# ---- design 1 ----
==> design_1/met3.png <==
The bar under the picture is 20 um long. Cells faint in the background.
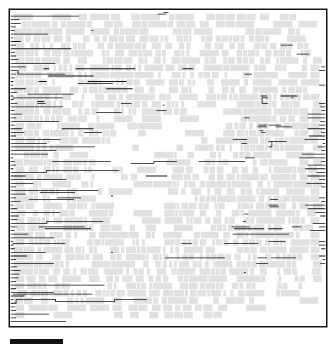

**config.mk**
```make
export PLATFORM = sky130hd
export DESIGN_NAME = fetch_controller_flat
export DESIGN_NICKNAME = d
export VERILOG_FILES = /design/src/rtl/fetch_controller_if.sv /design/src/rtl/fetch_controller.sv /design/src/flat_wrapper.sv
export SDC_FILE = /design/constraint.sdc
export NUM_CORES = 1
export LEC_CHECK = 0
export CORE_UTILIZATION = 45
export CTS_BUF_LIST = sky130_fd_sc_hd__clkbuf_8 sky130_fd_sc_hd__clkbuf_16
export CTS_CLUSTER_DIAMETER = 60
export DETAILED_ROUTE_END_ITERATION = 8
export PLACE_DENSITY = 0.8
export SETUP_SLACK_MARGIN = 0.02
export SYNTH_ARGS = -nofsm -noshare
export SYNTH_HDL_FRONTEND = slang
export SYNTH_SLANG_ARGS = --single-unit
export TNS_END_PERCENT = 10
```
**constraint.sdc**
```tcl
create_clock -name CLK -period 3.1 [get_ports CLK]
set_input_delay 0.775 -clock CLK [delete_from_list [all_inputs] [get_ports CLK]]
set_output_delay 0.775 -clock CLK [all_outputs]
set_load 0.05 [all_outputs]
```
**src/rtl/fetch_controller_if.sv**
```systemverilog
// Fetch-stage bundle between the fetch controller, the PC register and the I-cache port.
// master = fetch controller, slave = the pipeline/cache side.
interface fetch_controller_if;
    logic [31:0] pc;
    logic [31:0] next_pc;
    logic        pc_incr;
    logic [31:0] pc_comb;
    logic        iREN;
    logic        ihit;
    logic        stall;
    logic        br_take;
    logic [31:0] br_target;
    logic        jmp_take;
    logic [31:0] jmp_target;
    logic        halt;
    logic        flush;
    logic        fetch_valid;
    logic        halted;
    logic [31:0] fetch_count;
    logic [31:0] redirect_count;

    modport master (
        input  pc, next_pc, ihit, stall, br_take, br_target,
               jmp_take, jmp_target, halt,
        output pc_incr, pc_comb, iREN, flush, fetch_valid, halted,
               fetch_count, redirect_count
    );

    modport slave (
        output pc, next_pc, ihit, stall, br_take, br_target,
               jmp_take, jmp_target, halt,
        input  pc_incr, pc_comb, iREN, flush, fetch_valid, halted,
               fetch_count, redirect_count
    );
endinterface

```
**src/rtl/fetch_controller.sv**
```systemverilog
// Per-core fetch sequencer: picks the next PC (sequential/branch/jump/hold/halt),
// drives the I-cache read enable and holds a redirect across an I-cache miss.
module fetch_controller #(
    parameter logic [31:0] PC_RESET = 32'h0000_0000
) (
    input  logic CLK,
    input  logic RST,
    fetch_controller_if.master bus
);

    typedef enum logic [1:0] {IDLE, FETCH, PEND, HALT} state_e;

    state_e      state_q, state_d;
    logic [31:0] hold_target_q, hold_target_d;
    logic [31:0] fetch_count_q, fetch_count_d;
    logic [31:0] redirect_count_q, redirect_count_d;

    logic        pc_incr;
    logic [31:0] pc_comb;
    logic        iren;
    logic        flush;
    logic        fetch_valid;
    logic        halted;

    logic [31:0] br_tgt;
    logic [31:0] jmp_tgt;
    logic        redirect;
    logic [31:0] redirect_tgt;

    // Targets are word-aligned before they are used or captured.
    assign br_tgt       = bus.br_target  & ~32'h3;
    assign jmp_tgt      = bus.jmp_target & ~32'h3;
    assign redirect     = bus.br_take | bus.jmp_take;
    assign redirect_tgt = bus.br_take ? br_tgt : jmp_tgt;

    always_comb begin
        state_d          = state_q;
        hold_target_d    = hold_target_q;
        fetch_count_d    = fetch_count_q;
        redirect_count_d = redirect_count_q;
        pc_incr          = 1'b0;
        pc_comb          = PC_RESET;
        iren             = 1'b0;
        flush            = 1'b0;
        fetch_valid      = 1'b0;
        halted           = 1'b0;

        if (RST) begin
            state_d          = IDLE;
            hold_target_d    = PC_RESET;
            fetch_count_d    = '0;
            redirect_count_d = '0;
        end else begin
            unique case (state_q)
                IDLE: begin
                    state_d = FETCH;
                end

                FETCH: begin
                    iren = 1'b1;
                    if (bus.halt) begin
                        flush   = 1'b1;
                        state_d = HALT;
                    end else if (bus.stall) begin
                        // Redirect sources keep their request up until stall drops.
                    end else if (redirect) begin
                        flush = 1'b1;
                        if (bus.ihit) begin
                            pc_incr          = 1'b1;
                            pc_comb          = redirect_tgt;
                            redirect_count_d = redirect_count_q + 32'd1;
                        end else begin
                            hold_target_d = redirect_tgt;
                            state_d       = PEND;
                        end
                    end else if (bus.ihit) begin
                        pc_incr       = 1'b1;
                        pc_comb       = bus.next_pc;
                        fetch_valid   = 1'b1;
                        fetch_count_d = fetch_count_q + 32'd1;
                    end
                end

                PEND: begin
                    // Keep reading the unchanged pc so the outstanding miss completes.
                    iren = 1'b1;
                    if (bus.halt) begin
                        flush   = 1'b1;
                        state_d = HALT;
                    end else if (!bus.stall) begin
                        if (bus.ihit) begin
                            pc_incr          = 1'b1;
                            pc_comb          = bus.br_take ? br_tgt : hold_target_q;
                            flush            = 1'b1;
                            redirect_count_d = redirect_count_q + 32'd1;
                            state_d          = FETCH;
                        end else if (bus.br_take) begin
                            hold_target_d = br_tgt;
                        end
                    end
                end

                HALT: begin
                    halted = 1'b1;
                end

                default: begin
                    state_d = IDLE;
                end
            endcase
        end
    end

    always_ff @(posedge CLK) begin
        if (RST) begin
            state_q          <= IDLE;
            hold_target_q    <= PC_RESET;
            fetch_count_q    <= '0;
            redirect_count_q <= '0;
        end else begin
            state_q          <= state_d;
            hold_target_q    <= hold_target_d;
            fetch_count_q    <= fetch_count_d;
            redirect_count_q <= redirect_count_d;
        end
    end

    assign bus.pc_incr        = pc_incr;
    assign bus.pc_comb        = pc_comb;
    assign bus.iREN           = iren;
    assign bus.flush          = flush;
    assign bus.fetch_valid    = fetch_valid;
    assign bus.halted         = halted;
    assign bus.fetch_count    = fetch_count_q;
    assign bus.redirect_count = redirect_count_q;

endmodule

```
**src/flat_wrapper.sv**
```systemverilog
// flat-port wrapper written by rule: the top's interface ports become plain ports
module fetch_controller_flat 
#(
    parameter logic [31:0] PC_RESET = 32'h0000_0000
)
  (CLK, RST, bus_pc, bus_next_pc, bus_ihit, bus_stall, bus_br_take, bus_br_target, bus_jmp_take, bus_jmp_target, bus_halt, bus_pc_incr, bus_pc_comb, bus_iREN, bus_flush, bus_fetch_valid, bus_halted, bus_fetch_count, bus_redirect_count);
  fetch_controller_if bus_i ();
  input  logic CLK;
  input  logic RST;
  input wire logic [$bits(bus_i.pc)-1:0] bus_pc;
  input wire logic [$bits(bus_i.next_pc)-1:0] bus_next_pc;
  input wire logic [$bits(bus_i.ihit)-1:0] bus_ihit;
  input wire logic [$bits(bus_i.stall)-1:0] bus_stall;
  input wire logic [$bits(bus_i.br_take)-1:0] bus_br_take;
  input wire logic [$bits(bus_i.br_target)-1:0] bus_br_target;
  input wire logic [$bits(bus_i.jmp_take)-1:0] bus_jmp_take;
  input wire logic [$bits(bus_i.jmp_target)-1:0] bus_jmp_target;
  input wire logic [$bits(bus_i.halt)-1:0] bus_halt;
  output wire logic [$bits(bus_i.pc_incr)-1:0] bus_pc_incr;
  output wire logic [$bits(bus_i.pc_comb)-1:0] bus_pc_comb;
  output wire logic [$bits(bus_i.iREN)-1:0] bus_iREN;
  output wire logic [$bits(bus_i.flush)-1:0] bus_flush;
  output wire logic [$bits(bus_i.fetch_valid)-1:0] bus_fetch_valid;
  output wire logic [$bits(bus_i.halted)-1:0] bus_halted;
  output wire logic [$bits(bus_i.fetch_count)-1:0] bus_fetch_count;
  output wire logic [$bits(bus_i.redirect_count)-1:0] bus_redirect_count;
  assign bus_i.pc = bus_pc;
  assign bus_i.next_pc = bus_next_pc;
  assign bus_i.ihit = bus_ihit;
  assign bus_i.stall = bus_stall;
  assign bus_i.br_take = bus_br_take;
  assign bus_i.br_target = bus_br_target;
  assign bus_i.jmp_take = bus_jmp_take;
  assign bus_i.jmp_target = bus_jmp_target;
  assign bus_i.halt = bus_halt;
  assign bus_pc_incr = bus_i.pc_incr;
  assign bus_pc_comb = bus_i.pc_comb;
  assign bus_iREN = bus_i.iREN;
  assign bus_flush = bus_i.flush;
  assign bus_fetch_valid = bus_i.fetch_valid;
  assign bus_halted = bus_i.halted;
  assign bus_fetch_count = bus_i.fetch_count;
  assign bus_redirect_count = bus_i.redirect_count;
  fetch_controller #(.PC_RESET(PC_RESET)) u_core (.CLK(CLK), .RST(RST), .bus(bus_i));
endmodule
```
# ---- design 2 ----
[src/rtl/pc_fetch_unit.sv]
// pc_fetch_unit: program counter and instruction fetch stage with a request/acknowledge
// memory handshake, a fetch-timeout guard and branch/jump next-PC selection.
module pc_fetch_unit #(
    parameter int                    DATA_WIDTH = 32,
    parameter logic [DATA_WIDTH-1:0] RESET_ADDR = '0,
    parameter int                    MAX_WAIT   = 15
) (
    input  logic                  CLK,
    input  logic                  RST,
    output logic                  IMEM_REQ,
    output logic [DATA_WIDTH-1:0] IMEM_ADDR,
    input  logic                  IMEM_ACK,
    input  logic [DATA_WIDTH-1:0] IMEM_RDATA,
    output logic [DATA_WIDTH-1:0] INSTR,
    output logic                  INSTR_VALID,
    input  logic                  STALL,
    input  logic                  BRANCH,
    input  logic                  JUMP,
    input  logic [DATA_WIDTH-1:0] SignImm,
    output logic [DATA_WIDTH-1:0] PC,
    output logic [DATA_WIDTH-1:0] PCPlus4,
    output logic                  FETCH_ERR
);
    localparam int CW = $clog2(MAX_WAIT + 1);

    typedef enum logic [1:0] {BOOT, FETCH, ISSUED, ERROR} state_t;

    state_t                state;
    logic [CW-1:0]         wait_cnt;
    logic [DATA_WIDTH-1:0] target;

    assign PCPlus4   = PC + DATA_WIDTH'(4);
    assign IMEM_ADDR = PC;

    // Jump beats branch; the shift drops the immediate's top two bits, giving wrap-around targets.
    always_comb
        target = JUMP   ? {PCPlus4[DATA_WIDTH-1:28], INSTR[25:0], 2'b00} :
                 BRANCH ? PCPlus4 + (SignImm << 2) : PCPlus4;

    always_ff @(posedge CLK or posedge RST) begin
        if (RST) begin
            state       <= BOOT;
            PC          <= RESET_ADDR;
            INSTR       <= '0;
            INSTR_VALID <= 1'b0;
            IMEM_REQ    <= 1'b0;
            FETCH_ERR   <= 1'b0;
            wait_cnt    <= '0;
        end else begin
            case (state)
                BOOT: begin
                    state    <= FETCH;
                    IMEM_REQ <= 1'b1;
                end
                FETCH: begin
                    if (IMEM_ACK) begin
                        INSTR       <= IMEM_RDATA;
                        INSTR_VALID <= 1'b1;
                        IMEM_REQ    <= 1'b0;
                        wait_cnt    <= '0;
                        state       <= ISSUED;
                    end else begin
                        wait_cnt <= wait_cnt + CW'(1);
                        // This unacknowledged cycle is the last one allowed.
                        if (wait_cnt == CW'(MAX_WAIT - 1)) begin
                            FETCH_ERR <= 1'b1;
                            IMEM_REQ  <= 1'b0;
                            state     <= ERROR;
                        end
                    end
                end
                ISSUED: begin
                    if (!STALL) begin
                        PC          <= target;
                        INSTR_VALID <= 1'b0;
                        IMEM_REQ    <= 1'b1;
                        state       <= FETCH;
                    end
                end
                ERROR: begin
                    IMEM_REQ    <= 1'b0;
                    INSTR_VALID <= 1'b0;
                end
            endcase
        end
    end
endmodule
[config.mk]
export PLATFORM = sky130hd
export DESIGN_NAME = pc_fetch_unit
export DESIGN_NICKNAME = d
export VERILOG_FILES = /design/src/rtl/pc_fetch_unit.sv
export SDC_FILE = /design/constraint.sdc
export NUM_CORES = 1
export LEC_CHECK = 0
export CAP_MARGIN = 20
export CORE_UTILIZATION = 42
export DETAILED_ROUTE_END_ITERATION = 8
export PLACE_DENSITY_LB_ADDON = 0.15
export SLEW_MARGIN = 5
export SYNTH_ARGS = -nofsm -noshare
export SYNTH_HDL_FRONTEND = slang
export SYNTH_SLANG_ARGS = --single-unit
export TNS_END_PERCENT = 50
[constraint.sdc]
create_clock -name CLK -period 3.5 [get_ports CLK]
set_input_delay 0.525 -clock CLK [delete_from_list [all_inputs] [get_ports CLK]]
set_output_delay 0.525 -clock CLK [all_outputs]
set_load 0.01 [all_outputs]
==> design_2/final_clocks.png <==
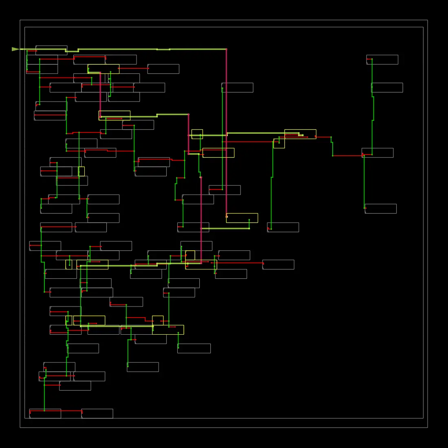
Skew-Pair Late Insertion Delay: 350 ps
flop count: 71
clock buffer count: 9
CTS Sinks: 71
Num CTS Buffers: 9

==> ci_impl_report.md, design 2 <==
## PnR job results

| Metric | Value |
|---|---|
| Met3 Track Usage GR | 0.0666 |
| Peak supply drop | 268 uV |
| Failing checks | negative setup slack |
| Max Fclk | 284 MHz |
| Max cap viols | 0 |
| Critical Path Sink Type | register |
| # setup viols final | 1 |
| Gr ovfl total | 0 |
| Vias after detailed routing | 6,064 |
| Nets | 1,011 |
| Post-CTS Setup Inserts | 2 |
| CTS Hold Buffers Added | 0 |
| Final worst slack | -15.8 ps |
| Most frequent cell after synthesis | dfrtp_1 |
| Number of distinct library cells after synthesis | 69 |
| Top cells by count | dfrtp_1 (71), a21oi_1 (58), nand2_1 (57) |
| Status | complete, but fails checks |
| Yosys top cell by area | dfrtp_1 |
| XOR Share, Synth | 0.0744 |
| Reg-to-reg critical path endpoint | IMEM_ADDR[30]$_DFFE_PP0P_ |
| PD cells | 219 nW/um^2 |
| Worst hold slack | 496 ps |
| WP buf/inv | 0 |
| Adder Share, Synth | 0.0861 |
| Resized Gates After CTS | 3 |
| P_leak | 0.00405 uW |
| Grt met1 use | 0.387 |
| Num ports | 201 |
-- design 2: power by group --
part | switching (uW) | leakage (uW) | internal (uW)
Combinational | 132 | 0.00297 | 133
Clock | 375 | 0.000136 | 480
Sequential | 0 | 0.000947 | 821
Total | 507 | 0.00405 | 1430
-- design 2: area by class of cell --
type | count | area share
flip-flops and latches | 71 | 0.201
clock inverters | 7 | 0.00551
multi-input cells | 509 | 0.432
clock buffers | 9 | 0.0254
inverters | 19 | 0.00805
repair buffers | 292 | 0.303
well taps | 176 | 0.0249
==> design_1/met4.png <==
Supply wires on this layer in gray. Cells faint in the background.
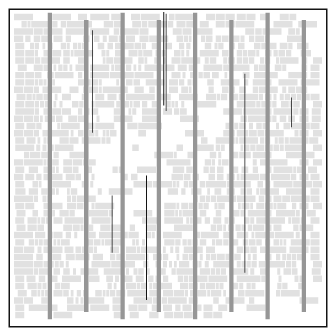
wire length on this layer: 261 um
share of all routed wire: 1.4%
main direction: vertical
longest straight run: 74.1 um
nets with wire on the layer: 6
WL final: 18,900 um
vias after detailed routing: 6,840

Notes on design_1/met3.png above:
share of all routed wire: 7.3%
main direction: horizontal
wire length on this layer: 1,380 um
longest straight run: 34.7 um
met3 Track Usage GR: 0.0637

==> ci_impl_report.md, design 1 <==
## PnR job results

| Metric | Value |
|---|---|
| Skew-Pair Late Insertion Delay | 350 ps |
| Register area share after synthesis | 0.323 |
| Seq group | 1340 uW |
| Biggest area cells | dfxtp_1 (32%), nor2_1 (6.2%), o21ai_0 (6.2%) |
| First-pass GRT wire length | 31,100 um |
| M1 WL | 8120 um |
| Buffering overhead | 0.284 |
| Final worst slack | 78.4 ps |
| Status | finished, final reports clean |
| # Cells Yosys | 814 |
| Gr ovfl total | 0 |
| Most common logic cells in the final layout | clkdlybuf4s50_1 (159), dfxtp_1 (98), o21ai_0 (75) |
| Count of tool warnings | 66 |
| Post-synth mux share | 0.0791 |
| Sw Ratio | 0.303 |
| Fraction of area in multi-input gates | 0.422 |
| Synthesized cell area | 6080 um^2 |
| Detail Route met2 WL | 9140 um |
| Layout area overhead | 51.1% |
| RSZ-0062 raised after global routing | yes |
| Seq cells post-synth | 98 |
| Number of core rows | 42 |
| Detail Route Antenna Nets | 0 |
| MI comb cells | 611 |
| Largest stage delay, worst path | 520 ps |
| Comb power | 1050 uW |
| # setup viols final | 0 |
| XOR Share, Synth | 0.0173 |
| Worst hold slack | 478 ps |
-- design 1: cells in the mapped netlist (8+ instances only) --
master	count
and4_1	11
and2_1	8
a21oi_1	40
or4_1	25
nor4_1	14
a22oi_1	32
nand3_1	21
or3_1	15
o21ai_0	75
clkbuf_1	57
o22ai_1	30
nor2_1	100
xor2_1	9
nor2b_1	15
nand4_1	27
mux2i_1	30
inv_1	41
o31ai_1	22
a211oi_1	31
dfxtp_1	98
mux2_2	10
nand2_1	58
-- design 1: what timing repair did --
action                                  CTS  global route
hold buffers                              0             0
endpoints found under the setup margin    0            20
gates resized                             0             3

# ---- design 3 ----
==> design_3/met2.png <==
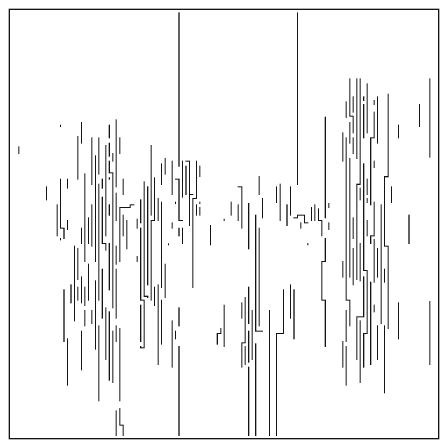

==> config.mk <==
export PLATFORM = sky130hd
export DESIGN_NAME = imm_issue_sequencer
export DESIGN_NICKNAME = d
export VERILOG_FILES = /design/src/rtl/imm_issue_sequencer_pkg.sv /design/src/rtl/imm_class_decode.sv /design/src/rtl/imm_issue_sequencer.sv
export SDC_FILE = /design/constraint.sdc
export NUM_CORES = 1
export LEC_CHECK = 0
export CAP_MARGIN = 40
export CORE_MARGIN = 2
export CORE_UTILIZATION = 35
export DETAILED_ROUTE_END_ITERATION = 16
export DONT_BUFFER_PORTS = 1
export HOLD_SLACK_MARGIN = 0.08
export PLACE_DENSITY = 0.61
export SLEW_MARGIN = 20
export SYNTH_ARGS = -nofsm -noshare
export SYNTH_HDL_FRONTEND = slang
export SYNTH_SLANG_ARGS = --single-unit
==> constraint.sdc <==
create_clock -name clk -period 3 [get_ports clk]
set_input_delay 0.45 -clock clk [delete_from_list [all_inputs] [get_ports clk]]
set_output_delay 0.45 -clock clk [all_outputs]
set_load 0.01 [all_outputs]
==> src/rtl/imm_issue_sequencer_pkg.sv <==
// Shared types and encodings for the immediate-issue sequencer.
// Holds opcode classes, ImmOp controls, FSM states and the micro-op payload.
package imm_issue_sequencer_pkg;

   localparam int unsigned INSTR_W = 16;
   localparam int unsigned OPC_W   = 5;
   localparam int unsigned IMM_W   = 11;
   localparam int unsigned IMMOP_W = 3;
   localparam int unsigned CLASS_W = 3;

   // Opcode class = opcode[4:2]
   typedef enum logic [CLASS_W-1:0] {
      CLS_RTYPE  = 3'b000,
      CLS_IMM7   = 3'b001,
      CLS_IMM9   = 3'b010,
      CLS_BRANCH = 3'b011,
      CLS_JUMP   = 3'b100,
      CLS_LUI    = 3'b101,
      CLS_LIW    = 3'b110,
      CLS_RSVD   = 3'b111
   } op_class_e;

   localparam logic [IMMOP_W-1:0] IMMOP_IMM7     = 3'b000;
   localparam logic [IMMOP_W-1:0] IMMOP_IMM9     = 3'b001;
   localparam logic [IMMOP_W-1:0] IMMOP_IMM7_SH1 = 3'b010;
   localparam logic [IMMOP_W-1:0] IMMOP_IMM9_SH1 = 3'b011;
   localparam logic [IMMOP_W-1:0] IMMOP_IMM_SH7  = 3'b101;

   typedef enum logic [1:0] {
      ST_EMPTY  = 2'b00,
      ST_FULL   = 2'b01,
      ST_LIW_HI = 2'b10,
      ST_LIW_LO = 2'b11
   } seq_state_e;

   // Micro-op as presented to the immediate datapath
   typedef struct packed {
      logic               valid;
      logic [IMM_W-1:0]   instr;
      logic [IMMOP_W-1:0] immop;
      logic               regzero;
      logic               uop_seq;
      logic               illegal;
   } uop_t;

   localparam uop_t UOP_IDLE = '{
      valid:   1'b0,
      instr:   '0,
      immop:   IMMOP_IMM7,
      regzero: 1'b1,
      uop_seq: 1'b0,
      illegal: 1'b0
   };

   function automatic op_class_e op_class(input logic [OPC_W-1:0] opcode);
      return op_class_e'(opcode[OPC_W-1 -: CLASS_W]);
   endfunction

endpackage

==> src/rtl/imm_class_decode.sv <==
// Combinational opcode-class decode into immediate-generator controls.
module imm_class_decode
   import imm_issue_sequencer_pkg::*;
(
   input  logic [OPC_W-1:0]   opcode,
   output logic [IMMOP_W-1:0] immop,
   output logic               regzero,
   output logic               is_liw,
   output logic               is_illegal
);

   op_class_e cls;

   assign cls = op_class(opcode);

   always_comb begin
      immop      = IMMOP_IMM7;
      regzero    = 1'b0;
      is_liw     = 1'b0;
      is_illegal = 1'b0;
      case (cls)
         CLS_RTYPE:  regzero = 1'b1;
         CLS_IMM7:   immop   = IMMOP_IMM7;
         CLS_IMM9:   immop   = IMMOP_IMM9;
         CLS_BRANCH: immop   = IMMOP_IMM7_SH1;
         CLS_JUMP:   immop   = IMMOP_IMM9_SH1;
         CLS_LUI:    immop   = IMMOP_IMM_SH7;
         // First LIW micro-op carries the upper part
         CLS_LIW: begin
            immop  = IMMOP_IMM_SH7;
            is_liw = 1'b1;
         end
         CLS_RSVD: begin
            regzero    = 1'b1;
            is_illegal = 1'b1;
         end
         default: regzero = 1'b1;
      endcase
   end

endmodule

==> src/rtl/imm_issue_sequencer.sv <==
// One-deep issue sequencer feeding the immediate generator; splits LIW
// instructions into two micro-ops and flags reserved opcodes.
module imm_issue_sequencer
   import imm_issue_sequencer_pkg::*;
(
   input  logic               clk,
   input  logic               rst_n,
   input  logic [INSTR_W-1:0] in_instr,
   input  logic               in_valid,
   output logic               in_ready,
   input  logic               flush,
   output logic               out_valid,
   input  logic               out_ready,
   output logic [IMM_W-1:0]   out_instr,
   output logic [IMMOP_W-1:0] ImmOp,
   output logic               RegZero,
   output logic               uop_seq,
   output logic               illegal
);

   seq_state_e         state_q;
   seq_state_e         state_nxt;
   uop_t               uop_q;
   uop_t               uop_nxt;
   logic               accept;
   logic               issue;
   logic               load;
   logic [IMMOP_W-1:0] dec_immop;
   logic               dec_regzero;
   logic               dec_is_liw;
   logic               dec_is_illegal;

   imm_class_decode u_decode (
      .opcode     (in_instr[INSTR_W-1 -: OPC_W]),
      .immop      (dec_immop),
      .regzero    (dec_regzero),
      .is_liw     (dec_is_liw),
      .is_illegal (dec_is_illegal)
   );

   // A slot frees up only when the current (last) micro-op leaves this cycle
   assign in_ready = rst_n && !flush &&
                     ((state_q == ST_EMPTY) ||
                      (((state_q == ST_FULL) || (state_q == ST_LIW_LO)) && out_ready));

   assign accept = in_valid && in_ready;
   assign issue  = uop_q.valid && out_ready;

   // Next-state and next micro-op; outputs hold unless a transfer happens
   always_comb begin
      state_nxt       = state_q;
      uop_nxt         = uop_q;
      uop_nxt.illegal = 1'b0;
      load            = 1'b0;
      if (flush) begin
         state_nxt = ST_EMPTY;
         uop_nxt   = UOP_IDLE;
      end else begin
         case (state_q)
            ST_EMPTY: load = accept;
            ST_FULL, ST_LIW_LO: begin
               if (issue) begin
                  if (accept) begin
                     load = 1'b1;
                  end else begin
                     state_nxt = ST_EMPTY;
                     uop_nxt   = UOP_IDLE;
                  end
               end
            end
            ST_LIW_HI: begin
               if (issue) begin
                  state_nxt       = ST_LIW_LO;
                  uop_nxt.immop   = IMMOP_IMM7;
                  uop_nxt.regzero = 1'b0;
                  uop_nxt.uop_seq = 1'b1;
               end
            end
            default: begin
               state_nxt = ST_EMPTY;
               uop_nxt   = UOP_IDLE;
            end
         endcase
         if (load) begin
            state_nxt = dec_is_liw ? ST_LIW_HI : ST_FULL;
            uop_nxt   = '{
               valid:   1'b1,
               instr:   in_instr[IMM_W-1:0],
               immop:   dec_immop,
               regzero: dec_regzero,
               uop_seq: 1'b0,
               illegal: dec_is_illegal
            };
         end
      end
   end

   always_ff @(posedge clk) begin
      if (!rst_n) begin
         state_q <= ST_EMPTY;
         uop_q   <= UOP_IDLE;
      end else begin
         state_q <= state_nxt;
         uop_q   <= uop_nxt;
      end
   end

   assign out_valid = uop_q.valid;
   assign out_instr = uop_q.instr;
   assign ImmOp     = uop_q.immop;
   assign RegZero   = uop_q.regzero;
   assign uop_seq   = uop_q.uop_seq;
   assign illegal   = uop_q.illegal;

endmodule

# ---- design 4 ----
===== src/rtl/up_pkg.sv =====
// ---------------------------------------------------------------------------
// up_pkg -- shared definitions for the PC / fetch sequencer.
//
// Contents:
//   state_t        FSM state encoding (FETCH, EXEC, HALT)
//   ADDR_W_DFLT    default program counter / ROM address width
//   INSTR_W_DFLT   default ROM word width
//   OPC_W_DFLT     default opcode field width (upper bits of the word)
// ---------------------------------------------------------------------------
package up_pkg;

    localparam int ADDR_W_DFLT  = 12;
    localparam int INSTR_W_DFLT = 8;
    localparam int OPC_W_DFLT   = 4;

    typedef enum logic [1:0] {
        FETCH = 2'd0,
        EXEC  = 2'd1,
        HALT  = 2'd2
    } state_t;

endpackage : up_pkg


===== src/rtl/pc_counter.sv =====
// ---------------------------------------------------------------------------
// pc_counter -- loadable, enabled program counter.
//
// Ports:
//   clk       in   rising-edge clock
//   reset     in   synchronous active-high reset, clears q to 0
//   inc       in   advance q by one (wraps modulo 2^ADDR_W)
//   load      in   load q from load_val (wins over inc)
//   load_val  in   ADDR_W value to load
//   q         out  ADDR_W current count
// ---------------------------------------------------------------------------
module pc_counter #(
    parameter int ADDR_W = 12
) (
    input  logic              clk,
    input  logic              reset,
    input  logic              inc,
    input  logic              load,
    input  logic [ADDR_W-1:0] load_val,
    output logic [ADDR_W-1:0] q
);

    localparam logic [ADDR_W-1:0] ONE = ADDR_W'(1);

    // NOTE: sequential state is always written with <= so every flop samples
    // its inputs before any of them update on the same edge.
    always_ff @(posedge clk) begin
        if (reset) begin
            q <= '0;
        end else if (load) begin
            q <= load_val;
        end else if (inc) begin
            q <= q + ONE;
        end
    end

endmodule : pc_counter


===== src/rtl/pc_fetch_seq.sv =====
// ---------------------------------------------------------------------------
// pc_fetch_seq -- two-phase instruction fetch sequencer.
//
// Fetches a word from an asynchronous-read ROM addressed by pc, latches it
// into the instruction register, and presents opcode/operand during EXEC.
// One instruction per two cycles without stalls.
//
// Ports:
//   clk          in   rising-edge clock
//   reset        in   synchronous active-high reset
//   en           in   run enable, only sampled in FETCH
//   stall        in   hold the current state for this cycle
//   rom_addr     out  ROM address (= pc)
//   rom_data     in   ROM word at rom_addr
//   jump_valid   in   load jump_addr into pc at the end of EXEC
//   jump_addr    in   jump target
//   instr        out  opcode field of the instruction register
//   oprnd        out  operand field of the instruction register
//   instr_valid  out  high while in EXEC
//   phase        out  0 = FETCH, 1 = EXEC or HALT
//   pc           out  current program counter
//   pc_wrap      out  sticky wrap-error flag
//
// Build option PC_FETCH_WRAP_ERR_EN: when defined, fetching from the last
// address sets pc_wrap and parks the FSM in HALT until reset. When undefined,
// pc wraps silently, pc_wrap is tied low and HALT is unreachable.
// ---------------------------------------------------------------------------
module pc_fetch_seq
    import up_pkg::*;
#(
    parameter int ADDR_W  = ADDR_W_DFLT,
    parameter int INSTR_W = INSTR_W_DFLT,
    parameter int OPC_W   = OPC_W_DFLT
) (
    input  logic                     clk,
    input  logic                     reset,
    input  logic                     en,
    input  logic                     stall,
    output logic [ADDR_W-1:0]        rom_addr,
    input  logic [INSTR_W-1:0]       rom_data,
    input  logic                     jump_valid,
    input  logic [ADDR_W-1:0]        jump_addr,
    output logic [OPC_W-1:0]         instr,
    output logic [INSTR_W-OPC_W-1:0] oprnd,
    output logic                     instr_valid,
    output logic                     phase,
    output logic [ADDR_W-1:0]        pc,
    output logic                     pc_wrap
);

    state_t               state;
    state_t               state_nxt;
    logic [INSTR_W-1:0]   ir;
    logic                 fetch_go;
    logic                 jump_take;
    logic                 wrap_halt;

    // A fetch happens only from FETCH; en is deliberately not looked at in
    // EXEC so an instruction in flight always completes.
    assign fetch_go  = (state == FETCH) && en && !stall;
    assign jump_take = (state == EXEC) && !stall && jump_valid;

    pc_counter #(
        .ADDR_W (ADDR_W)
    ) u_pc (
        .clk      (clk),
        .reset    (reset),
        .inc      (fetch_go),
        .load     (jump_take),
        .load_val (jump_addr),
        .q        (pc)
    );

    // Instruction register: loaded on every fetch, including the wrapping one.
    always_ff @(posedge clk) begin
        if (reset) begin
            ir <= '0;
        end else if (fetch_go) begin
            ir <= rom_data;
        end
    end

`ifdef PC_FETCH_WRAP_ERR_EN
    // Fetching from the all-ones address is the wrap error.
    assign wrap_halt = fetch_go && (&pc);

    always_ff @(posedge clk) begin
        if (reset) begin
            pc_wrap <= 1'b0;
        end else if (wrap_halt) begin
            pc_wrap <= 1'b1;
        end
    end
`else
    assign wrap_halt = 1'b0;
    assign pc_wrap   = 1'b0;
`endif

    // FSM: state register
    always_ff @(posedge clk) begin
        if (reset) begin
            state <= FETCH;
        end else begin
            state <= state_nxt;
        end
    end

    // FSM: next-state logic
    // NOTE: the default assignment ahead of the case keeps this block purely
    // combinational; a path that left state_nxt unassigned would infer a latch.
    always_comb begin
        state_nxt = state;
        case (state)
            FETCH: begin
                if (fetch_go) begin
                    state_nxt = wrap_halt ? HALT : EXEC;
                end
            end
            EXEC: begin
                if (!stall) begin
                    state_nxt = FETCH;
                end
            end
            HALT:    state_nxt = HALT;
            default: state_nxt = FETCH;
        endcase
    end

    // FSM: outputs
    always_comb begin
        instr_valid = (state == EXEC);
        phase       = (state != FETCH);
        rom_addr    = pc;
        instr       = ir[INSTR_W-1:INSTR_W-OPC_W];
        oprnd       = ir[INSTR_W-OPC_W-1:0];
    end

endmodule : pc_fetch_seq


===== config.mk =====
export PLATFORM = sky130hd
export DESIGN_NAME = pc_fetch_seq
export DESIGN_NICKNAME = d
export VERILOG_FILES = /design/src/rtl/up_pkg.sv /design/src/rtl/pc_counter.sv /design/src/rtl/pc_fetch_seq.sv
export SDC_FILE = /design/constraint.sdc
export NUM_CORES = 1
export LEC_CHECK = 0
export ABC_AREA = 1
export ABC_CLOCK_PERIOD_IN_PS = 1300
export CORE_ASPECT_RATIO = 0.6
export CORE_MARGIN = 1
export CORE_UTILIZATION = 35
export CTS_CLUSTER_DIAMETER = 60
export CTS_CLUSTER_SIZE = 14
export DETAILED_ROUTE_END_ITERATION = 16
export HOLD_SLACK_MARGIN = 0.06
export PLACE_DENSITY = 0.76
export RECOVER_POWER = 100
export SLEW_MARGIN = 20
export SYNTH_ARGS = -nofsm -noshare
export SYNTH_HDL_FRONTEND = slang
export SYNTH_SLANG_ARGS = --single-unit

===== constraint.sdc =====
create_clock -name clk -period 1.3 [get_ports clk]
set_input_delay 0.26 -clock clk [delete_from_list [all_inputs] [get_ports clk]]
set_output_delay 0.26 -clock clk [all_outputs]
set_load 0.005 [all_outputs]

==> design_4/gate_families.png <==
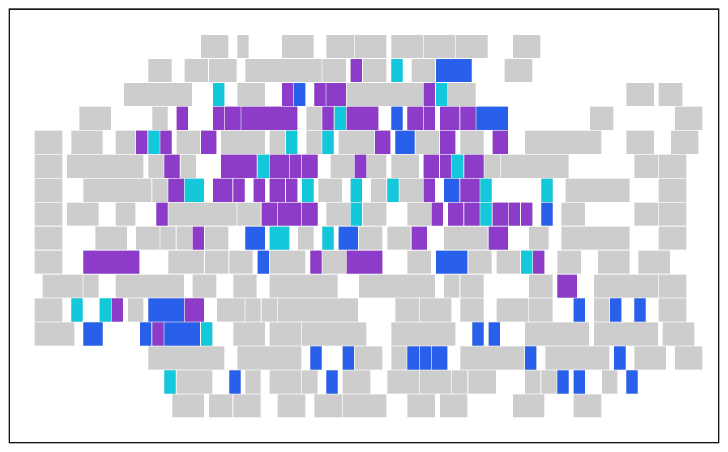
| color | family | cells |
|---|---|---|
| blue | NOR gates | 32 |
| purple | NAND gates | 59 |
| cyan | inverters | 24 |
Top cell excl fill/tap: buf_4
fraction of area in multi-input gates: 0.315
Final Instance Count excl. Fillers: 319

==> design_4/met3.png <==
The bar under the picture is 20 um long. Cells faint in the background.
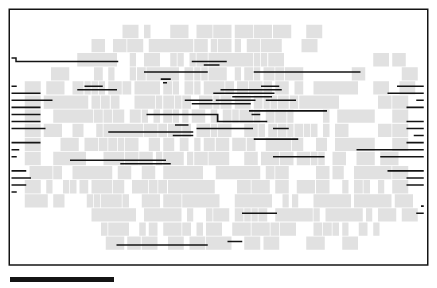
main direction: horizontal
nets with wire on the layer: 52
longest straight run: 20.2 um
share of all routed wire: 10%
wire length on this layer: 398 um
WL final: 3990 um
vias after detailed routing: 1,534

==> ci_impl_report.md, design 4 <==
## PnR job results

| Metric | Value |
|---|---|
| CTS Hold Buffers Added | 0 |
| Logic pwr share | 0.228 |
| N_taps | 45 |
| Critical Path Sink Type | register |
| Failing checks | negative setup slack |
| Post-CTS Setup Inserts | 17 |
| Sw Ratio | 0.269 |
| Status | complete, but fails checks |
| Gr ovfl total | 0 |
| Clock buffer count | 3 |
| Max cap viols | 0 |
| Top non-seq family | simple AND/OR/NAND/NOR gates |
| Top power group | registers |
| Final worst slack | -39.4 ps |
| Initial drt markers | 156 |
| CTS clock-pin slew for the worst setup and hold paths | 80 ps |
| Adder Share, Synth | 0.00970 |
| Post-Syn Nets | 216 |
| Post-Synth AOI/OAI Area | 0.117 |
| Clock share of power | 0.297 |
| Slew Viols, Final | 0 |
| Seq cells post-synth | 22 |
| Synth warn | 0 |
| # setup viols final | 3 |
| Buffering overhead | 0.387 |
| Clock network area share | 0.0185 |
| Flop pwr share | 0.475 |
| Seq group | 708 uW |
[design 4: layer usage]
| layer | up-vias | global-route usage |
|---|---|---|
| li1 | 772 | - |
| met1 | 667 | 0.296 |
| met2 | 87 | 0.298 |
| met3 | 8 | 0.0617 |
| met4 | 0 | 0.0625 |
| met5 | - | 0 |
[design 4: registers in the layout, summed over array words and instances (netlist names)]
register	flops
u_pc.q	12
state	2
ir	8
[design 4: worst max-delay path: stages (launching register included)]
cell     delay (ps)
dfxtp_4         360
buf_6           120
nor2_4          130
buf_6           130
nand3_4         100
or2_0           250
nand3_1          90
a21oi_1          60
==> design_3/final_clocks.png <==
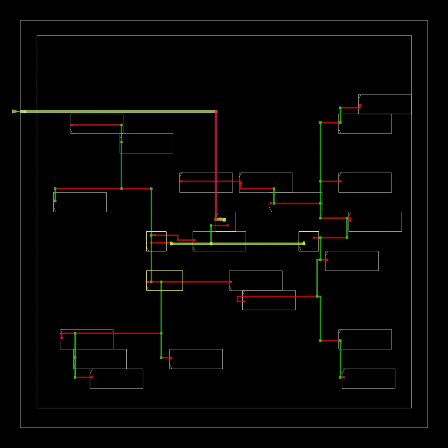
Skew-Pair Late Insertion Delay: 300 ps
clock buffer count: 4

## Picture notes: design_3/met2.png
nets with wire on the layer: 97
main direction: vertical
longest straight run: 22.6 um
vias after detailed routing: 855
met2 usage: 0.243
WL final: 2340 um

==> ci_impl_report.md, design 3 <==
## PnR job results

| Metric | Value |
|---|---|
| Status | finished, final reports clean |
| CTS tree | done |
| Post-route cell area | 980 um^2 |
| Ant diodes | 0 |
| Tmin final | 1720 ps |
| Hold/Removal Path Class | in2reg |
| Initial Utilization | 0.359 |
| H-Tree Depth | 1 |
| Die extent in x | 56.5 um |
| Reg-to-reg critical path endpoint | ImmOp[1]$_SDFFE_PP0P_ |
| Register area | 400 um^2 |
| CTS Root Cell | clkbuf_4 |
| CP max FO | 20 |
| GPL Wtd Cong | 0.702 |
| Post-CTS Setup Inserts | 0 |
| Largest stage delay, worst path | 460 ps |
| WP data arrival | 1270 ps |
| GRT Total Usage | 0.150 |
| Cell count of the worst hold path | 2 |
| First-pass GRT wire length | 3810 um |
| Hold EP | RegZero$_SDFFE_PP1P_ |
| HP Start | flush |
| Post-route DRC | 0 |
| # Cells Yosys | 112 |
| Worst path slowest cell | nand2b_1 |
[design 3: per-layer routing]
layer,global-route usage,vias up,routed length [um]
met5,0,-,0
met2,0.243,48,1090
met4,0.0306,0,14
met1,0.172,400,910
met3,0.0853,2,328
li1,-,405,-
[design 3: area by class of cell]
cell class                      instances  share of cell area
Multi-Input combinational cell         79               0.503
Sequential cell                        20               0.409
Tap cell                               31              0.0396
Clock buffer                            4              0.0370
Timing Repair Buffer                    1             0.00766
Inverter                                1             0.00383
[design 3: kinds of logic after synthesis]
family	share of synthesized area
compound gates	0.301
xor+xnor	0.00908
buf+inv	0.0739
flops	0.415
simple gates	0.201

## Gallery

Signal wires on met1.
Supply wires on this layer in gray.
Plate I
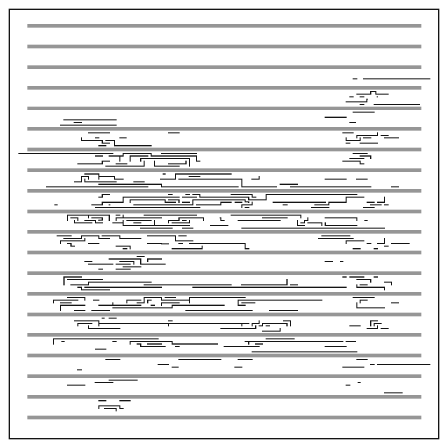
Plate II
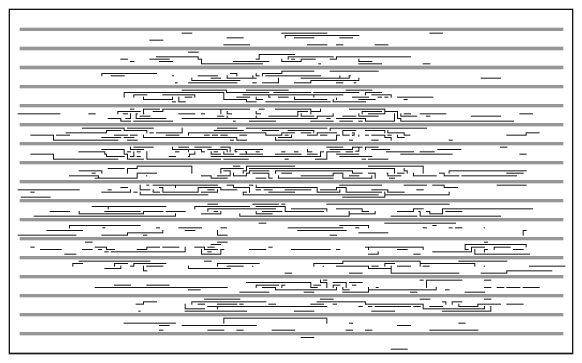
Design 3 is Plate I.
Design 4 is Plate II.


# ---- design 5 ----
==> design_5/met2.png <==
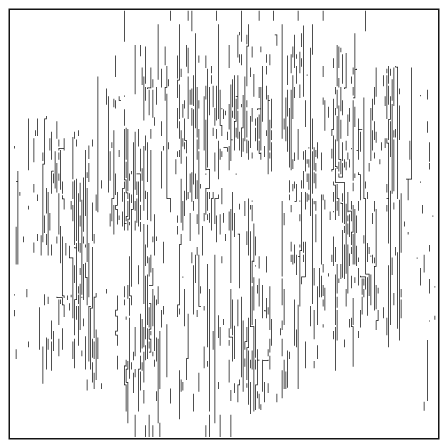

File: src/rtl/step_pulse_shaper_if.sv
// Bundle between the S-curve generator, the pulse shaper and firmware.
// STEP_PULSE_SHAPER_SOFT_LIMIT_EN adds the soft position limit signals.
interface step_pulse_shaper_if #(
  parameter int unsigned DEPTH_LOG2 = 3,
  parameter int unsigned POS_WIDTH  = 32
);
  logic                        step_i;
  logic                        dir_i;
  logic                        bypass_i;
  logic                        clr_i;
  logic                        step_o;
  logic                        dir_o;
  logic                        bypass_o;
  logic signed [POS_WIDTH-1:0] position_o;
  logic [DEPTH_LOG2:0]         pending_o;
  logic                        overflow_o;
  logic                        busy_o;
`ifdef STEP_PULSE_SHAPER_SOFT_LIMIT_EN
  logic signed [POS_WIDTH-1:0] pos_min_i;
  logic signed [POS_WIDTH-1:0] pos_max_i;
  logic                        limit_hit_o;
`endif

  // Generator / firmware side
  modport master (
    output step_i, dir_i, bypass_i, clr_i,
`ifdef STEP_PULSE_SHAPER_SOFT_LIMIT_EN
    output pos_min_i, pos_max_i,
    input  limit_hit_o,
`endif
    input  step_o, dir_o, bypass_o, position_o, pending_o, overflow_o, busy_o
  );

  // Shaper side
  modport slave (
    input  step_i, dir_i, bypass_i, clr_i,
`ifdef STEP_PULSE_SHAPER_SOFT_LIMIT_EN
    input  pos_min_i, pos_max_i,
    output limit_hit_o,
`endif
    output step_o, dir_o, bypass_o, position_o, pending_o, overflow_o, busy_o
  );
endinterface

File: src/rtl/step_pulse_shaper.sv
// Step pulse shaper: queues generator steps and re-emits them with guaranteed
// direction-setup, step-high and step-low times; tracks absolute position.
// Optional feature macro: STEP_PULSE_SHAPER_SOFT_LIMIT_EN (soft position limits).
module step_pulse_shaper #(
  parameter int unsigned DEPTH_LOG2 = 3,
  parameter int unsigned HIGH_CYC   = 4,
  parameter int unsigned LOW_CYC    = 4,
  parameter int unsigned DIR_SETUP  = 8,
  parameter int unsigned POS_WIDTH  = 32
) (
  input logic              clk_i,
  input logic              reset_n,
  step_pulse_shaper_if.slave bus
);

  localparam int unsigned DEPTH = 1 << DEPTH_LOG2;
  localparam int unsigned CNT_W = DEPTH_LOG2 + 1;
  localparam int unsigned TMR_W = 8;
  localparam logic [TMR_W-1:0] HIGH_LOAD  = TMR_W'(HIGH_CYC - 1);
  localparam logic [TMR_W-1:0] LOW_LOAD   = TMR_W'(LOW_CYC - 1);
  localparam logic [TMR_W-1:0] SETUP_LOAD = TMR_W'(DIR_SETUP - 1);

  typedef enum logic [1:0] {IDLE, SETUP, HIGH, LOW} state_t;

  state_t                 state;
  logic [TMR_W-1:0]       timer;
  logic                   step_q;
  logic                   dir_q;
  logic                   bypass_q;
  logic                   busy_q;
  logic                   overflow_q;
  logic signed [POS_WIDTH-1:0] position_q;

  logic                   step_s1, step_s2, step_s3;
  logic                   dir_s1, dir_s2;

  logic [DEPTH-1:0]       fifo_mem;
  logic [DEPTH_LOG2-1:0]  wr_ptr;
  logic [DEPTH_LOG2-1:0]  rd_ptr;
  logic [CNT_W-1:0]       count;

  logic                   rise_c;
  logic                   empty_c;
  logic                   head_c;
  logic                   issue_pop_c;
  logic                   limit_drop_c;
  logic                   pop_c;
  logic                   push_ok_c;
  logic                   drop_c;
  logic                   idle_nxt_c;
  logic [CNT_W-1:0]       count_nxt_c;

`ifdef STEP_PULSE_SHAPER_SOFT_LIMIT_EN
  logic                   limit_hit_q;
`endif

  // Queue/FSM handshake decode shared by the sequential blocks
  always_comb begin
    rise_c       = step_s2 & ~step_s3;
    empty_c      = (count == '0);
    head_c       = fifo_mem[rd_ptr];
    issue_pop_c  = (state == HIGH) && (timer == '0);
    limit_drop_c = 1'b0;
`ifdef STEP_PULSE_SHAPER_SOFT_LIMIT_EN
    // Compare before stepping so the check itself cannot wrap
    if ((state == IDLE) && !empty_c) begin
      limit_drop_c = head_c ? (position_q >= bus.pos_max_i)
                            : (position_q <= bus.pos_min_i);
    end
`endif
    pop_c       = issue_pop_c | limit_drop_c;
    push_ok_c   = rise_c && ((count < CNT_W'(DEPTH)) || pop_c);
    drop_c      = rise_c && !push_ok_c;
    count_nxt_c = count;
    if (push_ok_c && !pop_c) begin
      count_nxt_c = count + CNT_W'(1);
    end else if (!push_ok_c && pop_c) begin
      count_nxt_c = count - CNT_W'(1);
    end
    unique case (state)
      IDLE:    idle_nxt_c = empty_c || limit_drop_c;
      LOW:     idle_nxt_c = (timer == '0);
      default: idle_nxt_c = 1'b0;
    endcase
  end

  // Input synchronizers, step edge detect flop and bypass pipeline
  always_ff @(posedge clk_i or negedge reset_n) begin
    if (!reset_n) begin
      step_s1  <= 1'b0;
      step_s2  <= 1'b0;
      step_s3  <= 1'b0;
      dir_s1   <= 1'b0;
      dir_s2   <= 1'b0;
      bypass_q <= 1'b0;
    end else begin
      step_s1  <= bus.step_i;
      step_s2  <= step_s1;
      step_s3  <= step_s2;
      dir_s1   <= bus.dir_i;
      dir_s2   <= dir_s1;
      bypass_q <= bus.bypass_i;
    end
  end

  // Direction FIFO; pointers wrap naturally since depth is a power of two
  always_ff @(posedge clk_i or negedge reset_n) begin
    if (!reset_n) begin
      fifo_mem <= '0;
      wr_ptr   <= '0;
      rd_ptr   <= '0;
      count    <= '0;
    end else begin
      if (push_ok_c) begin
        fifo_mem[wr_ptr] <= dir_s2;
        wr_ptr           <= wr_ptr + DEPTH_LOG2'(1);
      end
      if (pop_c) begin
        rd_ptr <= rd_ptr + DEPTH_LOG2'(1);
      end
      count <= count_nxt_c;
    end
  end

  // Pulse sequencer: direction setup, step high, step low
  always_ff @(posedge clk_i or negedge reset_n) begin
    if (!reset_n) begin
      state  <= IDLE;
      timer  <= '0;
      step_q <= 1'b0;
      dir_q  <= 1'b0;
    end else begin
      unique case (state)
        IDLE: begin
          if (!empty_c && !limit_drop_c) begin
            if (head_c == dir_q) begin
              step_q <= 1'b1;
              timer  <= HIGH_LOAD;
              state  <= HIGH;
            end else begin
              dir_q <= head_c;
              timer <= SETUP_LOAD;
              state <= SETUP;
            end
          end
        end
        SETUP: begin
          if (timer == '0) begin
            step_q <= 1'b1;
            timer  <= HIGH_LOAD;
            state  <= HIGH;
          end else begin
            timer <= timer - TMR_W'(1);
          end
        end
        HIGH: begin
          if (timer == '0) begin
            step_q <= 1'b0;
            timer  <= LOW_LOAD;
            state  <= LOW;
          end else begin
            timer <= timer - TMR_W'(1);
          end
        end
        LOW: begin
          if (timer == '0) begin
            state <= IDLE;
          end else begin
            timer <= timer - TMR_W'(1);
          end
        end
        default: state <= IDLE;
      endcase
    end
  end

  // Position counter and sticky flags; clear wins over a same-cycle update
  always_ff @(posedge clk_i or negedge reset_n) begin
    if (!reset_n) begin
      position_q  <= '0;
      overflow_q  <= 1'b0;
`ifdef STEP_PULSE_SHAPER_SOFT_LIMIT_EN
      limit_hit_q <= 1'b0;
`endif
    end else if (bus.clr_i) begin
      position_q  <= '0;
      overflow_q  <= 1'b0;
`ifdef STEP_PULSE_SHAPER_SOFT_LIMIT_EN
      limit_hit_q <= 1'b0;
`endif
    end else begin
      if (issue_pop_c) begin
        position_q <= head_c ? position_q + POS_WIDTH'(1)
                             : position_q - POS_WIDTH'(1);
      end
      if (drop_c) begin
        overflow_q <= 1'b1;
      end
`ifdef STEP_PULSE_SHAPER_SOFT_LIMIT_EN
      if (limit_drop_c) begin
        limit_hit_q <= 1'b1;
      end
`endif
    end
  end

  // Busy tracks next-cycle queue occupancy and FSM state so it is exact
  always_ff @(posedge clk_i or negedge reset_n) begin
    if (!reset_n) begin
      busy_q <= 1'b0;
    end else begin
      busy_q <= (count_nxt_c != '0) || !idle_nxt_c;
    end
  end

  assign bus.step_o     = step_q;
  assign bus.dir_o      = dir_q;
  assign bus.bypass_o   = bypass_q;
  assign bus.position_o = position_q;
  assign bus.pending_o  = count;
  assign bus.overflow_o = overflow_q;
  assign bus.busy_o     = busy_q;
`ifdef STEP_PULSE_SHAPER_SOFT_LIMIT_EN
  assign bus.limit_hit_o = limit_hit_q;
`endif

endmodule

File: src/flat_wrapper.sv
// flat-port wrapper written by rule: the top's interface ports become plain ports
module step_pulse_shaper_flat 
#(
  parameter int unsigned DEPTH_LOG2 = 3,
  parameter int unsigned HIGH_CYC   = 4,
  parameter int unsigned LOW_CYC    = 4,
  parameter int unsigned DIR_SETUP  = 8,
  parameter int unsigned POS_WIDTH  = 32
)
  (clk_i, reset_n, bus_step_i, bus_dir_i, bus_bypass_i, bus_clr_i, bus_step_o, bus_dir_o, bus_bypass_o, bus_position_o, bus_pending_o, bus_overflow_o, bus_busy_o);
  step_pulse_shaper_if #(.DEPTH_LOG2(DEPTH_LOG2), .POS_WIDTH(POS_WIDTH)) bus_i ();
  input logic clk_i;
  input logic reset_n;
  input wire logic [$bits(bus_i.step_i)-1:0] bus_step_i;
  input wire logic [$bits(bus_i.dir_i)-1:0] bus_dir_i;
  input wire logic [$bits(bus_i.bypass_i)-1:0] bus_bypass_i;
  input wire logic [$bits(bus_i.clr_i)-1:0] bus_clr_i;
  output wire logic [$bits(bus_i.step_o)-1:0] bus_step_o;
  output wire logic [$bits(bus_i.dir_o)-1:0] bus_dir_o;
  output wire logic [$bits(bus_i.bypass_o)-1:0] bus_bypass_o;
  output wire logic [$bits(bus_i.position_o)-1:0] bus_position_o;
  output wire logic [$bits(bus_i.pending_o)-1:0] bus_pending_o;
  output wire logic [$bits(bus_i.overflow_o)-1:0] bus_overflow_o;
  output wire logic [$bits(bus_i.busy_o)-1:0] bus_busy_o;
  assign bus_i.step_i = bus_step_i;
  assign bus_i.dir_i = bus_dir_i;
  assign bus_i.bypass_i = bus_bypass_i;
  assign bus_i.clr_i = bus_clr_i;
  assign bus_step_o = bus_i.step_o;
  assign bus_dir_o = bus_i.dir_o;
  assign bus_bypass_o = bus_i.bypass_o;
  assign bus_position_o = bus_i.position_o;
  assign bus_pending_o = bus_i.pending_o;
  assign bus_overflow_o = bus_i.overflow_o;
  assign bus_busy_o = bus_i.busy_o;
  step_pulse_shaper #(.DEPTH_LOG2(DEPTH_LOG2), .HIGH_CYC(HIGH_CYC), .LOW_CYC(LOW_CYC), .DIR_SETUP(DIR_SETUP), .POS_WIDTH(POS_WIDTH)) u_core (.clk_i(clk_i), .reset_n(reset_n), .bus(bus_i));
endmodule
File: config.mk
export PLATFORM = sky130hd
export DESIGN_NAME = step_pulse_shaper_flat
export DESIGN_NICKNAME = d
export VERILOG_FILES = /design/src/rtl/step_pulse_shaper_if.sv /design/src/rtl/step_pulse_shaper.sv /design/src/flat_wrapper.sv
export SDC_FILE = /design/constraint.sdc
export NUM_CORES = 1
export LEC_CHECK = 0
export CORE_UTILIZATION = 40
export DETAILED_ROUTE_END_ITERATION = 10
export PLACE_DENSITY_LB_ADDON = 0.2
export SLEW_MARGIN = 20
export SYNTH_ARGS = -nofsm -noshare
export SYNTH_HDL_FRONTEND = slang
export SYNTH_SLANG_ARGS = --single-unit
File: constraint.sdc
create_clock -name clk_i -period 5.1 [get_ports clk_i]
set_input_delay 0.765 -clock clk_i [delete_from_list [all_inputs] [get_ports clk_i]]
set_output_delay 0.765 -clock clk_i [all_outputs]
set_load 0.005 [all_outputs]
# ---- design 6 ----
### src/rtl/rom_stream_reader.sv
// Sweeps a contiguous ROM address range, buffers the 1-cycle-latency read data
// in a small FIFO and presents it as a valid/ready byte stream.
// Build macro ROM_STREAM_CHKSUM_EN adds a running modulo-2**DATA_W byte checksum output.
module rom_stream_reader #(
  parameter int ADDR_W     = 13,
  parameter int DATA_W     = 8,
  parameter int LEN_W      = 14,
  parameter int FIFO_DEPTH = 2
) (
  input  logic              clk,
  input  logic              rst,
  input  logic              start,
  input  logic [ADDR_W-1:0] start_addr,
  input  logic [LEN_W-1:0]  length,
  output logic              busy,
  output logic              done,
  output logic [ADDR_W-1:0] rom_addr,
  input  logic [DATA_W-1:0] rom_q,
  output logic [DATA_W-1:0] out_data,
  output logic              out_valid,
  input  logic              out_ready
`ifdef ROM_STREAM_CHKSUM_EN
  ,
  output logic [DATA_W-1:0] chksum
`endif
);

  localparam int PW = $clog2(FIFO_DEPTH);
  localparam int CW = PW + 1;
  localparam logic [CW-1:0] DEPTH_C = CW'(FIFO_DEPTH);

  typedef enum logic [1:0] {
    S_IDLE  = 2'd0,
    S_FETCH = 2'd1,
    S_DRAIN = 2'd2
  } state_t;

  state_t            state;
  logic [LEN_W-1:0]  remaining;
  logic              inflight;
  logic [DATA_W-1:0] mem [FIFO_DEPTH];
  logic [PW-1:0]     wr_ptr;
  logic [PW-1:0]     rd_ptr;
  logic [CW-1:0]     count;
  logic [CW-1:0]     count_next;
  logic [CW:0]       used;
  logic [CW:0]       limit;
  logic              push;
  logic              pop;
  logic              issue;

  // Stream: a byte moves on every cycle where out_valid & out_ready; once
  // out_valid is high it stays high with out_data stable until that transfer.
  assign out_valid = (count != '0);
  assign out_data  = mem[rd_ptr];
  assign busy      = (state != S_IDLE);
  assign pop       = out_valid & out_ready;
  assign push      = inflight;

  // A read is only issued if a FIFO slot is guaranteed when its data returns.
  assign used  = {1'b0, count} + {{CW{1'b0}}, inflight};
  assign limit = {1'b0, DEPTH_C} + {{CW{1'b0}}, pop};
  assign issue = (state == S_FETCH) && (remaining != '0) && (used < limit);

  always_comb begin
    count_next = count;
    if (push && !pop) begin
      count_next = count + 1'b1;
    end else if (!push && pop) begin
      count_next = count - 1'b1;
    end
  end

  always_ff @(posedge clk) begin
    if (rst) begin
      state     <= S_IDLE;
      rom_addr  <= '0;
      remaining <= '0;
      inflight  <= 1'b0;
      done      <= 1'b0;
      wr_ptr    <= '0;
      rd_ptr    <= '0;
      count     <= '0;
      for (int i = 0; i < FIFO_DEPTH; i++) begin
        mem[i] <= '0;
      end
`ifdef ROM_STREAM_CHKSUM_EN
      chksum    <= '0;
`endif
    end else begin
      done     <= 1'b0;
      inflight <= issue;
      count    <= count_next;
      if (issue) begin
        rom_addr  <= rom_addr + ADDR_W'(1);
        remaining <= remaining - LEN_W'(1);
      end
      if (push) begin
        mem[wr_ptr] <= rom_q;
        wr_ptr      <= wr_ptr + 1'b1;
      end
      if (pop) begin
        rd_ptr <= rd_ptr + 1'b1;
`ifdef ROM_STREAM_CHKSUM_EN
        chksum <= chksum + out_data;
`endif
      end
      case (state)
        S_IDLE: begin
          if (start) begin
`ifdef ROM_STREAM_CHKSUM_EN
            chksum <= '0;
`endif
            if (length != '0) begin
              rom_addr  <= start_addr;
              remaining <= length;
              state     <= S_FETCH;
            end else begin
              done <= 1'b1;
            end
          end
        end
        S_FETCH: begin
          if (issue && remaining == LEN_W'(1)) begin
            state <= S_DRAIN;
          end
        end
        S_DRAIN: begin
          // Finish on the handshake of the last byte so done lands the cycle after.
          if (!inflight && count_next == '0) begin
            done  <= 1'b1;
            state <= S_IDLE;
          end
        end
        default: state <= S_IDLE;
      endcase
    end
  end

endmodule
### config.mk
export PLATFORM = sky130hd
export DESIGN_NAME = rom_stream_reader
export DESIGN_NICKNAME = d
export VERILOG_FILES = /design/src/rtl/rom_stream_reader.sv
export SDC_FILE = /design/constraint.sdc
export NUM_CORES = 1
export LEC_CHECK = 0
export CAP_MARGIN = 20
export CORE_AREA = 4 4 75 77
export CTS_BUF_LIST = sky130_fd_sc_hd__clkbuf_4
export CTS_CLUSTER_DIAMETER = 200
export DETAILED_ROUTE_END_ITERATION = 10
export DIE_AREA = 0 0 79 81
export GPL_TIMING_DRIVEN = 1
export PLACE_DENSITY_LB_ADDON = 0.15
export SLEW_MARGIN = 20
export SYNTH_ARGS = -nofsm -noshare
export SYNTH_HDL_FRONTEND = slang
export SYNTH_SLANG_ARGS = --single-unit
### constraint.sdc
create_clock -name clk -period 6.3 [get_ports clk]
set_clock_uncertainty 0.1 [all_clocks]
set_input_delay 1.26 -clock clk [delete_from_list [all_inputs] [get_ports clk]]
set_output_delay 1.26 -clock clk [all_outputs]
set_load 0.02 [all_outputs]
==> design_5/met1.png <==
Supply wires on this layer in gray.
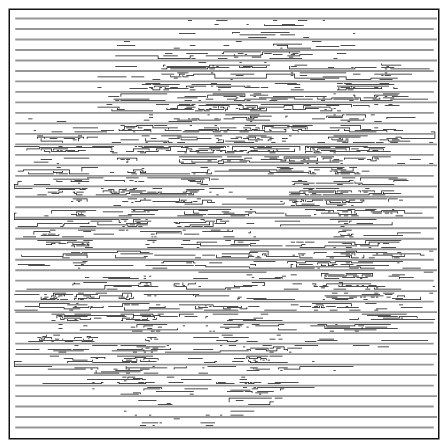
nets with wire on the layer: 571
longest straight run: 36.3 um
grt met1 use: 0.232
WL final: 10,800 um
vias after detailed routing: 3,885

==> design_5/met3.png <==
The bar under the picture is 20 um long. Cells faint in the background.
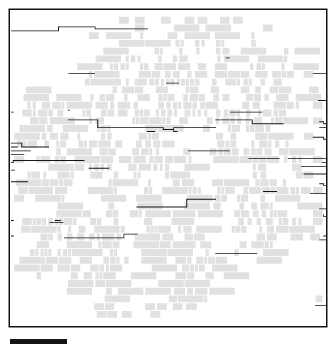
main direction: horizontal
share of all routed wire: 3.7%
nets with wire on the layer: 36
wire length on this layer: 403 um
longest straight run: 24.8 um
met3 Track Usage GR: 0.0552

About design_5/met2.png:
nets with wire on the layer: 501
wire length on this layer: 5,120 um
main direction: vertical
share of all routed wire: 47%
longest straight run: 43.5 um
met2 usage: 0.308

==> ci_impl_report.md, design 5 <==
## PnR job results

| Metric | Value |
|---|---|
| Chip height | 111 um |
| Post-synth EDFFs | 0 |
| Num ports | 47 |
| Relative slew slack | 0.400 |
| Psw | 2000 uW |
| Post-route DRC | 8 |
| Synthesized cell area | 4750 um^2 |
| Core box area | 11,500 um^2 |
| Num CTS Buffers | 9 |
| Worst hold slack | 345 ps |
| Most frequent cell after synthesis | nand2_1 |
| Final worst path period share | 0.835 |
| Status | complete, but fails checks |
| Largest stage delay, worst path | 570 ps |
| Reg-to-reg slack, setup | 840 ps |
| Number of core rows | 39 |
| GRT Total Usage | 0.186 |
| Ordered list of cells on the worst path | mux4_2, mux2i_4, ha_1, a21o_1, a221o_1, a21oi_1, o21ai_1, a211o_1, a31oi_1, a2111oi_0, or4_1, nand3_1 |
| DP HPWL | 7600 um |
| P_leak | 0.00259 uW |
| Failing checks | design-rule violations |
| H-Tree Depth | 3 |
| Seq cells post-synth | 70 |
| Detail Route Antenna Nets | 0 |
| Clk. pwr | 707 uW |
## design 5: layout make-up
type	instances	area, um^2
Fill cell	1101	5830
Multi-Input combinational cell	426	2890
Sequential cell	70	1750
Timing Repair Buffer	51	495
Clock buffer	9	225
Tap cell	143	179
Clock inverter	7	106
Inverter	10	37.5
## design 5: logic make-up after synthesis
group / count (synthesis) / synth area share
adder cells (fa/ha/maj): 50 / 0.133
XOR/XNOR: 38 / 0.0700
AND/OR/NAND/NOR: 185 / 0.187
flip-flops: 70 / 0.369
multiplexers: 17 / 0.0437
AND-OR/OR-AND: 136 / 0.172
buffers and inverters: 30 / 0.0255
==> design_6/gate_families.png <==
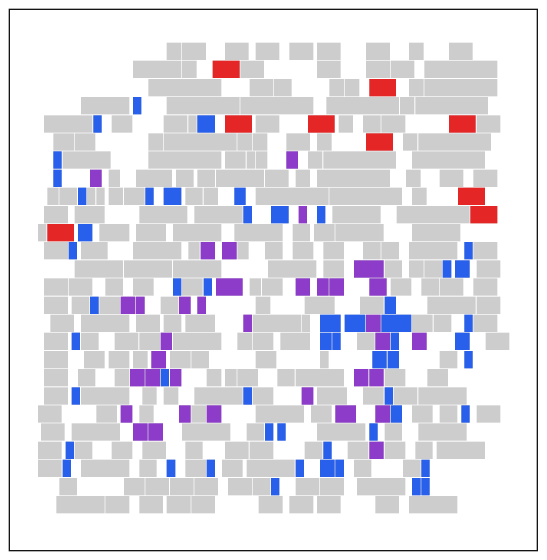
| color | family | cells |
|---|---|---|
| blue | NOR gates | 54 |
| purple | NAND gates | 35 |
| red | multiplexers | 9 |
Final Instance Count excl. Fillers: 407
fraction of area in multi-input gates: 0.413
Top cell excl fill/tap: clkdlybuf4s50_1

==> ci_impl_report.md, design 6 <==
## PnR job results

| Metric | Value |
|---|---|
| Register area | 1200 um^2 |
| First-pass GRT wire length | 9920 um |
| Antenna violations before repair | 0 |
| Setup TNS | 0 ps |
| WP data arrival | 3700 ps |
| Final Hold Vio Count | 0 |
| 1st-pass router iterations | 4 |
| Total power | 908 uW |
| Synthesized cell area | 2700 um^2 |
| Number of core rows | 26 |
| Status | finished, final reports clean |
| DR top layer | met4 |
| Startpoint types | input pin |
| Die extent in x | 79 um |
| Max Fclk | 284 MHz |
| Layout cells sized above 1 | 0.0831 |
| Port bufs | 62 |
| Peak supply drop | 262 uV |
| Yosys top cell by area | dfxtp_1 |
| CTS Sinks | 52 |
| Largest reg by FF count | mem |
| Sw Ratio | 0.343 |
| CTS clock-pin slew for the worst setup and hold paths | 150 ps |
| Synth warn | 0 |
| Gr ovfl total | 0 |
| Cell count of the worst hold path | 1 |
| Comb power | 325 uW |
## design 6: worst max-delay path, cell delays in order
cell and delay, ps:
clkdlybuf4s50_1 460, or3b_4 410, a211oi_4 730, nand2_4 180, or3_1 390, a311oi_1 270
## design 6: cell usage in the layout, fill, tap and decap left out, types with 9 or more instances in the layout
master,n
a211oi_1,21
nand3_1,9
mux2_2,9
dfxtp_1,36
nor2_1,38
nand4_1,16
clkdlybuf4s50_1,62
and2_1,18
edfxtp_1,16
xor2_1,20

==> gallery <==
The clock network.
shot_01.png
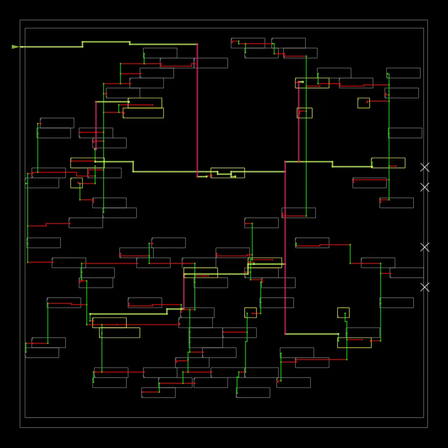
shot_02.png
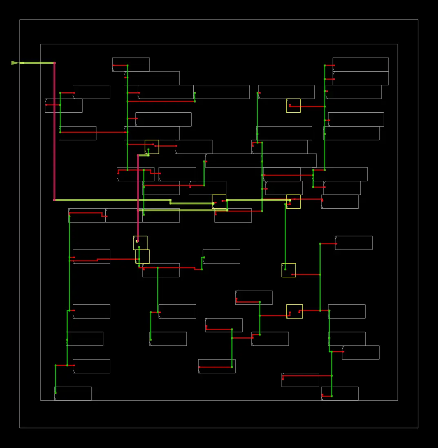
shot_01.png -> design 5
shot_02.png -> design 6


# ---- design 7 ----
==> src/rtl/axi_msg_fifo.sv <==
// Bidirectional message buffer: two circular FIFOs with rdy/ack handshakes.
// Define AXI_MSG_FIFO_STATS_EN to build the saturating producer-stall counters.
module axi_msg_fifo_ring #(
  parameter int W         = 64,
  parameter int DEPTH     = 8,
  parameter int AF_THRESH = DEPTH - 2,
  parameter int W_CNT     = $clog2(DEPTH) + 1
) (
  input  logic             clk,
  input  logic             rst,
  input  logic             p_rdy,
  input  logic [W-1:0]     p_data,
  output logic             p_ack,
  output logic             c_rdy,
  output logic [W-1:0]     c_data,
  input  logic             c_ack,
  output logic [W_CNT-1:0] count,
  output logic             afull,
  output logic [15:0]      stall_cnt
);
  localparam int W_PTR = $clog2(DEPTH);

  logic [W-1:0]     mem [DEPTH];
  logic [W_PTR-1:0] head;
  logic [W_PTR-1:0] tail;
  logic [W_CNT-1:0] cnt;
  logic             ack_q;
  logic             full;
  logic             empty;
  logic             push;
  logic             pop;

  assign full  = (cnt == W_CNT'(DEPTH));
  assign empty = (cnt == '0);
  // ack_q blocks a second capture of the same offer
  assign push  = p_rdy & ~ack_q & ~full;
  assign pop   = c_ack & ~empty;

  assign p_ack  = ack_q;
  assign c_rdy  = ~empty;
  assign c_data = mem[head];
  assign count  = cnt;
  assign afull  = (cnt >= W_CNT'(AF_THRESH));

  // pointer, occupancy and ack state
  always_ff @(posedge clk) begin
    if (rst) begin
      head  <= '0;
      tail  <= '0;
      cnt   <= '0;
      ack_q <= 1'b0;
    end else begin
      ack_q <= push;
      if (push) tail <= tail + 1'b1;
      if (pop)  head <= head + 1'b1;
      case ({push, pop})
        2'b10:   cnt <= cnt + 1'b1;
        2'b01:   cnt <= cnt - 1'b1;
        default: cnt <= cnt;
      endcase
    end
  end

  // storage write, contents survive reset
  always_ff @(posedge clk) begin
    if (push && !rst) mem[tail] <= p_data;
  end

`ifdef AXI_MSG_FIFO_STATS_EN
  logic [15:0] stall_q;

  // count refused offers, saturating
  always_ff @(posedge clk) begin
    if (rst)
      stall_q <= '0;
    else if (p_rdy && full && stall_q != 16'hFFFF)
      stall_q <= stall_q + 16'd1;
  end

  assign stall_cnt = stall_q;
`else
  assign stall_cnt = '0;
`endif

endmodule

module axi_msg_fifo #(
  parameter int W_MSG     = 64,
  parameter int DEPTH     = 8,
  parameter int AF_THRESH = DEPTH - 2,
  localparam int W_CNT    = $clog2(DEPTH) + 1
) (
  input  logic             clk,
  input  logic             rst,
  input  logic             o_in_msg_rdy,
  input  logic [W_MSG-1:0] o_in_msg,
  output logic             o_in_msg_ack,
  output logic             i_in_msg_rdy,
  output logic [W_MSG-1:0] i_in_msg,
  input  logic             i_in_msg_ack,
  input  logic             i_out_msg_rdy,
  input  logic [W_MSG-1:0] i_out_msg,
  output logic             i_out_msg_ack,
  output logic             o_out_msg_rdy,
  output logic [W_MSG-1:0] o_out_msg,
  input  logic             o_out_msg_ack,
  output logic [W_CNT-1:0] in_count,
  output logic [W_CNT-1:0] out_count,
  output logic             in_afull,
  output logic             out_afull,
  output logic [15:0]      in_stall_cnt,
  output logic [15:0]      out_stall_cnt
);

  axi_msg_fifo_ring #(
    .W(W_MSG), .DEPTH(DEPTH), .AF_THRESH(AF_THRESH), .W_CNT(W_CNT)
  ) u_in (
    .clk(clk), .rst(rst),
    .p_rdy(o_in_msg_rdy), .p_data(o_in_msg), .p_ack(o_in_msg_ack),
    .c_rdy(i_in_msg_rdy), .c_data(i_in_msg), .c_ack(i_in_msg_ack),
    .count(in_count), .afull(in_afull), .stall_cnt(in_stall_cnt)
  );

  axi_msg_fifo_ring #(
    .W(W_MSG), .DEPTH(DEPTH), .AF_THRESH(AF_THRESH), .W_CNT(W_CNT)
  ) u_out (
    .clk(clk), .rst(rst),
    .p_rdy(i_out_msg_rdy), .p_data(i_out_msg), .p_ack(i_out_msg_ack),
    .c_rdy(o_out_msg_rdy), .c_data(o_out_msg), .c_ack(o_out_msg_ack),
    .count(out_count), .afull(out_afull), .stall_cnt(out_stall_cnt)
  );

endmodule

==> config.mk <==
export PLATFORM = sky130hd
export DESIGN_NAME = axi_msg_fifo
export DESIGN_NICKNAME = d
export VERILOG_FILES = /design/src/rtl/axi_msg_fifo.sv
export SDC_FILE = /design/constraint.sdc
export NUM_CORES = 1
export LEC_CHECK = 0
export ABC_CLOCK_PERIOD_IN_PS = 13420
export CAP_MARGIN = 20
export CORE_MARGIN = 10
export CORE_UTILIZATION = 40
export CTS_CLUSTER_DIAMETER = 30
export DETAILED_ROUTE_END_ITERATION = 8
export PLACE_DENSITY_LB_ADDON = 0.15
export SKIP_LAST_GASP = 1
export SLEW_MARGIN = 20
export SYNTH_ARGS = -nofsm -noshare
export SYNTH_HDL_FRONTEND = slang
export SYNTH_SLANG_ARGS = --single-unit
==> constraint.sdc <==
create_clock -name clk -period 13.42 [get_ports clk]
set_clock_uncertainty 0.05 [all_clocks]
set_input_delay 1.342 -clock clk [delete_from_list [all_inputs] [get_ports clk]]
set_output_delay 1.342 -clock clk [all_outputs]
set_load 0.1 [all_outputs]
# ---- design 8 ----
**src/rtl/keccak_pkg.sv**
```systemverilog
// Shared SHAKE types and constants.
// Holds the input arbiter state encoding and header field layout.
package keccak_pkg;

  localparam int W = 64;
  localparam int LOG2W = $clog2(W);
  localparam int HDR_OUTSIZE_LSB = 0;
  localparam int HDR_MODE_LSB = 32;
  localparam int INSIZE_BITS = 32;
  localparam int REM_W = 33 - LOG2W;

  typedef enum logic [1:0] {
    IDLE,
    HDR0,
    HDR1,
    DATA
  } arb_state_t;

  // 33-bit sum so an all-ones size does not wrap
  function automatic logic [REM_W-1:0] words_for(
    input logic [INSIZE_BITS-1:0] bits
  );
    logic [32:0] s;
    s = {1'b0, bits} + 33'(W - 1);
    return REM_W'(s >> LOG2W);
  endfunction

endpackage

```
**src/rtl/shake_input_arbiter_if.sv**
```systemverilog
// Requester, load-stage and owner-tracking signals of the arbiter.
// master is the arbiter side, slave the surrounding logic.
interface shake_input_arbiter_if;
  import keccak_pkg::*;

  logic         req0_valid;
  logic [W-1:0] req0_data;
  logic         req0_ready;
  logic         req1_valid;
  logic [W-1:0] req1_data;
  logic         req1_ready;
  logic         load_valid;
  logic [W-1:0] load_data;
  logic         load_ready;
  logic         result_done;
  logic         owner_valid;
  logic         owner_id;
  logic         busy;

  modport master (
    input  req0_valid, req0_data,
    input  req1_valid, req1_data,
    input  load_ready, result_done,
    output req0_ready, req1_ready,
    output load_valid, load_data,
    output owner_valid, owner_id, busy
  );

  modport slave (
    output req0_valid, req0_data,
    output req1_valid, req1_data,
    output load_ready, result_done,
    input  req0_ready, req1_ready,
    input  load_valid, load_data,
    input  owner_valid, owner_id, busy
  );

endinterface

```
**src/rtl/owner_fifo.sv**
```systemverilog
// Small 1-bit FIFO recording which requester owns each message.
module owner_fifo #(
  parameter int DEPTH = 4
) (
  input  logic clk,
  input  logic rst,
  input  logic push,
  input  logic pop,
  input  logic din,
  output logic full,
  output logic empty,
  output logic head
);

  localparam int AW = $clog2(DEPTH);

  logic [DEPTH-1:0] mem;
  logic [AW-1:0]    wr_ptr;
  logic [AW-1:0]    rd_ptr;
  logic [AW:0]      count;
  logic             do_push;
  logic             do_pop;

  assign full    = count == (AW+1)'(DEPTH);
  assign empty   = count == '0;
  assign head    = mem[rd_ptr];
  assign do_push = push && !full;
  assign do_pop  = pop && !empty;

  always_ff @(posedge clk) begin
    if (rst) begin
      mem    <= '0;
      wr_ptr <= '0;
      rd_ptr <= '0;
      count  <= '0;
    end else begin
      if (do_push) begin
        mem[wr_ptr] <= din;
        wr_ptr      <= wr_ptr + 1'b1;
      end
      if (do_pop) rd_ptr <= rd_ptr + 1'b1;
      unique case ({do_push, do_pop})
        2'b10:   count <= count + 1'b1;
        2'b01:   count <= count - 1'b1;
        default: count <= count;
      endcase
    end
  end

endmodule

```
**src/rtl/shake_input_arbiter.sv**
```systemverilog
// Round-robin arbiter sharing the SHAKE load stage between two
// requesters, holding the grant for a whole parsed message.
module shake_input_arbiter
  import keccak_pkg::*;
#(
  parameter int OWNER_DEPTH = 4
) (
  input logic                  clk,
  input logic                  rst,
  shake_input_arbiter_if.master bus
);

  arb_state_t       state;
  logic             gnt;
  logic             prio;
  logic [REM_W-1:0] remaining;
  logic [REM_W-1:0] nwords;
  logic             active;
  logic             xfer;
  logic             full;
  logic             empty;
  logic             head;
  logic             push;
  logic             any_req;

  assign active  = state != IDLE;
  assign xfer    = bus.load_valid && bus.load_ready;
  assign push    = state == HDR0 && xfer;
  assign any_req = bus.req0_valid || bus.req1_valid;
  assign nwords  = words_for(bus.load_data[INSIZE_BITS-1:0]);

  always_comb begin
    bus.load_valid = 1'b0;
    bus.load_data  = '0;
    bus.req0_ready = 1'b0;
    bus.req1_ready = 1'b0;
    if (active) begin
      if (gnt) begin
        bus.load_valid = bus.req1_valid;
        bus.load_data  = bus.req1_data;
        bus.req1_ready = bus.load_ready;
      end else begin
        bus.load_valid = bus.req0_valid;
        bus.load_data  = bus.req0_data;
        bus.req0_ready = bus.load_ready;
      end
    end
  end

  always_ff @(posedge clk) begin
    if (rst) begin
      state     <= IDLE;
      gnt       <= 1'b0;
      prio      <= 1'b0;
      remaining <= '0;
    end else begin
      unique case (state)
        IDLE: begin
          if (any_req && !full) begin
            gnt <= (bus.req0_valid && bus.req1_valid)
                 ? prio : bus.req1_valid;
            state <= HDR0;
          end
        end
        HDR0: if (xfer) state <= HDR1;
        HDR1: begin
          if (xfer) begin
            remaining <= nwords;
            if (nwords == '0) begin
              state <= IDLE;
              prio  <= ~gnt;
            end else begin
              state <= DATA;
            end
          end
        end
        DATA: begin
          if (xfer) begin
            remaining <= remaining - 1'b1;
            if (remaining == REM_W'(1)) begin
              state <= IDLE;
              prio  <= ~gnt;
            end
          end
        end
        default: state <= IDLE;
      endcase
    end
  end

  owner_fifo #(.DEPTH(OWNER_DEPTH)) u_owner (
    .clk   (clk),
    .rst   (rst),
    .push  (push),
    .pop   (bus.result_done),
    .din   (gnt),
    .full  (full),
    .empty (empty),
    .head  (head)
  );

  assign bus.owner_valid = !empty;
  assign bus.owner_id    = !empty && head;
  assign bus.busy        = active;

endmodule

```
**src/flat_wrapper.sv**
```systemverilog
// flat-port wrapper written by rule: the top's interface ports become plain ports
module shake_input_arbiter_flat import keccak_pkg::*;
#(
  parameter int OWNER_DEPTH = 4
)
  (clk, rst, bus_req0_valid, bus_req0_data, bus_req1_valid, bus_req1_data, bus_load_ready, bus_result_done, bus_req0_ready, bus_req1_ready, bus_load_valid, bus_load_data, bus_owner_valid, bus_owner_id, bus_busy);
  shake_input_arbiter_if bus_i ();
  input logic clk;
  input logic rst;
  input wire logic [$bits(bus_i.req0_valid)-1:0] bus_req0_valid;
  input wire logic [$bits(bus_i.req0_data)-1:0] bus_req0_data;
  input wire logic [$bits(bus_i.req1_valid)-1:0] bus_req1_valid;
  input wire logic [$bits(bus_i.req1_data)-1:0] bus_req1_data;
  input wire logic [$bits(bus_i.load_ready)-1:0] bus_load_ready;
  input wire logic [$bits(bus_i.result_done)-1:0] bus_result_done;
  output wire logic [$bits(bus_i.req0_ready)-1:0] bus_req0_ready;
  output wire logic [$bits(bus_i.req1_ready)-1:0] bus_req1_ready;
  output wire logic [$bits(bus_i.load_valid)-1:0] bus_load_valid;
  output wire logic [$bits(bus_i.load_data)-1:0] bus_load_data;
  output wire logic [$bits(bus_i.owner_valid)-1:0] bus_owner_valid;
  output wire logic [$bits(bus_i.owner_id)-1:0] bus_owner_id;
  output wire logic [$bits(bus_i.busy)-1:0] bus_busy;
  assign bus_i.req0_valid = bus_req0_valid;
  assign bus_i.req0_data = bus_req0_data;
  assign bus_i.req1_valid = bus_req1_valid;
  assign bus_i.req1_data = bus_req1_data;
  assign bus_i.load_ready = bus_load_ready;
  assign bus_i.result_done = bus_result_done;
  assign bus_req0_ready = bus_i.req0_ready;
  assign bus_req1_ready = bus_i.req1_ready;
  assign bus_load_valid = bus_i.load_valid;
  assign bus_load_data = bus_i.load_data;
  assign bus_owner_valid = bus_i.owner_valid;
  assign bus_owner_id = bus_i.owner_id;
  assign bus_busy = bus_i.busy;
  shake_input_arbiter #(.OWNER_DEPTH(OWNER_DEPTH)) u_core (.clk(clk), .rst(rst), .bus(bus_i));
endmodule
```
**config.mk**
```make
export PLATFORM = sky130hd
export DESIGN_NAME = shake_input_arbiter_flat
export DESIGN_NICKNAME = d
export VERILOG_FILES = /design/src/rtl/keccak_pkg.sv /design/src/rtl/shake_input_arbiter_if.sv /design/src/rtl/owner_fifo.sv /design/src/rtl/shake_input_arbiter.sv /design/src/flat_wrapper.sv
export SDC_FILE = /design/constraint.sdc
export NUM_CORES = 1
export LEC_CHECK = 0
export CORE_AREA = 2 2 111 113
export CTS_CLUSTER_SIZE = 10
export DETAILED_ROUTE_END_ITERATION = 7
export DIE_AREA = 0 0 113 115
export HOLD_SLACK_MARGIN = 0.1
export PLACE_DENSITY = 0.77
export RECOVER_POWER = 25
export SYNTH_ARGS = -nofsm -noshare
export SYNTH_HDL_FRONTEND = slang
export SYNTH_SLANG_ARGS = --single-unit
```
**constraint.sdc**
```tcl
create_clock -name clk -period 3 [get_ports clk]
set_input_delay 0.6 -clock clk [delete_from_list [all_inputs] [get_ports clk]]
set_output_delay 0.6 -clock clk [all_outputs]
set_load 0.05 [all_outputs]
```
# ---- design 9 ----
==> src/rtl/stack_arbiter.sv <==
// Round-robin arbiter that shares one LIFO stack among NUM_REQ requesters.
// One stack operation is in flight at a time, and every output is registered.
module stack_arbiter #(
    parameter int NUM_REQ    = 4,
    parameter int DATA_WIDTH = 8,
    parameter int ID_W       = 3
) (
    input  logic                          clk,
    input  logic                          rst,
    input  logic [NUM_REQ-1:0]            req_push,
    input  logic [NUM_REQ-1:0]            req_pop,
    input  logic [NUM_REQ*DATA_WIDTH-1:0] req_data,
    output logic [NUM_REQ-1:0]            req_ack,
    output logic                          rsp_err,
    output logic [DATA_WIDTH-1:0]         rsp_data,
    output logic [ID_W-1:0]               rsp_id,
    output logic                          busy,
    output logic                          stk_push,
    output logic                          stk_pop,
    output logic [DATA_WIDTH-1:0]         stk_data_in,
    input  logic [DATA_WIDTH-1:0]         stk_data_out,
    input  logic                          stk_full,
    input  logic                          stk_empty
);

    typedef enum logic [1:0] {
        S_IDLE,
        S_ISSUE,
        S_WAIT_POP,
        S_RESP
    } state_t;

    state_t                  r_state;
    state_t                  w_next_state;

    logic [ID_W-1:0]         r_last_grant, w_next_last_grant;
    logic [ID_W-1:0]         r_id,         w_next_id;
    logic                    r_is_push,    w_next_is_push;
    logic [DATA_WIDTH-1:0]   r_data,       w_next_data;
    logic                    r_err,        w_next_err;

    logic [NUM_REQ-1:0]      r_req_ack,     w_next_req_ack;
    logic                    r_rsp_err,     w_next_rsp_err;
    logic [DATA_WIDTH-1:0]   r_rsp_data,    w_next_rsp_data;
    logic [ID_W-1:0]         r_rsp_id,      w_next_rsp_id;
    logic                    r_busy;
    logic                    r_stk_push,    w_next_stk_push;
    logic                    r_stk_pop,     w_next_stk_pop;
    logic [DATA_WIDTH-1:0]   r_stk_data_in, w_next_stk_data_in;

    // The requester whose ack is on the bus this cycle only drops its request
    // on the next edge, so it is masked out of that IDLE arbitration.
    logic [NUM_REQ-1:0]      w_req;
    logic                    w_found_above, w_found_any;
    logic [ID_W-1:0]         w_id_above,    w_id_any;
    logic                    w_grant_valid;
    logic [ID_W-1:0]         w_grant_id;
    logic                    w_grant_push;
    logic [DATA_WIDTH-1:0]   w_grant_data;

    assign w_req = (req_push | req_pop) & ~r_req_ack;

    // Round robin: lowest requesting index above last_grant, else lowest overall.
    always_comb begin
        w_found_above = 1'b0;
        w_found_any   = 1'b0;
        w_id_above    = '0;
        w_id_any      = '0;
        for (int i = NUM_REQ - 1; i >= 0; i--) begin
            if (w_req[i]) begin
                w_found_any = 1'b1;
                w_id_any    = ID_W'(i);
                if (ID_W'(i) > r_last_grant) begin
                    w_found_above = 1'b1;
                    w_id_above    = ID_W'(i);
                end
            end
        end
        w_grant_valid = w_found_any;
        w_grant_id    = w_found_above ? w_id_above : w_id_any;
    end

    always_comb begin
        w_grant_push = 1'b0;
        w_grant_data = '0;
        for (int i = 0; i < NUM_REQ; i++) begin
            if (w_grant_id == ID_W'(i)) begin
                w_grant_push = req_push[i];
                w_grant_data = req_data[i*DATA_WIDTH +: DATA_WIDTH];
            end
        end
    end

    // NOTE: every signal written here gets a default first, so no path can
    // leave one unassigned and infer a latch.
    always_comb begin
        w_next_state       = r_state;
        w_next_last_grant  = r_last_grant;
        w_next_id          = r_id;
        w_next_is_push     = r_is_push;
        w_next_data        = r_data;
        w_next_err         = r_err;
        w_next_req_ack     = '0;
        w_next_rsp_err     = r_rsp_err;
        w_next_rsp_data    = r_rsp_data;
        w_next_rsp_id      = r_rsp_id;
        w_next_stk_push    = 1'b0;
        w_next_stk_pop     = 1'b0;
        w_next_stk_data_in = r_stk_data_in;

        case (r_state)
            S_IDLE: begin
                if (w_grant_valid) begin
                    w_next_id      = w_grant_id;
                    w_next_is_push = w_grant_push;
                    w_next_data    = w_grant_data;
                    w_next_state   = S_ISSUE;
                end
            end
            S_ISSUE: begin
                if (r_is_push && !stk_full) begin
                    w_next_stk_push    = 1'b1;
                    w_next_stk_data_in = r_data;
                    w_next_err         = 1'b0;
                    w_next_state       = S_RESP;
                end else if (!r_is_push && !stk_empty) begin
                    w_next_stk_pop = 1'b1;
                    w_next_state   = S_WAIT_POP;
                end else begin
                    w_next_err   = 1'b1;
                    w_next_state = S_RESP;
                end
            end
            S_WAIT_POP: begin
                w_next_err   = 1'b0;
                w_next_state = S_RESP;
            end
            S_RESP: begin
                for (int i = 0; i < NUM_REQ; i++) begin
                    w_next_req_ack[i] = (r_id == ID_W'(i));
                end
                w_next_rsp_id  = r_id;
                w_next_rsp_err = r_err;
                // The stack's registered read data is valid during this state.
                if (!r_is_push && !r_err) begin
                    w_next_rsp_data = stk_data_out;
                end
                w_next_last_grant = r_id;
                w_next_state      = S_IDLE;
            end
            default: w_next_state = S_IDLE;
        endcase
    end

    // NOTE: sequential state uses non-blocking assignments so every register
    // samples the pre-edge values regardless of statement order.
    always_ff @(posedge clk) begin
        if (rst) begin
            r_state <= S_IDLE;
        end else begin
            r_state <= w_next_state;
        end
    end

    always_ff @(posedge clk) begin
        if (rst) begin
            r_last_grant  <= ID_W'(NUM_REQ - 1);
            r_id          <= '0;
            r_is_push     <= 1'b0;
            r_data        <= '0;
            r_err         <= 1'b0;
            r_req_ack     <= '0;
            r_rsp_err     <= 1'b0;
            r_rsp_data    <= '0;
            r_rsp_id      <= '0;
            r_busy        <= 1'b0;
            r_stk_push    <= 1'b0;
            r_stk_pop     <= 1'b0;
            r_stk_data_in <= '0;
        end else begin
            r_last_grant  <= w_next_last_grant;
            r_id          <= w_next_id;
            r_is_push     <= w_next_is_push;
            r_data        <= w_next_data;
            r_err         <= w_next_err;
            r_req_ack     <= w_next_req_ack;
            r_rsp_err     <= w_next_rsp_err;
            r_rsp_data    <= w_next_rsp_data;
            r_rsp_id      <= w_next_rsp_id;
            r_busy        <= (w_next_state != S_IDLE);
            r_stk_push    <= w_next_stk_push;
            r_stk_pop     <= w_next_stk_pop;
            r_stk_data_in <= w_next_stk_data_in;
        end
    end

    assign req_ack     = r_req_ack;
    assign rsp_err     = r_rsp_err;
    assign rsp_data    = r_rsp_data;
    assign rsp_id      = r_rsp_id;
    assign busy        = r_busy;
    assign stk_push    = r_stk_push;
    assign stk_pop     = r_stk_pop;
    assign stk_data_in = r_stk_data_in;

endmodule

==> config.mk <==
export PLATFORM = sky130hd
export DESIGN_NAME = stack_arbiter
export DESIGN_NICKNAME = d
export VERILOG_FILES = /design/src/rtl/stack_arbiter.sv
export SDC_FILE = /design/constraint.sdc
export NUM_CORES = 1
export LEC_CHECK = 0
export ABC_AREA = 1
export CAP_MARGIN = 20
export CORE_MARGIN = 5
export CORE_UTILIZATION = 44
export CTS_CLUSTER_DIAMETER = 120
export CTS_CLUSTER_SIZE = 8
export DETAILED_ROUTE_END_ITERATION = 8
export PLACE_DENSITY_LB_ADDON = 0.1
export SLEW_MARGIN = 25
export SYNTH_ARGS = -nofsm -noshare
export SYNTH_HDL_FRONTEND = slang
export SYNTH_SLANG_ARGS = --single-unit
==> constraint.sdc <==
create_clock -name clk -period 1.9 [get_ports clk]
set_input_delay 0.19 -clock clk [delete_from_list [all_inputs] [get_ports clk]]
set_output_delay 0.19 -clock clk [all_outputs]
set_load 0.02 [all_outputs]
# ---- design 10 ----
==> src/rtl/light_monitor.sv <==
// Traffic-light monitor: decodes registered lamp drives into phases, times each phase,
// counts main/side cycles and latches the first illegal-combo, sequence or timeout fault.
module light_monitor (
    input  logic       clock,
    input  logic       reset,
    input  logic       tick_1hz,
    input  logic       Rm,
    input  logic       Ym,
    input  logic       Gm,
    input  logic       Rs,
    input  logic       Ys,
    input  logic       Gs,
    input  logic       W,
    input  logic       fault_clr,
    output logic [2:0] phase,
    output logic       phase_valid,
    output logic [4:0] dwell,
    output logic       dwell_valid,
    output logic [7:0] cycle_count,
    output logic       fault,
    output logic [1:0] fault_code
);

    typedef enum logic [2:0] {
        PH_MAIN_GO  = 3'd0,
        PH_MAIN_YEL = 3'd1,
        PH_SIDE_GO  = 3'd2,
        PH_SIDE_YEL = 3'd3,
        PH_WALK     = 3'd4
    } phase_e;

    typedef enum logic [1:0] {
        FC_NONE    = 2'd0,
        FC_COMBO   = 2'd1,
        FC_SEQ     = 2'd2,
        FC_TIMEOUT = 2'd3
    } fault_e;

    localparam logic [4:0] DWELL_MAX = 5'd31;

    // Lamp vector order: {Rm, Ym, Gm, Rs, Ys, Gs, W}
    logic [6:0] lamps_q;
    phase_e     phase_q, phase_d;
    logic       phase_valid_q, phase_valid_d;
    logic [4:0] cnt_q, cnt_d;
    logic [4:0] dwell_q, dwell_d;
    logic       dwell_valid_q, dwell_valid_d;
    logic [7:0] cycle_q, cycle_d;
    logic       fault_q, fault_d;
    fault_e     code_q, code_d;

    logic       legal;
    phase_e     dec;
    fault_e     evt;

    function automatic logic seq_ok(input phase_e from_ph, input phase_e to_ph);
        case (from_ph)
            PH_MAIN_GO:  seq_ok = (to_ph == PH_MAIN_YEL);
            PH_MAIN_YEL: seq_ok = (to_ph == PH_SIDE_GO) || (to_ph == PH_WALK);
            PH_SIDE_GO:  seq_ok = (to_ph == PH_SIDE_YEL);
            PH_SIDE_YEL: seq_ok = (to_ph == PH_MAIN_GO);
            PH_WALK:     seq_ok = (to_ph == PH_MAIN_GO);
            default:     seq_ok = 1'b0;
        endcase
    endfunction

    // NOTE: every signal written in an always_comb gets a default first, so no path leaves it unassigned (no latch).
    always_comb begin
        legal = 1'b1;
        dec   = PH_MAIN_GO;
        case (lamps_q)
            7'b0011000: dec = PH_MAIN_GO;
            7'b0101000: dec = PH_MAIN_YEL;
            7'b1000010: dec = PH_SIDE_GO;
            7'b1000100: dec = PH_SIDE_YEL;
            7'b1001001: dec = PH_WALK;
            default:    legal = 1'b0;
        endcase
    end

    always_comb begin
        phase_d       = phase_q;
        phase_valid_d = phase_valid_q;
        cnt_d         = cnt_q;
        dwell_d       = dwell_q;
        dwell_valid_d = 1'b0;
        cycle_d       = cycle_q;
        evt           = FC_NONE;

        if (legal && !phase_valid_q) begin
            phase_d       = dec;
            phase_valid_d = 1'b1;
            cnt_d         = '0;
        end else if (legal && (dec != phase_q)) begin
            // Phase change: report the dwell just completed; a coincident tick is dropped.
            phase_d       = dec;
            dwell_d       = cnt_q;
            dwell_valid_d = 1'b1;
            cnt_d         = '0;
            if (!seq_ok(phase_q, dec)) evt = FC_SEQ;
            if (phase_q == PH_SIDE_YEL && dec == PH_MAIN_GO) cycle_d = cycle_q + 8'd1;
        end else if (legal && tick_1hz && (cnt_q != DWELL_MAX)) begin
            cnt_d = cnt_q + 5'd1;
            if (cnt_q == DWELL_MAX - 5'd1) evt = FC_TIMEOUT;
        end

        // Dark lamps before the first legal phase (power-up) are not a fault.
        if (!legal && phase_valid_q) evt = FC_COMBO;
    end

    always_comb begin
        fault_d = fault_q;
        code_d  = code_q;
        if ((evt != FC_NONE) && (!fault_q || fault_clr)) begin
            fault_d = 1'b1;
            code_d  = evt;
        end else if (fault_clr) begin
            fault_d = 1'b0;
            code_d  = FC_NONE;
        end
    end

    // NOTE: sequential state uses non-blocking assignments so all registers update from pre-edge values.
    always_ff @(posedge clock) begin
        if (reset) begin
            lamps_q       <= '0;
            phase_q       <= PH_MAIN_GO;
            phase_valid_q <= 1'b0;
            cnt_q         <= '0;
            dwell_q       <= '0;
            dwell_valid_q <= 1'b0;
            cycle_q       <= '0;
            fault_q       <= 1'b0;
            code_q        <= FC_NONE;
        end else begin
            lamps_q       <= {Rm, Ym, Gm, Rs, Ys, Gs, W};
            phase_q       <= phase_d;
            phase_valid_q <= phase_valid_d;
            cnt_q         <= cnt_d;
            dwell_q       <= dwell_d;
            dwell_valid_q <= dwell_valid_d;
            cycle_q       <= cycle_d;
            fault_q       <= fault_d;
            code_q        <= code_d;
        end
    end

    assign phase       = phase_q;
    assign phase_valid = phase_valid_q;
    assign dwell       = dwell_q;
    assign dwell_valid = dwell_valid_q;
    assign cycle_count = cycle_q;
    assign fault       = fault_q;
    assign fault_code  = code_q;

endmodule

==> config.mk <==
export PLATFORM = sky130hd
export DESIGN_NAME = light_monitor
export DESIGN_NICKNAME = d
export VERILOG_FILES = /design/src/rtl/light_monitor.sv
export SDC_FILE = /design/constraint.sdc
export NUM_CORES = 1
export LEC_CHECK = 0
export ABC_AREA = 1
export CELL_PAD_IN_SITES_DETAIL_PLACEMENT = 0
export CELL_PAD_IN_SITES_GLOBAL_PLACEMENT = 1
export CORE_MARGIN = 2
export CORE_UTILIZATION = 35
export CTS_BUF_LIST = sky130_fd_sc_hd__clkbuf_8
export CTS_CLUSTER_SIZE = 24
export DETAILED_ROUTE_END_ITERATION = 12
export HOLD_SLACK_MARGIN = 0.15
export PLACE_DENSITY = 0.81
export SKIP_CTS_REPAIR_TIMING = 1
export SLEW_MARGIN = 10
export SYNTH_ARGS = -nofsm -noshare
export SYNTH_HDL_FRONTEND = slang
export SYNTH_SLANG_ARGS = --single-unit
==> constraint.sdc <==
create_clock -name clock -period 2.5 [get_ports clock]
set_input_delay 0.375 -clock clock [delete_from_list [all_inputs] [get_ports clock]]
set_output_delay 0.375 -clock clock [all_outputs]
set_load 0.01 [all_outputs]
==> design_9/gate_families.png <==
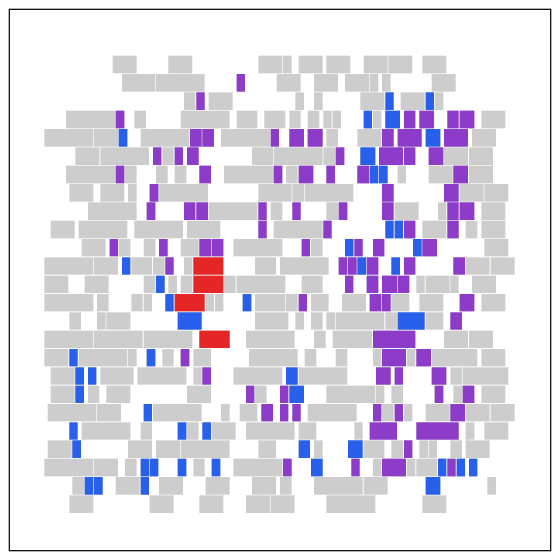
| color | family | cells |
|---|---|---|
| purple | NAND gates | 93 |
| blue | NOR gates | 47 |
| red | adder and majority cells | 4 |
fraction of area in multi-input gates: 0.362
Top cell excl fill/tap: clkdlybuf4s50_1
Final Instance Count excl. Fillers: 439

==> design_9/final_clocks.png <==
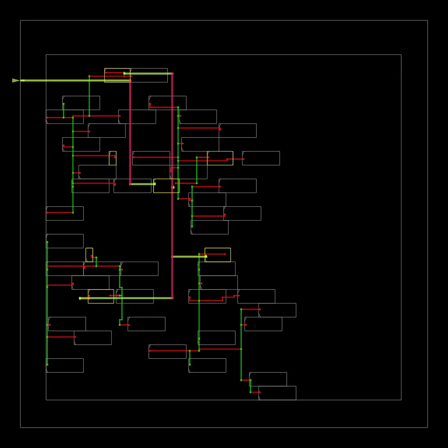
Clk. pwr: 519 uW
Skew-Pair Late Insertion Delay: 290 ps
CTS Sinks: 42
flop count: 42
Num CTS Buffers: 5

==> ci_impl_report.md, design 9 <==
## PnR job results

| Metric | Value |
|---|---|
| Main flop type after synthesis | dfxtp_1 |
| Antenna violations before repair | 0 |
| # setup viols final | 0 |
| WL final | 5490 um |
| CTS Root Cell | clkbuf_8 |
| Final Hold Vio Count | 0 |
| Flop pwr share | 0.352 |
| Clock buffer count | 7 |
| Initial drt markers | 36 |
| Number of distinct library cells after synthesis | 33 |
| Seq group | 1250 uW |
| GPL Wtd Cong | 0.875 |
| Status | finished, final reports clean |
| Cell count of the worst hold path | 2 |
| GRT Total Usage | 0.178 |
| CTS Buffer Depth | 2 |
| Gate Count Post-Synth | 291 |
| Vias after detailed routing | 2,087 |
| Hold/Removal Path Class | reg2reg |
| Chip area | 6430 um^2 |
| Logic area | 1120 um^2 |
| Psw | 1450 uW |
| Most common logic cells in the final layout | clkdlybuf4s50_1 (77), dfxtp_1 (42), nand2_1 (41) |
design 9: stage by stage:
stage          power, uW  setup slack [ps]
3_3_place_gp        3020              23.4
2_1_floorplan       2510               382
4_1_cts             3570               299
3_5_place_dp        3040              2.90
5_1_grt             3870               110
6_report            3550               276
design 9: cell families (layout without fill, tap and decap cells):
logic type               count (synthesis)  after routing  synth area share
AND-OR/OR-AND                           58             58             0.170
buffers and inverters                   46            127            0.0941
AND/OR/NAND/NOR                        140            140             0.323
other                                    1              1           0.00173
flip-flops                              42             42             0.388
adder cells (fa/ha/maj)                  4              4            0.0231
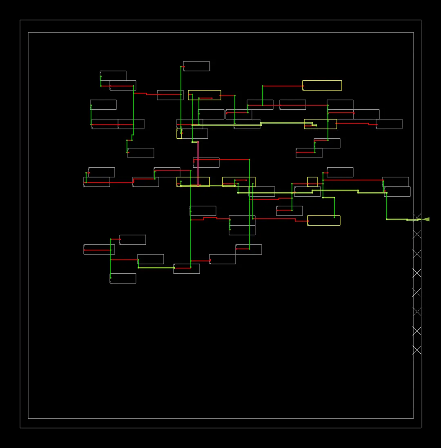
(design_8/final_clocks.png)
Num CTS Buffers: 5
Skew-Pair Late Insertion Delay: 290 ps
CTS Sinks: 42
flop count: 42
Clk. pwr: 628 uW

==> ci_impl_report.md, design 8 <==
## PnR job results

| Metric | Value |
|---|---|
| Chip height | 115 um |
| Vias after detailed routing | 5,993 |
| Synthesized cell area | 4530 um^2 |
| Failing checks | design-rule violations |
| Max-area cell share | 0.186 |
| Max Clock Skew | 8.60 ps |
| Ordered list of cells on the worst path | clkdlybuf4s50_1, nand3b_1, a22oi_1, buf_4, nand4_1, buf_4, nor4_2, buf_4, xor2_1, o21ai_0, a211oi_1 |
| Met3 Track Usage GR | 0.0358 |
| Gr ovfl total | 0 |
| Post-route DRC | 8 |
| RR Startpoint | u_core.gnt$_SDFFE_PP0P_ |
| CTS Root Cell | clkbuf_16 |
| Status | complete, but fails checks |
| Asr flop ratio synth | 0 |
| Clock share of power | 0.229 |
| CTS Hold Buffers Added | 0 |
| Antenna violations before repair | 1 |
| Non-clk invs | 13 |
| Reg2reg path depth | 9 |
| Worst path slowest cell | clkdlybuf4s50_1 |
| CP Class | in2reg |
| CTS tree | done |
| Logic area | 3620 um^2 |
| Sw Ratio | 0.414 |
| Number of global-route vias before repair | 5,878 |
| Post-synth mux share | 0.154 |
## design 8: metrics by stage
stage	util	hold WS, ps	setup TNS [ps]	setup slack (ps)
floorplan	-	433	-46.8	-46.8
global placement	0.613	446	-1640	-285
detailed placement	0.613	448	-2920	-404
CTS	0.632	468	0	0.304
global route	0.651	477	-44.6	-21.3
finish	0.651	467	0	24.6
## design 8: power by group through the flow
stage                     sequential [uW]  clock (uW)  combinational, uW
after floorplan                       583           0                851
after global placement                593           0               1420
after detailed placement              595           0               1440
after CTS                             578         634               1470
after global routing                  576         651               1610
final                                 575         628               1540
==> design_7/met4.png <==
Supply wires on this layer in gray. Cells faint in the background.
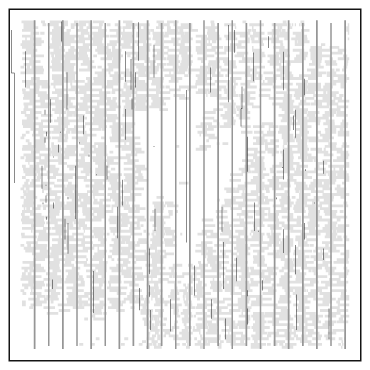
main direction: vertical
wire length on this layer: 1,740 um
share of all routed wire: 2.0%
longest straight run: 146 um
vias after detailed routing: 18,600
WL final: 89,100 um

==> ci_impl_report.md, design 7 <==
## PnR job results

| Metric | Value |
|---|---|
| Status | finished, final reports clean |
| P_leak | 0.0166 uW |
| Layout cells sized above 1 | 0.343 |
| Register area share after synthesis | 0.781 |
| CTS Root Cell | clkbuf_16 |
| Most Used Layer, Global Route | met2 |
| Resized Gates After CTS | 0 |
| Met2 usage | 0.265 |
| Non-clk bufs | 311 |
| Reg2reg path depth | 5 |
| Adder Share, Synth | 0.00250 |
| Hold EP | u_out.tail[0]$_SDFFE_PP0P_ |
| Hold/Removal Path Class | reg2reg |
| WP depth | 5 |
| Psw | 3790 uW |
| Top cell excl fill/tap | edfxtp_1 |
| Drt wl/cell | 24.6 um |
| Ant diodes | 4 |
| DP HPWL | 46,800 um |
| CTS Buffer Depth | 3 |
| Clock buffer count | 236 |
| Cell count of the worst hold path | 2 |
| H-Tree Depth | 4 |
| Post-placement cell area | 44,400 um^2 |
-- design 7: per-stage QoR --
| stage | worst slack [ps] | cells |
|---|---|---|
| 2_1_floorplan | 4190 | 1717 |
| 5_1_grt | 7040 | 3616 |
| 3_5_place_dp | 8000 | 3214 |
| 6_report | 7270 | 3619 |
| 3_3_place_gp | 8020 | 3214 |
| 4_1_cts | 7140 | 3615 |
-- design 7: state kept, by name (all words and copies together) (netlist names), named ones only --
signal	cells
u_in.mem	512
u_out.mem	512
u_in.count	4
u_out.count	4
u_in.head	3
u_in.tail	3
u_out.head	3
u_out.tail	3
u_in.p_ack	1
u_out.p_ack	1
==> design_10/met1.png <==
Supply wires on this layer in gray.
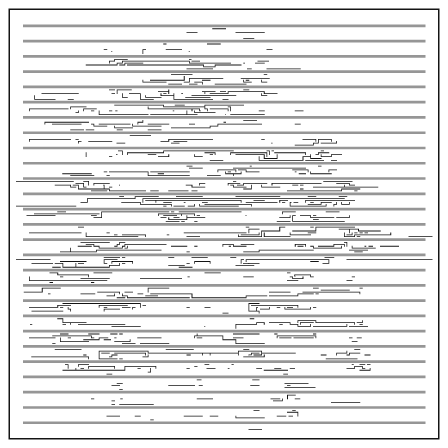
share of all routed wire: 49%
longest straight run: 35.9 um
wire length on this layer: 1,790 um
nets with wire on the layer: 275
main direction: horizontal
grt met1 use: 0.180
WL final: 3680 um

==> ci_impl_report.md, design 10 <==
## PnR job results

| Metric | Value |
|---|---|
| Status | finished, final reports clean |
| Post-Synth AOI/OAI Area | 0.0931 |
| Adder Share, Synth | 0.0274 |
| CP Launch Point | cnt_q[1]$_SDFFE_PP0N_ |
| Max Clock Skew | 6.11 ps |
| Num CTS Buffers | 5 |
| Final worst slack | 719 ps |
| Avg Vias per Cell | 4.50 |
| MI comb cells | 180 |
| Setup TNS | 0 ps |
| Final core occ | 0.457 |
| Number of global-route vias before repair | 1,476 |
| Total power | 1190 uW |
| First-pass GRT wire length | 6640 um |
| Synthesized cell area | 1830 um^2 |
| Post-Syn Nets | 266 |
| Reg2reg path depth | 12 |
| Cell count of the worst hold path | 2 |
| CTS clock-pin slew for the worst setup and hold paths | 70 ps |
| Drt wl/cell | 10.3 um |
| Register area share after synthesis | 0.361 |
| Top cell excl fill/tap | nand2_1 |
| Biggest area cells | dfxtp_1 (36%), nand2_1 (9.0%), nor2_1 (8.0%) |
| Max cap viols | 0 |
| Register area | 661 um^2 |
==> design 10: critical path: stages, from the launching register on <==
cell     delay, ps
dfxtp_1        350
ha_1           190
inv_1           70
nor2_1          50
ha_1           170
nor2_1         210
nand2_2        140
nor2_1         110
nand3_1        120
nand3_1         90
nand2_1         70
nand2_1         60
a21oi_1         50
==> design 10: routing by layer <==
metal | vias to the layer above | GRT usage | wire length (um)
met5 | - | 0 | 0
met4 | 0 | 0.0436 | 40
met3 | 4 | 0.0379 | 145
met2 | 25 | 0.230 | 1700
met1 | 721 | 0.180 | 1790
li1 | 858 | - | -


==> gallery <==
The metal 3 layer.
picture 1
The bar under the picture is 20 um long. Cells faint in the background.
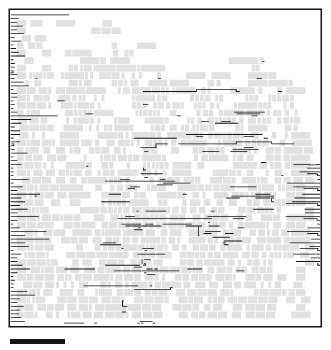
picture 2
The bar under the picture is 20 um long. Cells faint in the background.
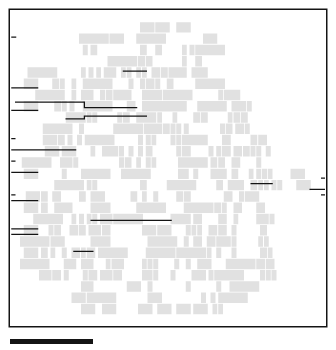
picture 3
The bar under the picture is 20 um long. Cells faint in the background.
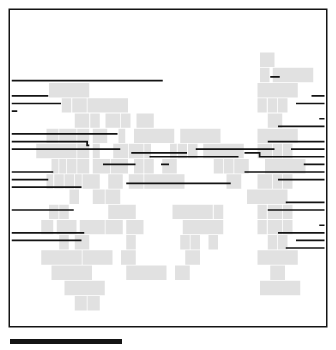
picture 4
The bar under the picture is 20 um long. Cells faint in the background.
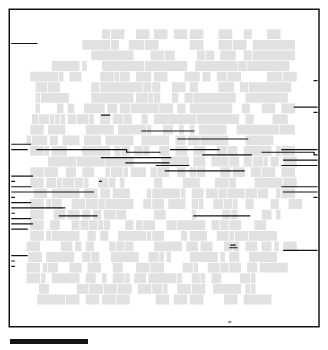
picture 5
The bar under the picture is 20 um long. Cells faint in the background.
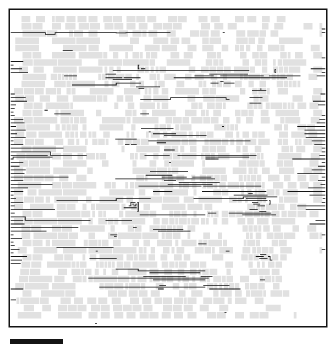
picture 6
The bar under the picture is 100 um long. Cells faint in the background.
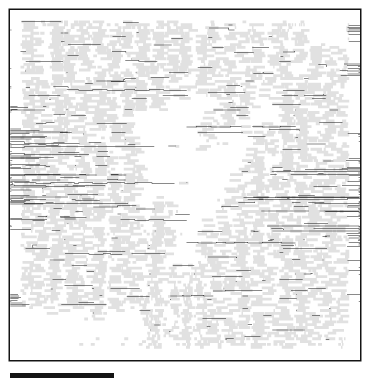
- picture 2 = design 10
- picture 6 = design 7
- picture 3 = design 3
- picture 5 = design 2
- picture 1 = design 8
- picture 4 = design 6
- smallest die: picture 3
- largest die: picture 6


==> notes/layouts.md <==
Pictures saved along the way, in no particular order.

The clock network.
panel A
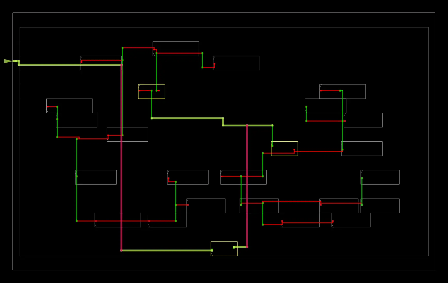
panel B
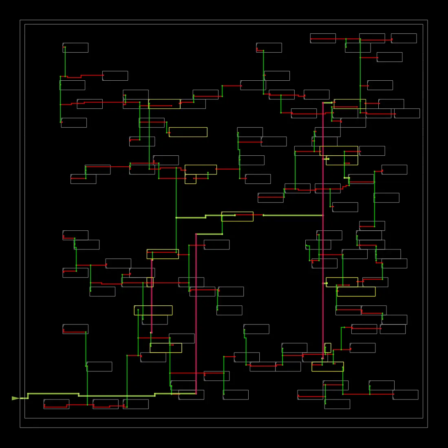
panel C
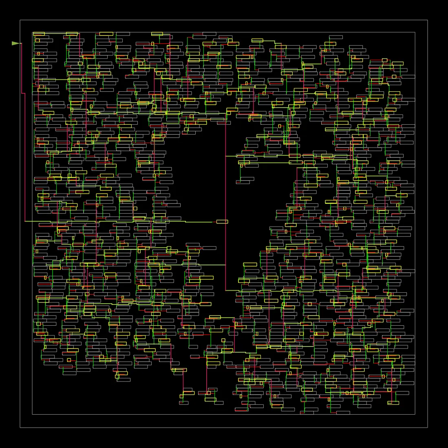
panel D
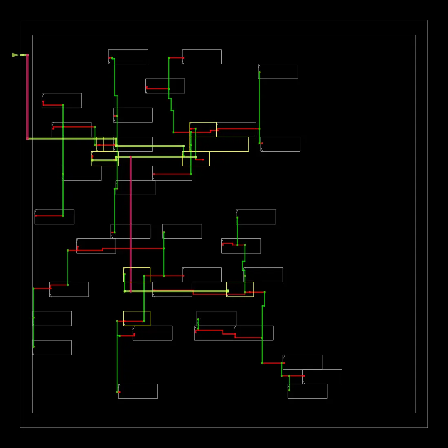
The one with the most sequential cells is panel C.
Panel C is design 7.
Panel D is design 10.
Panel B is design 1.
Panel A is design 4.

Power figures rest on the tool's default switching activity, not on a simulated workload.
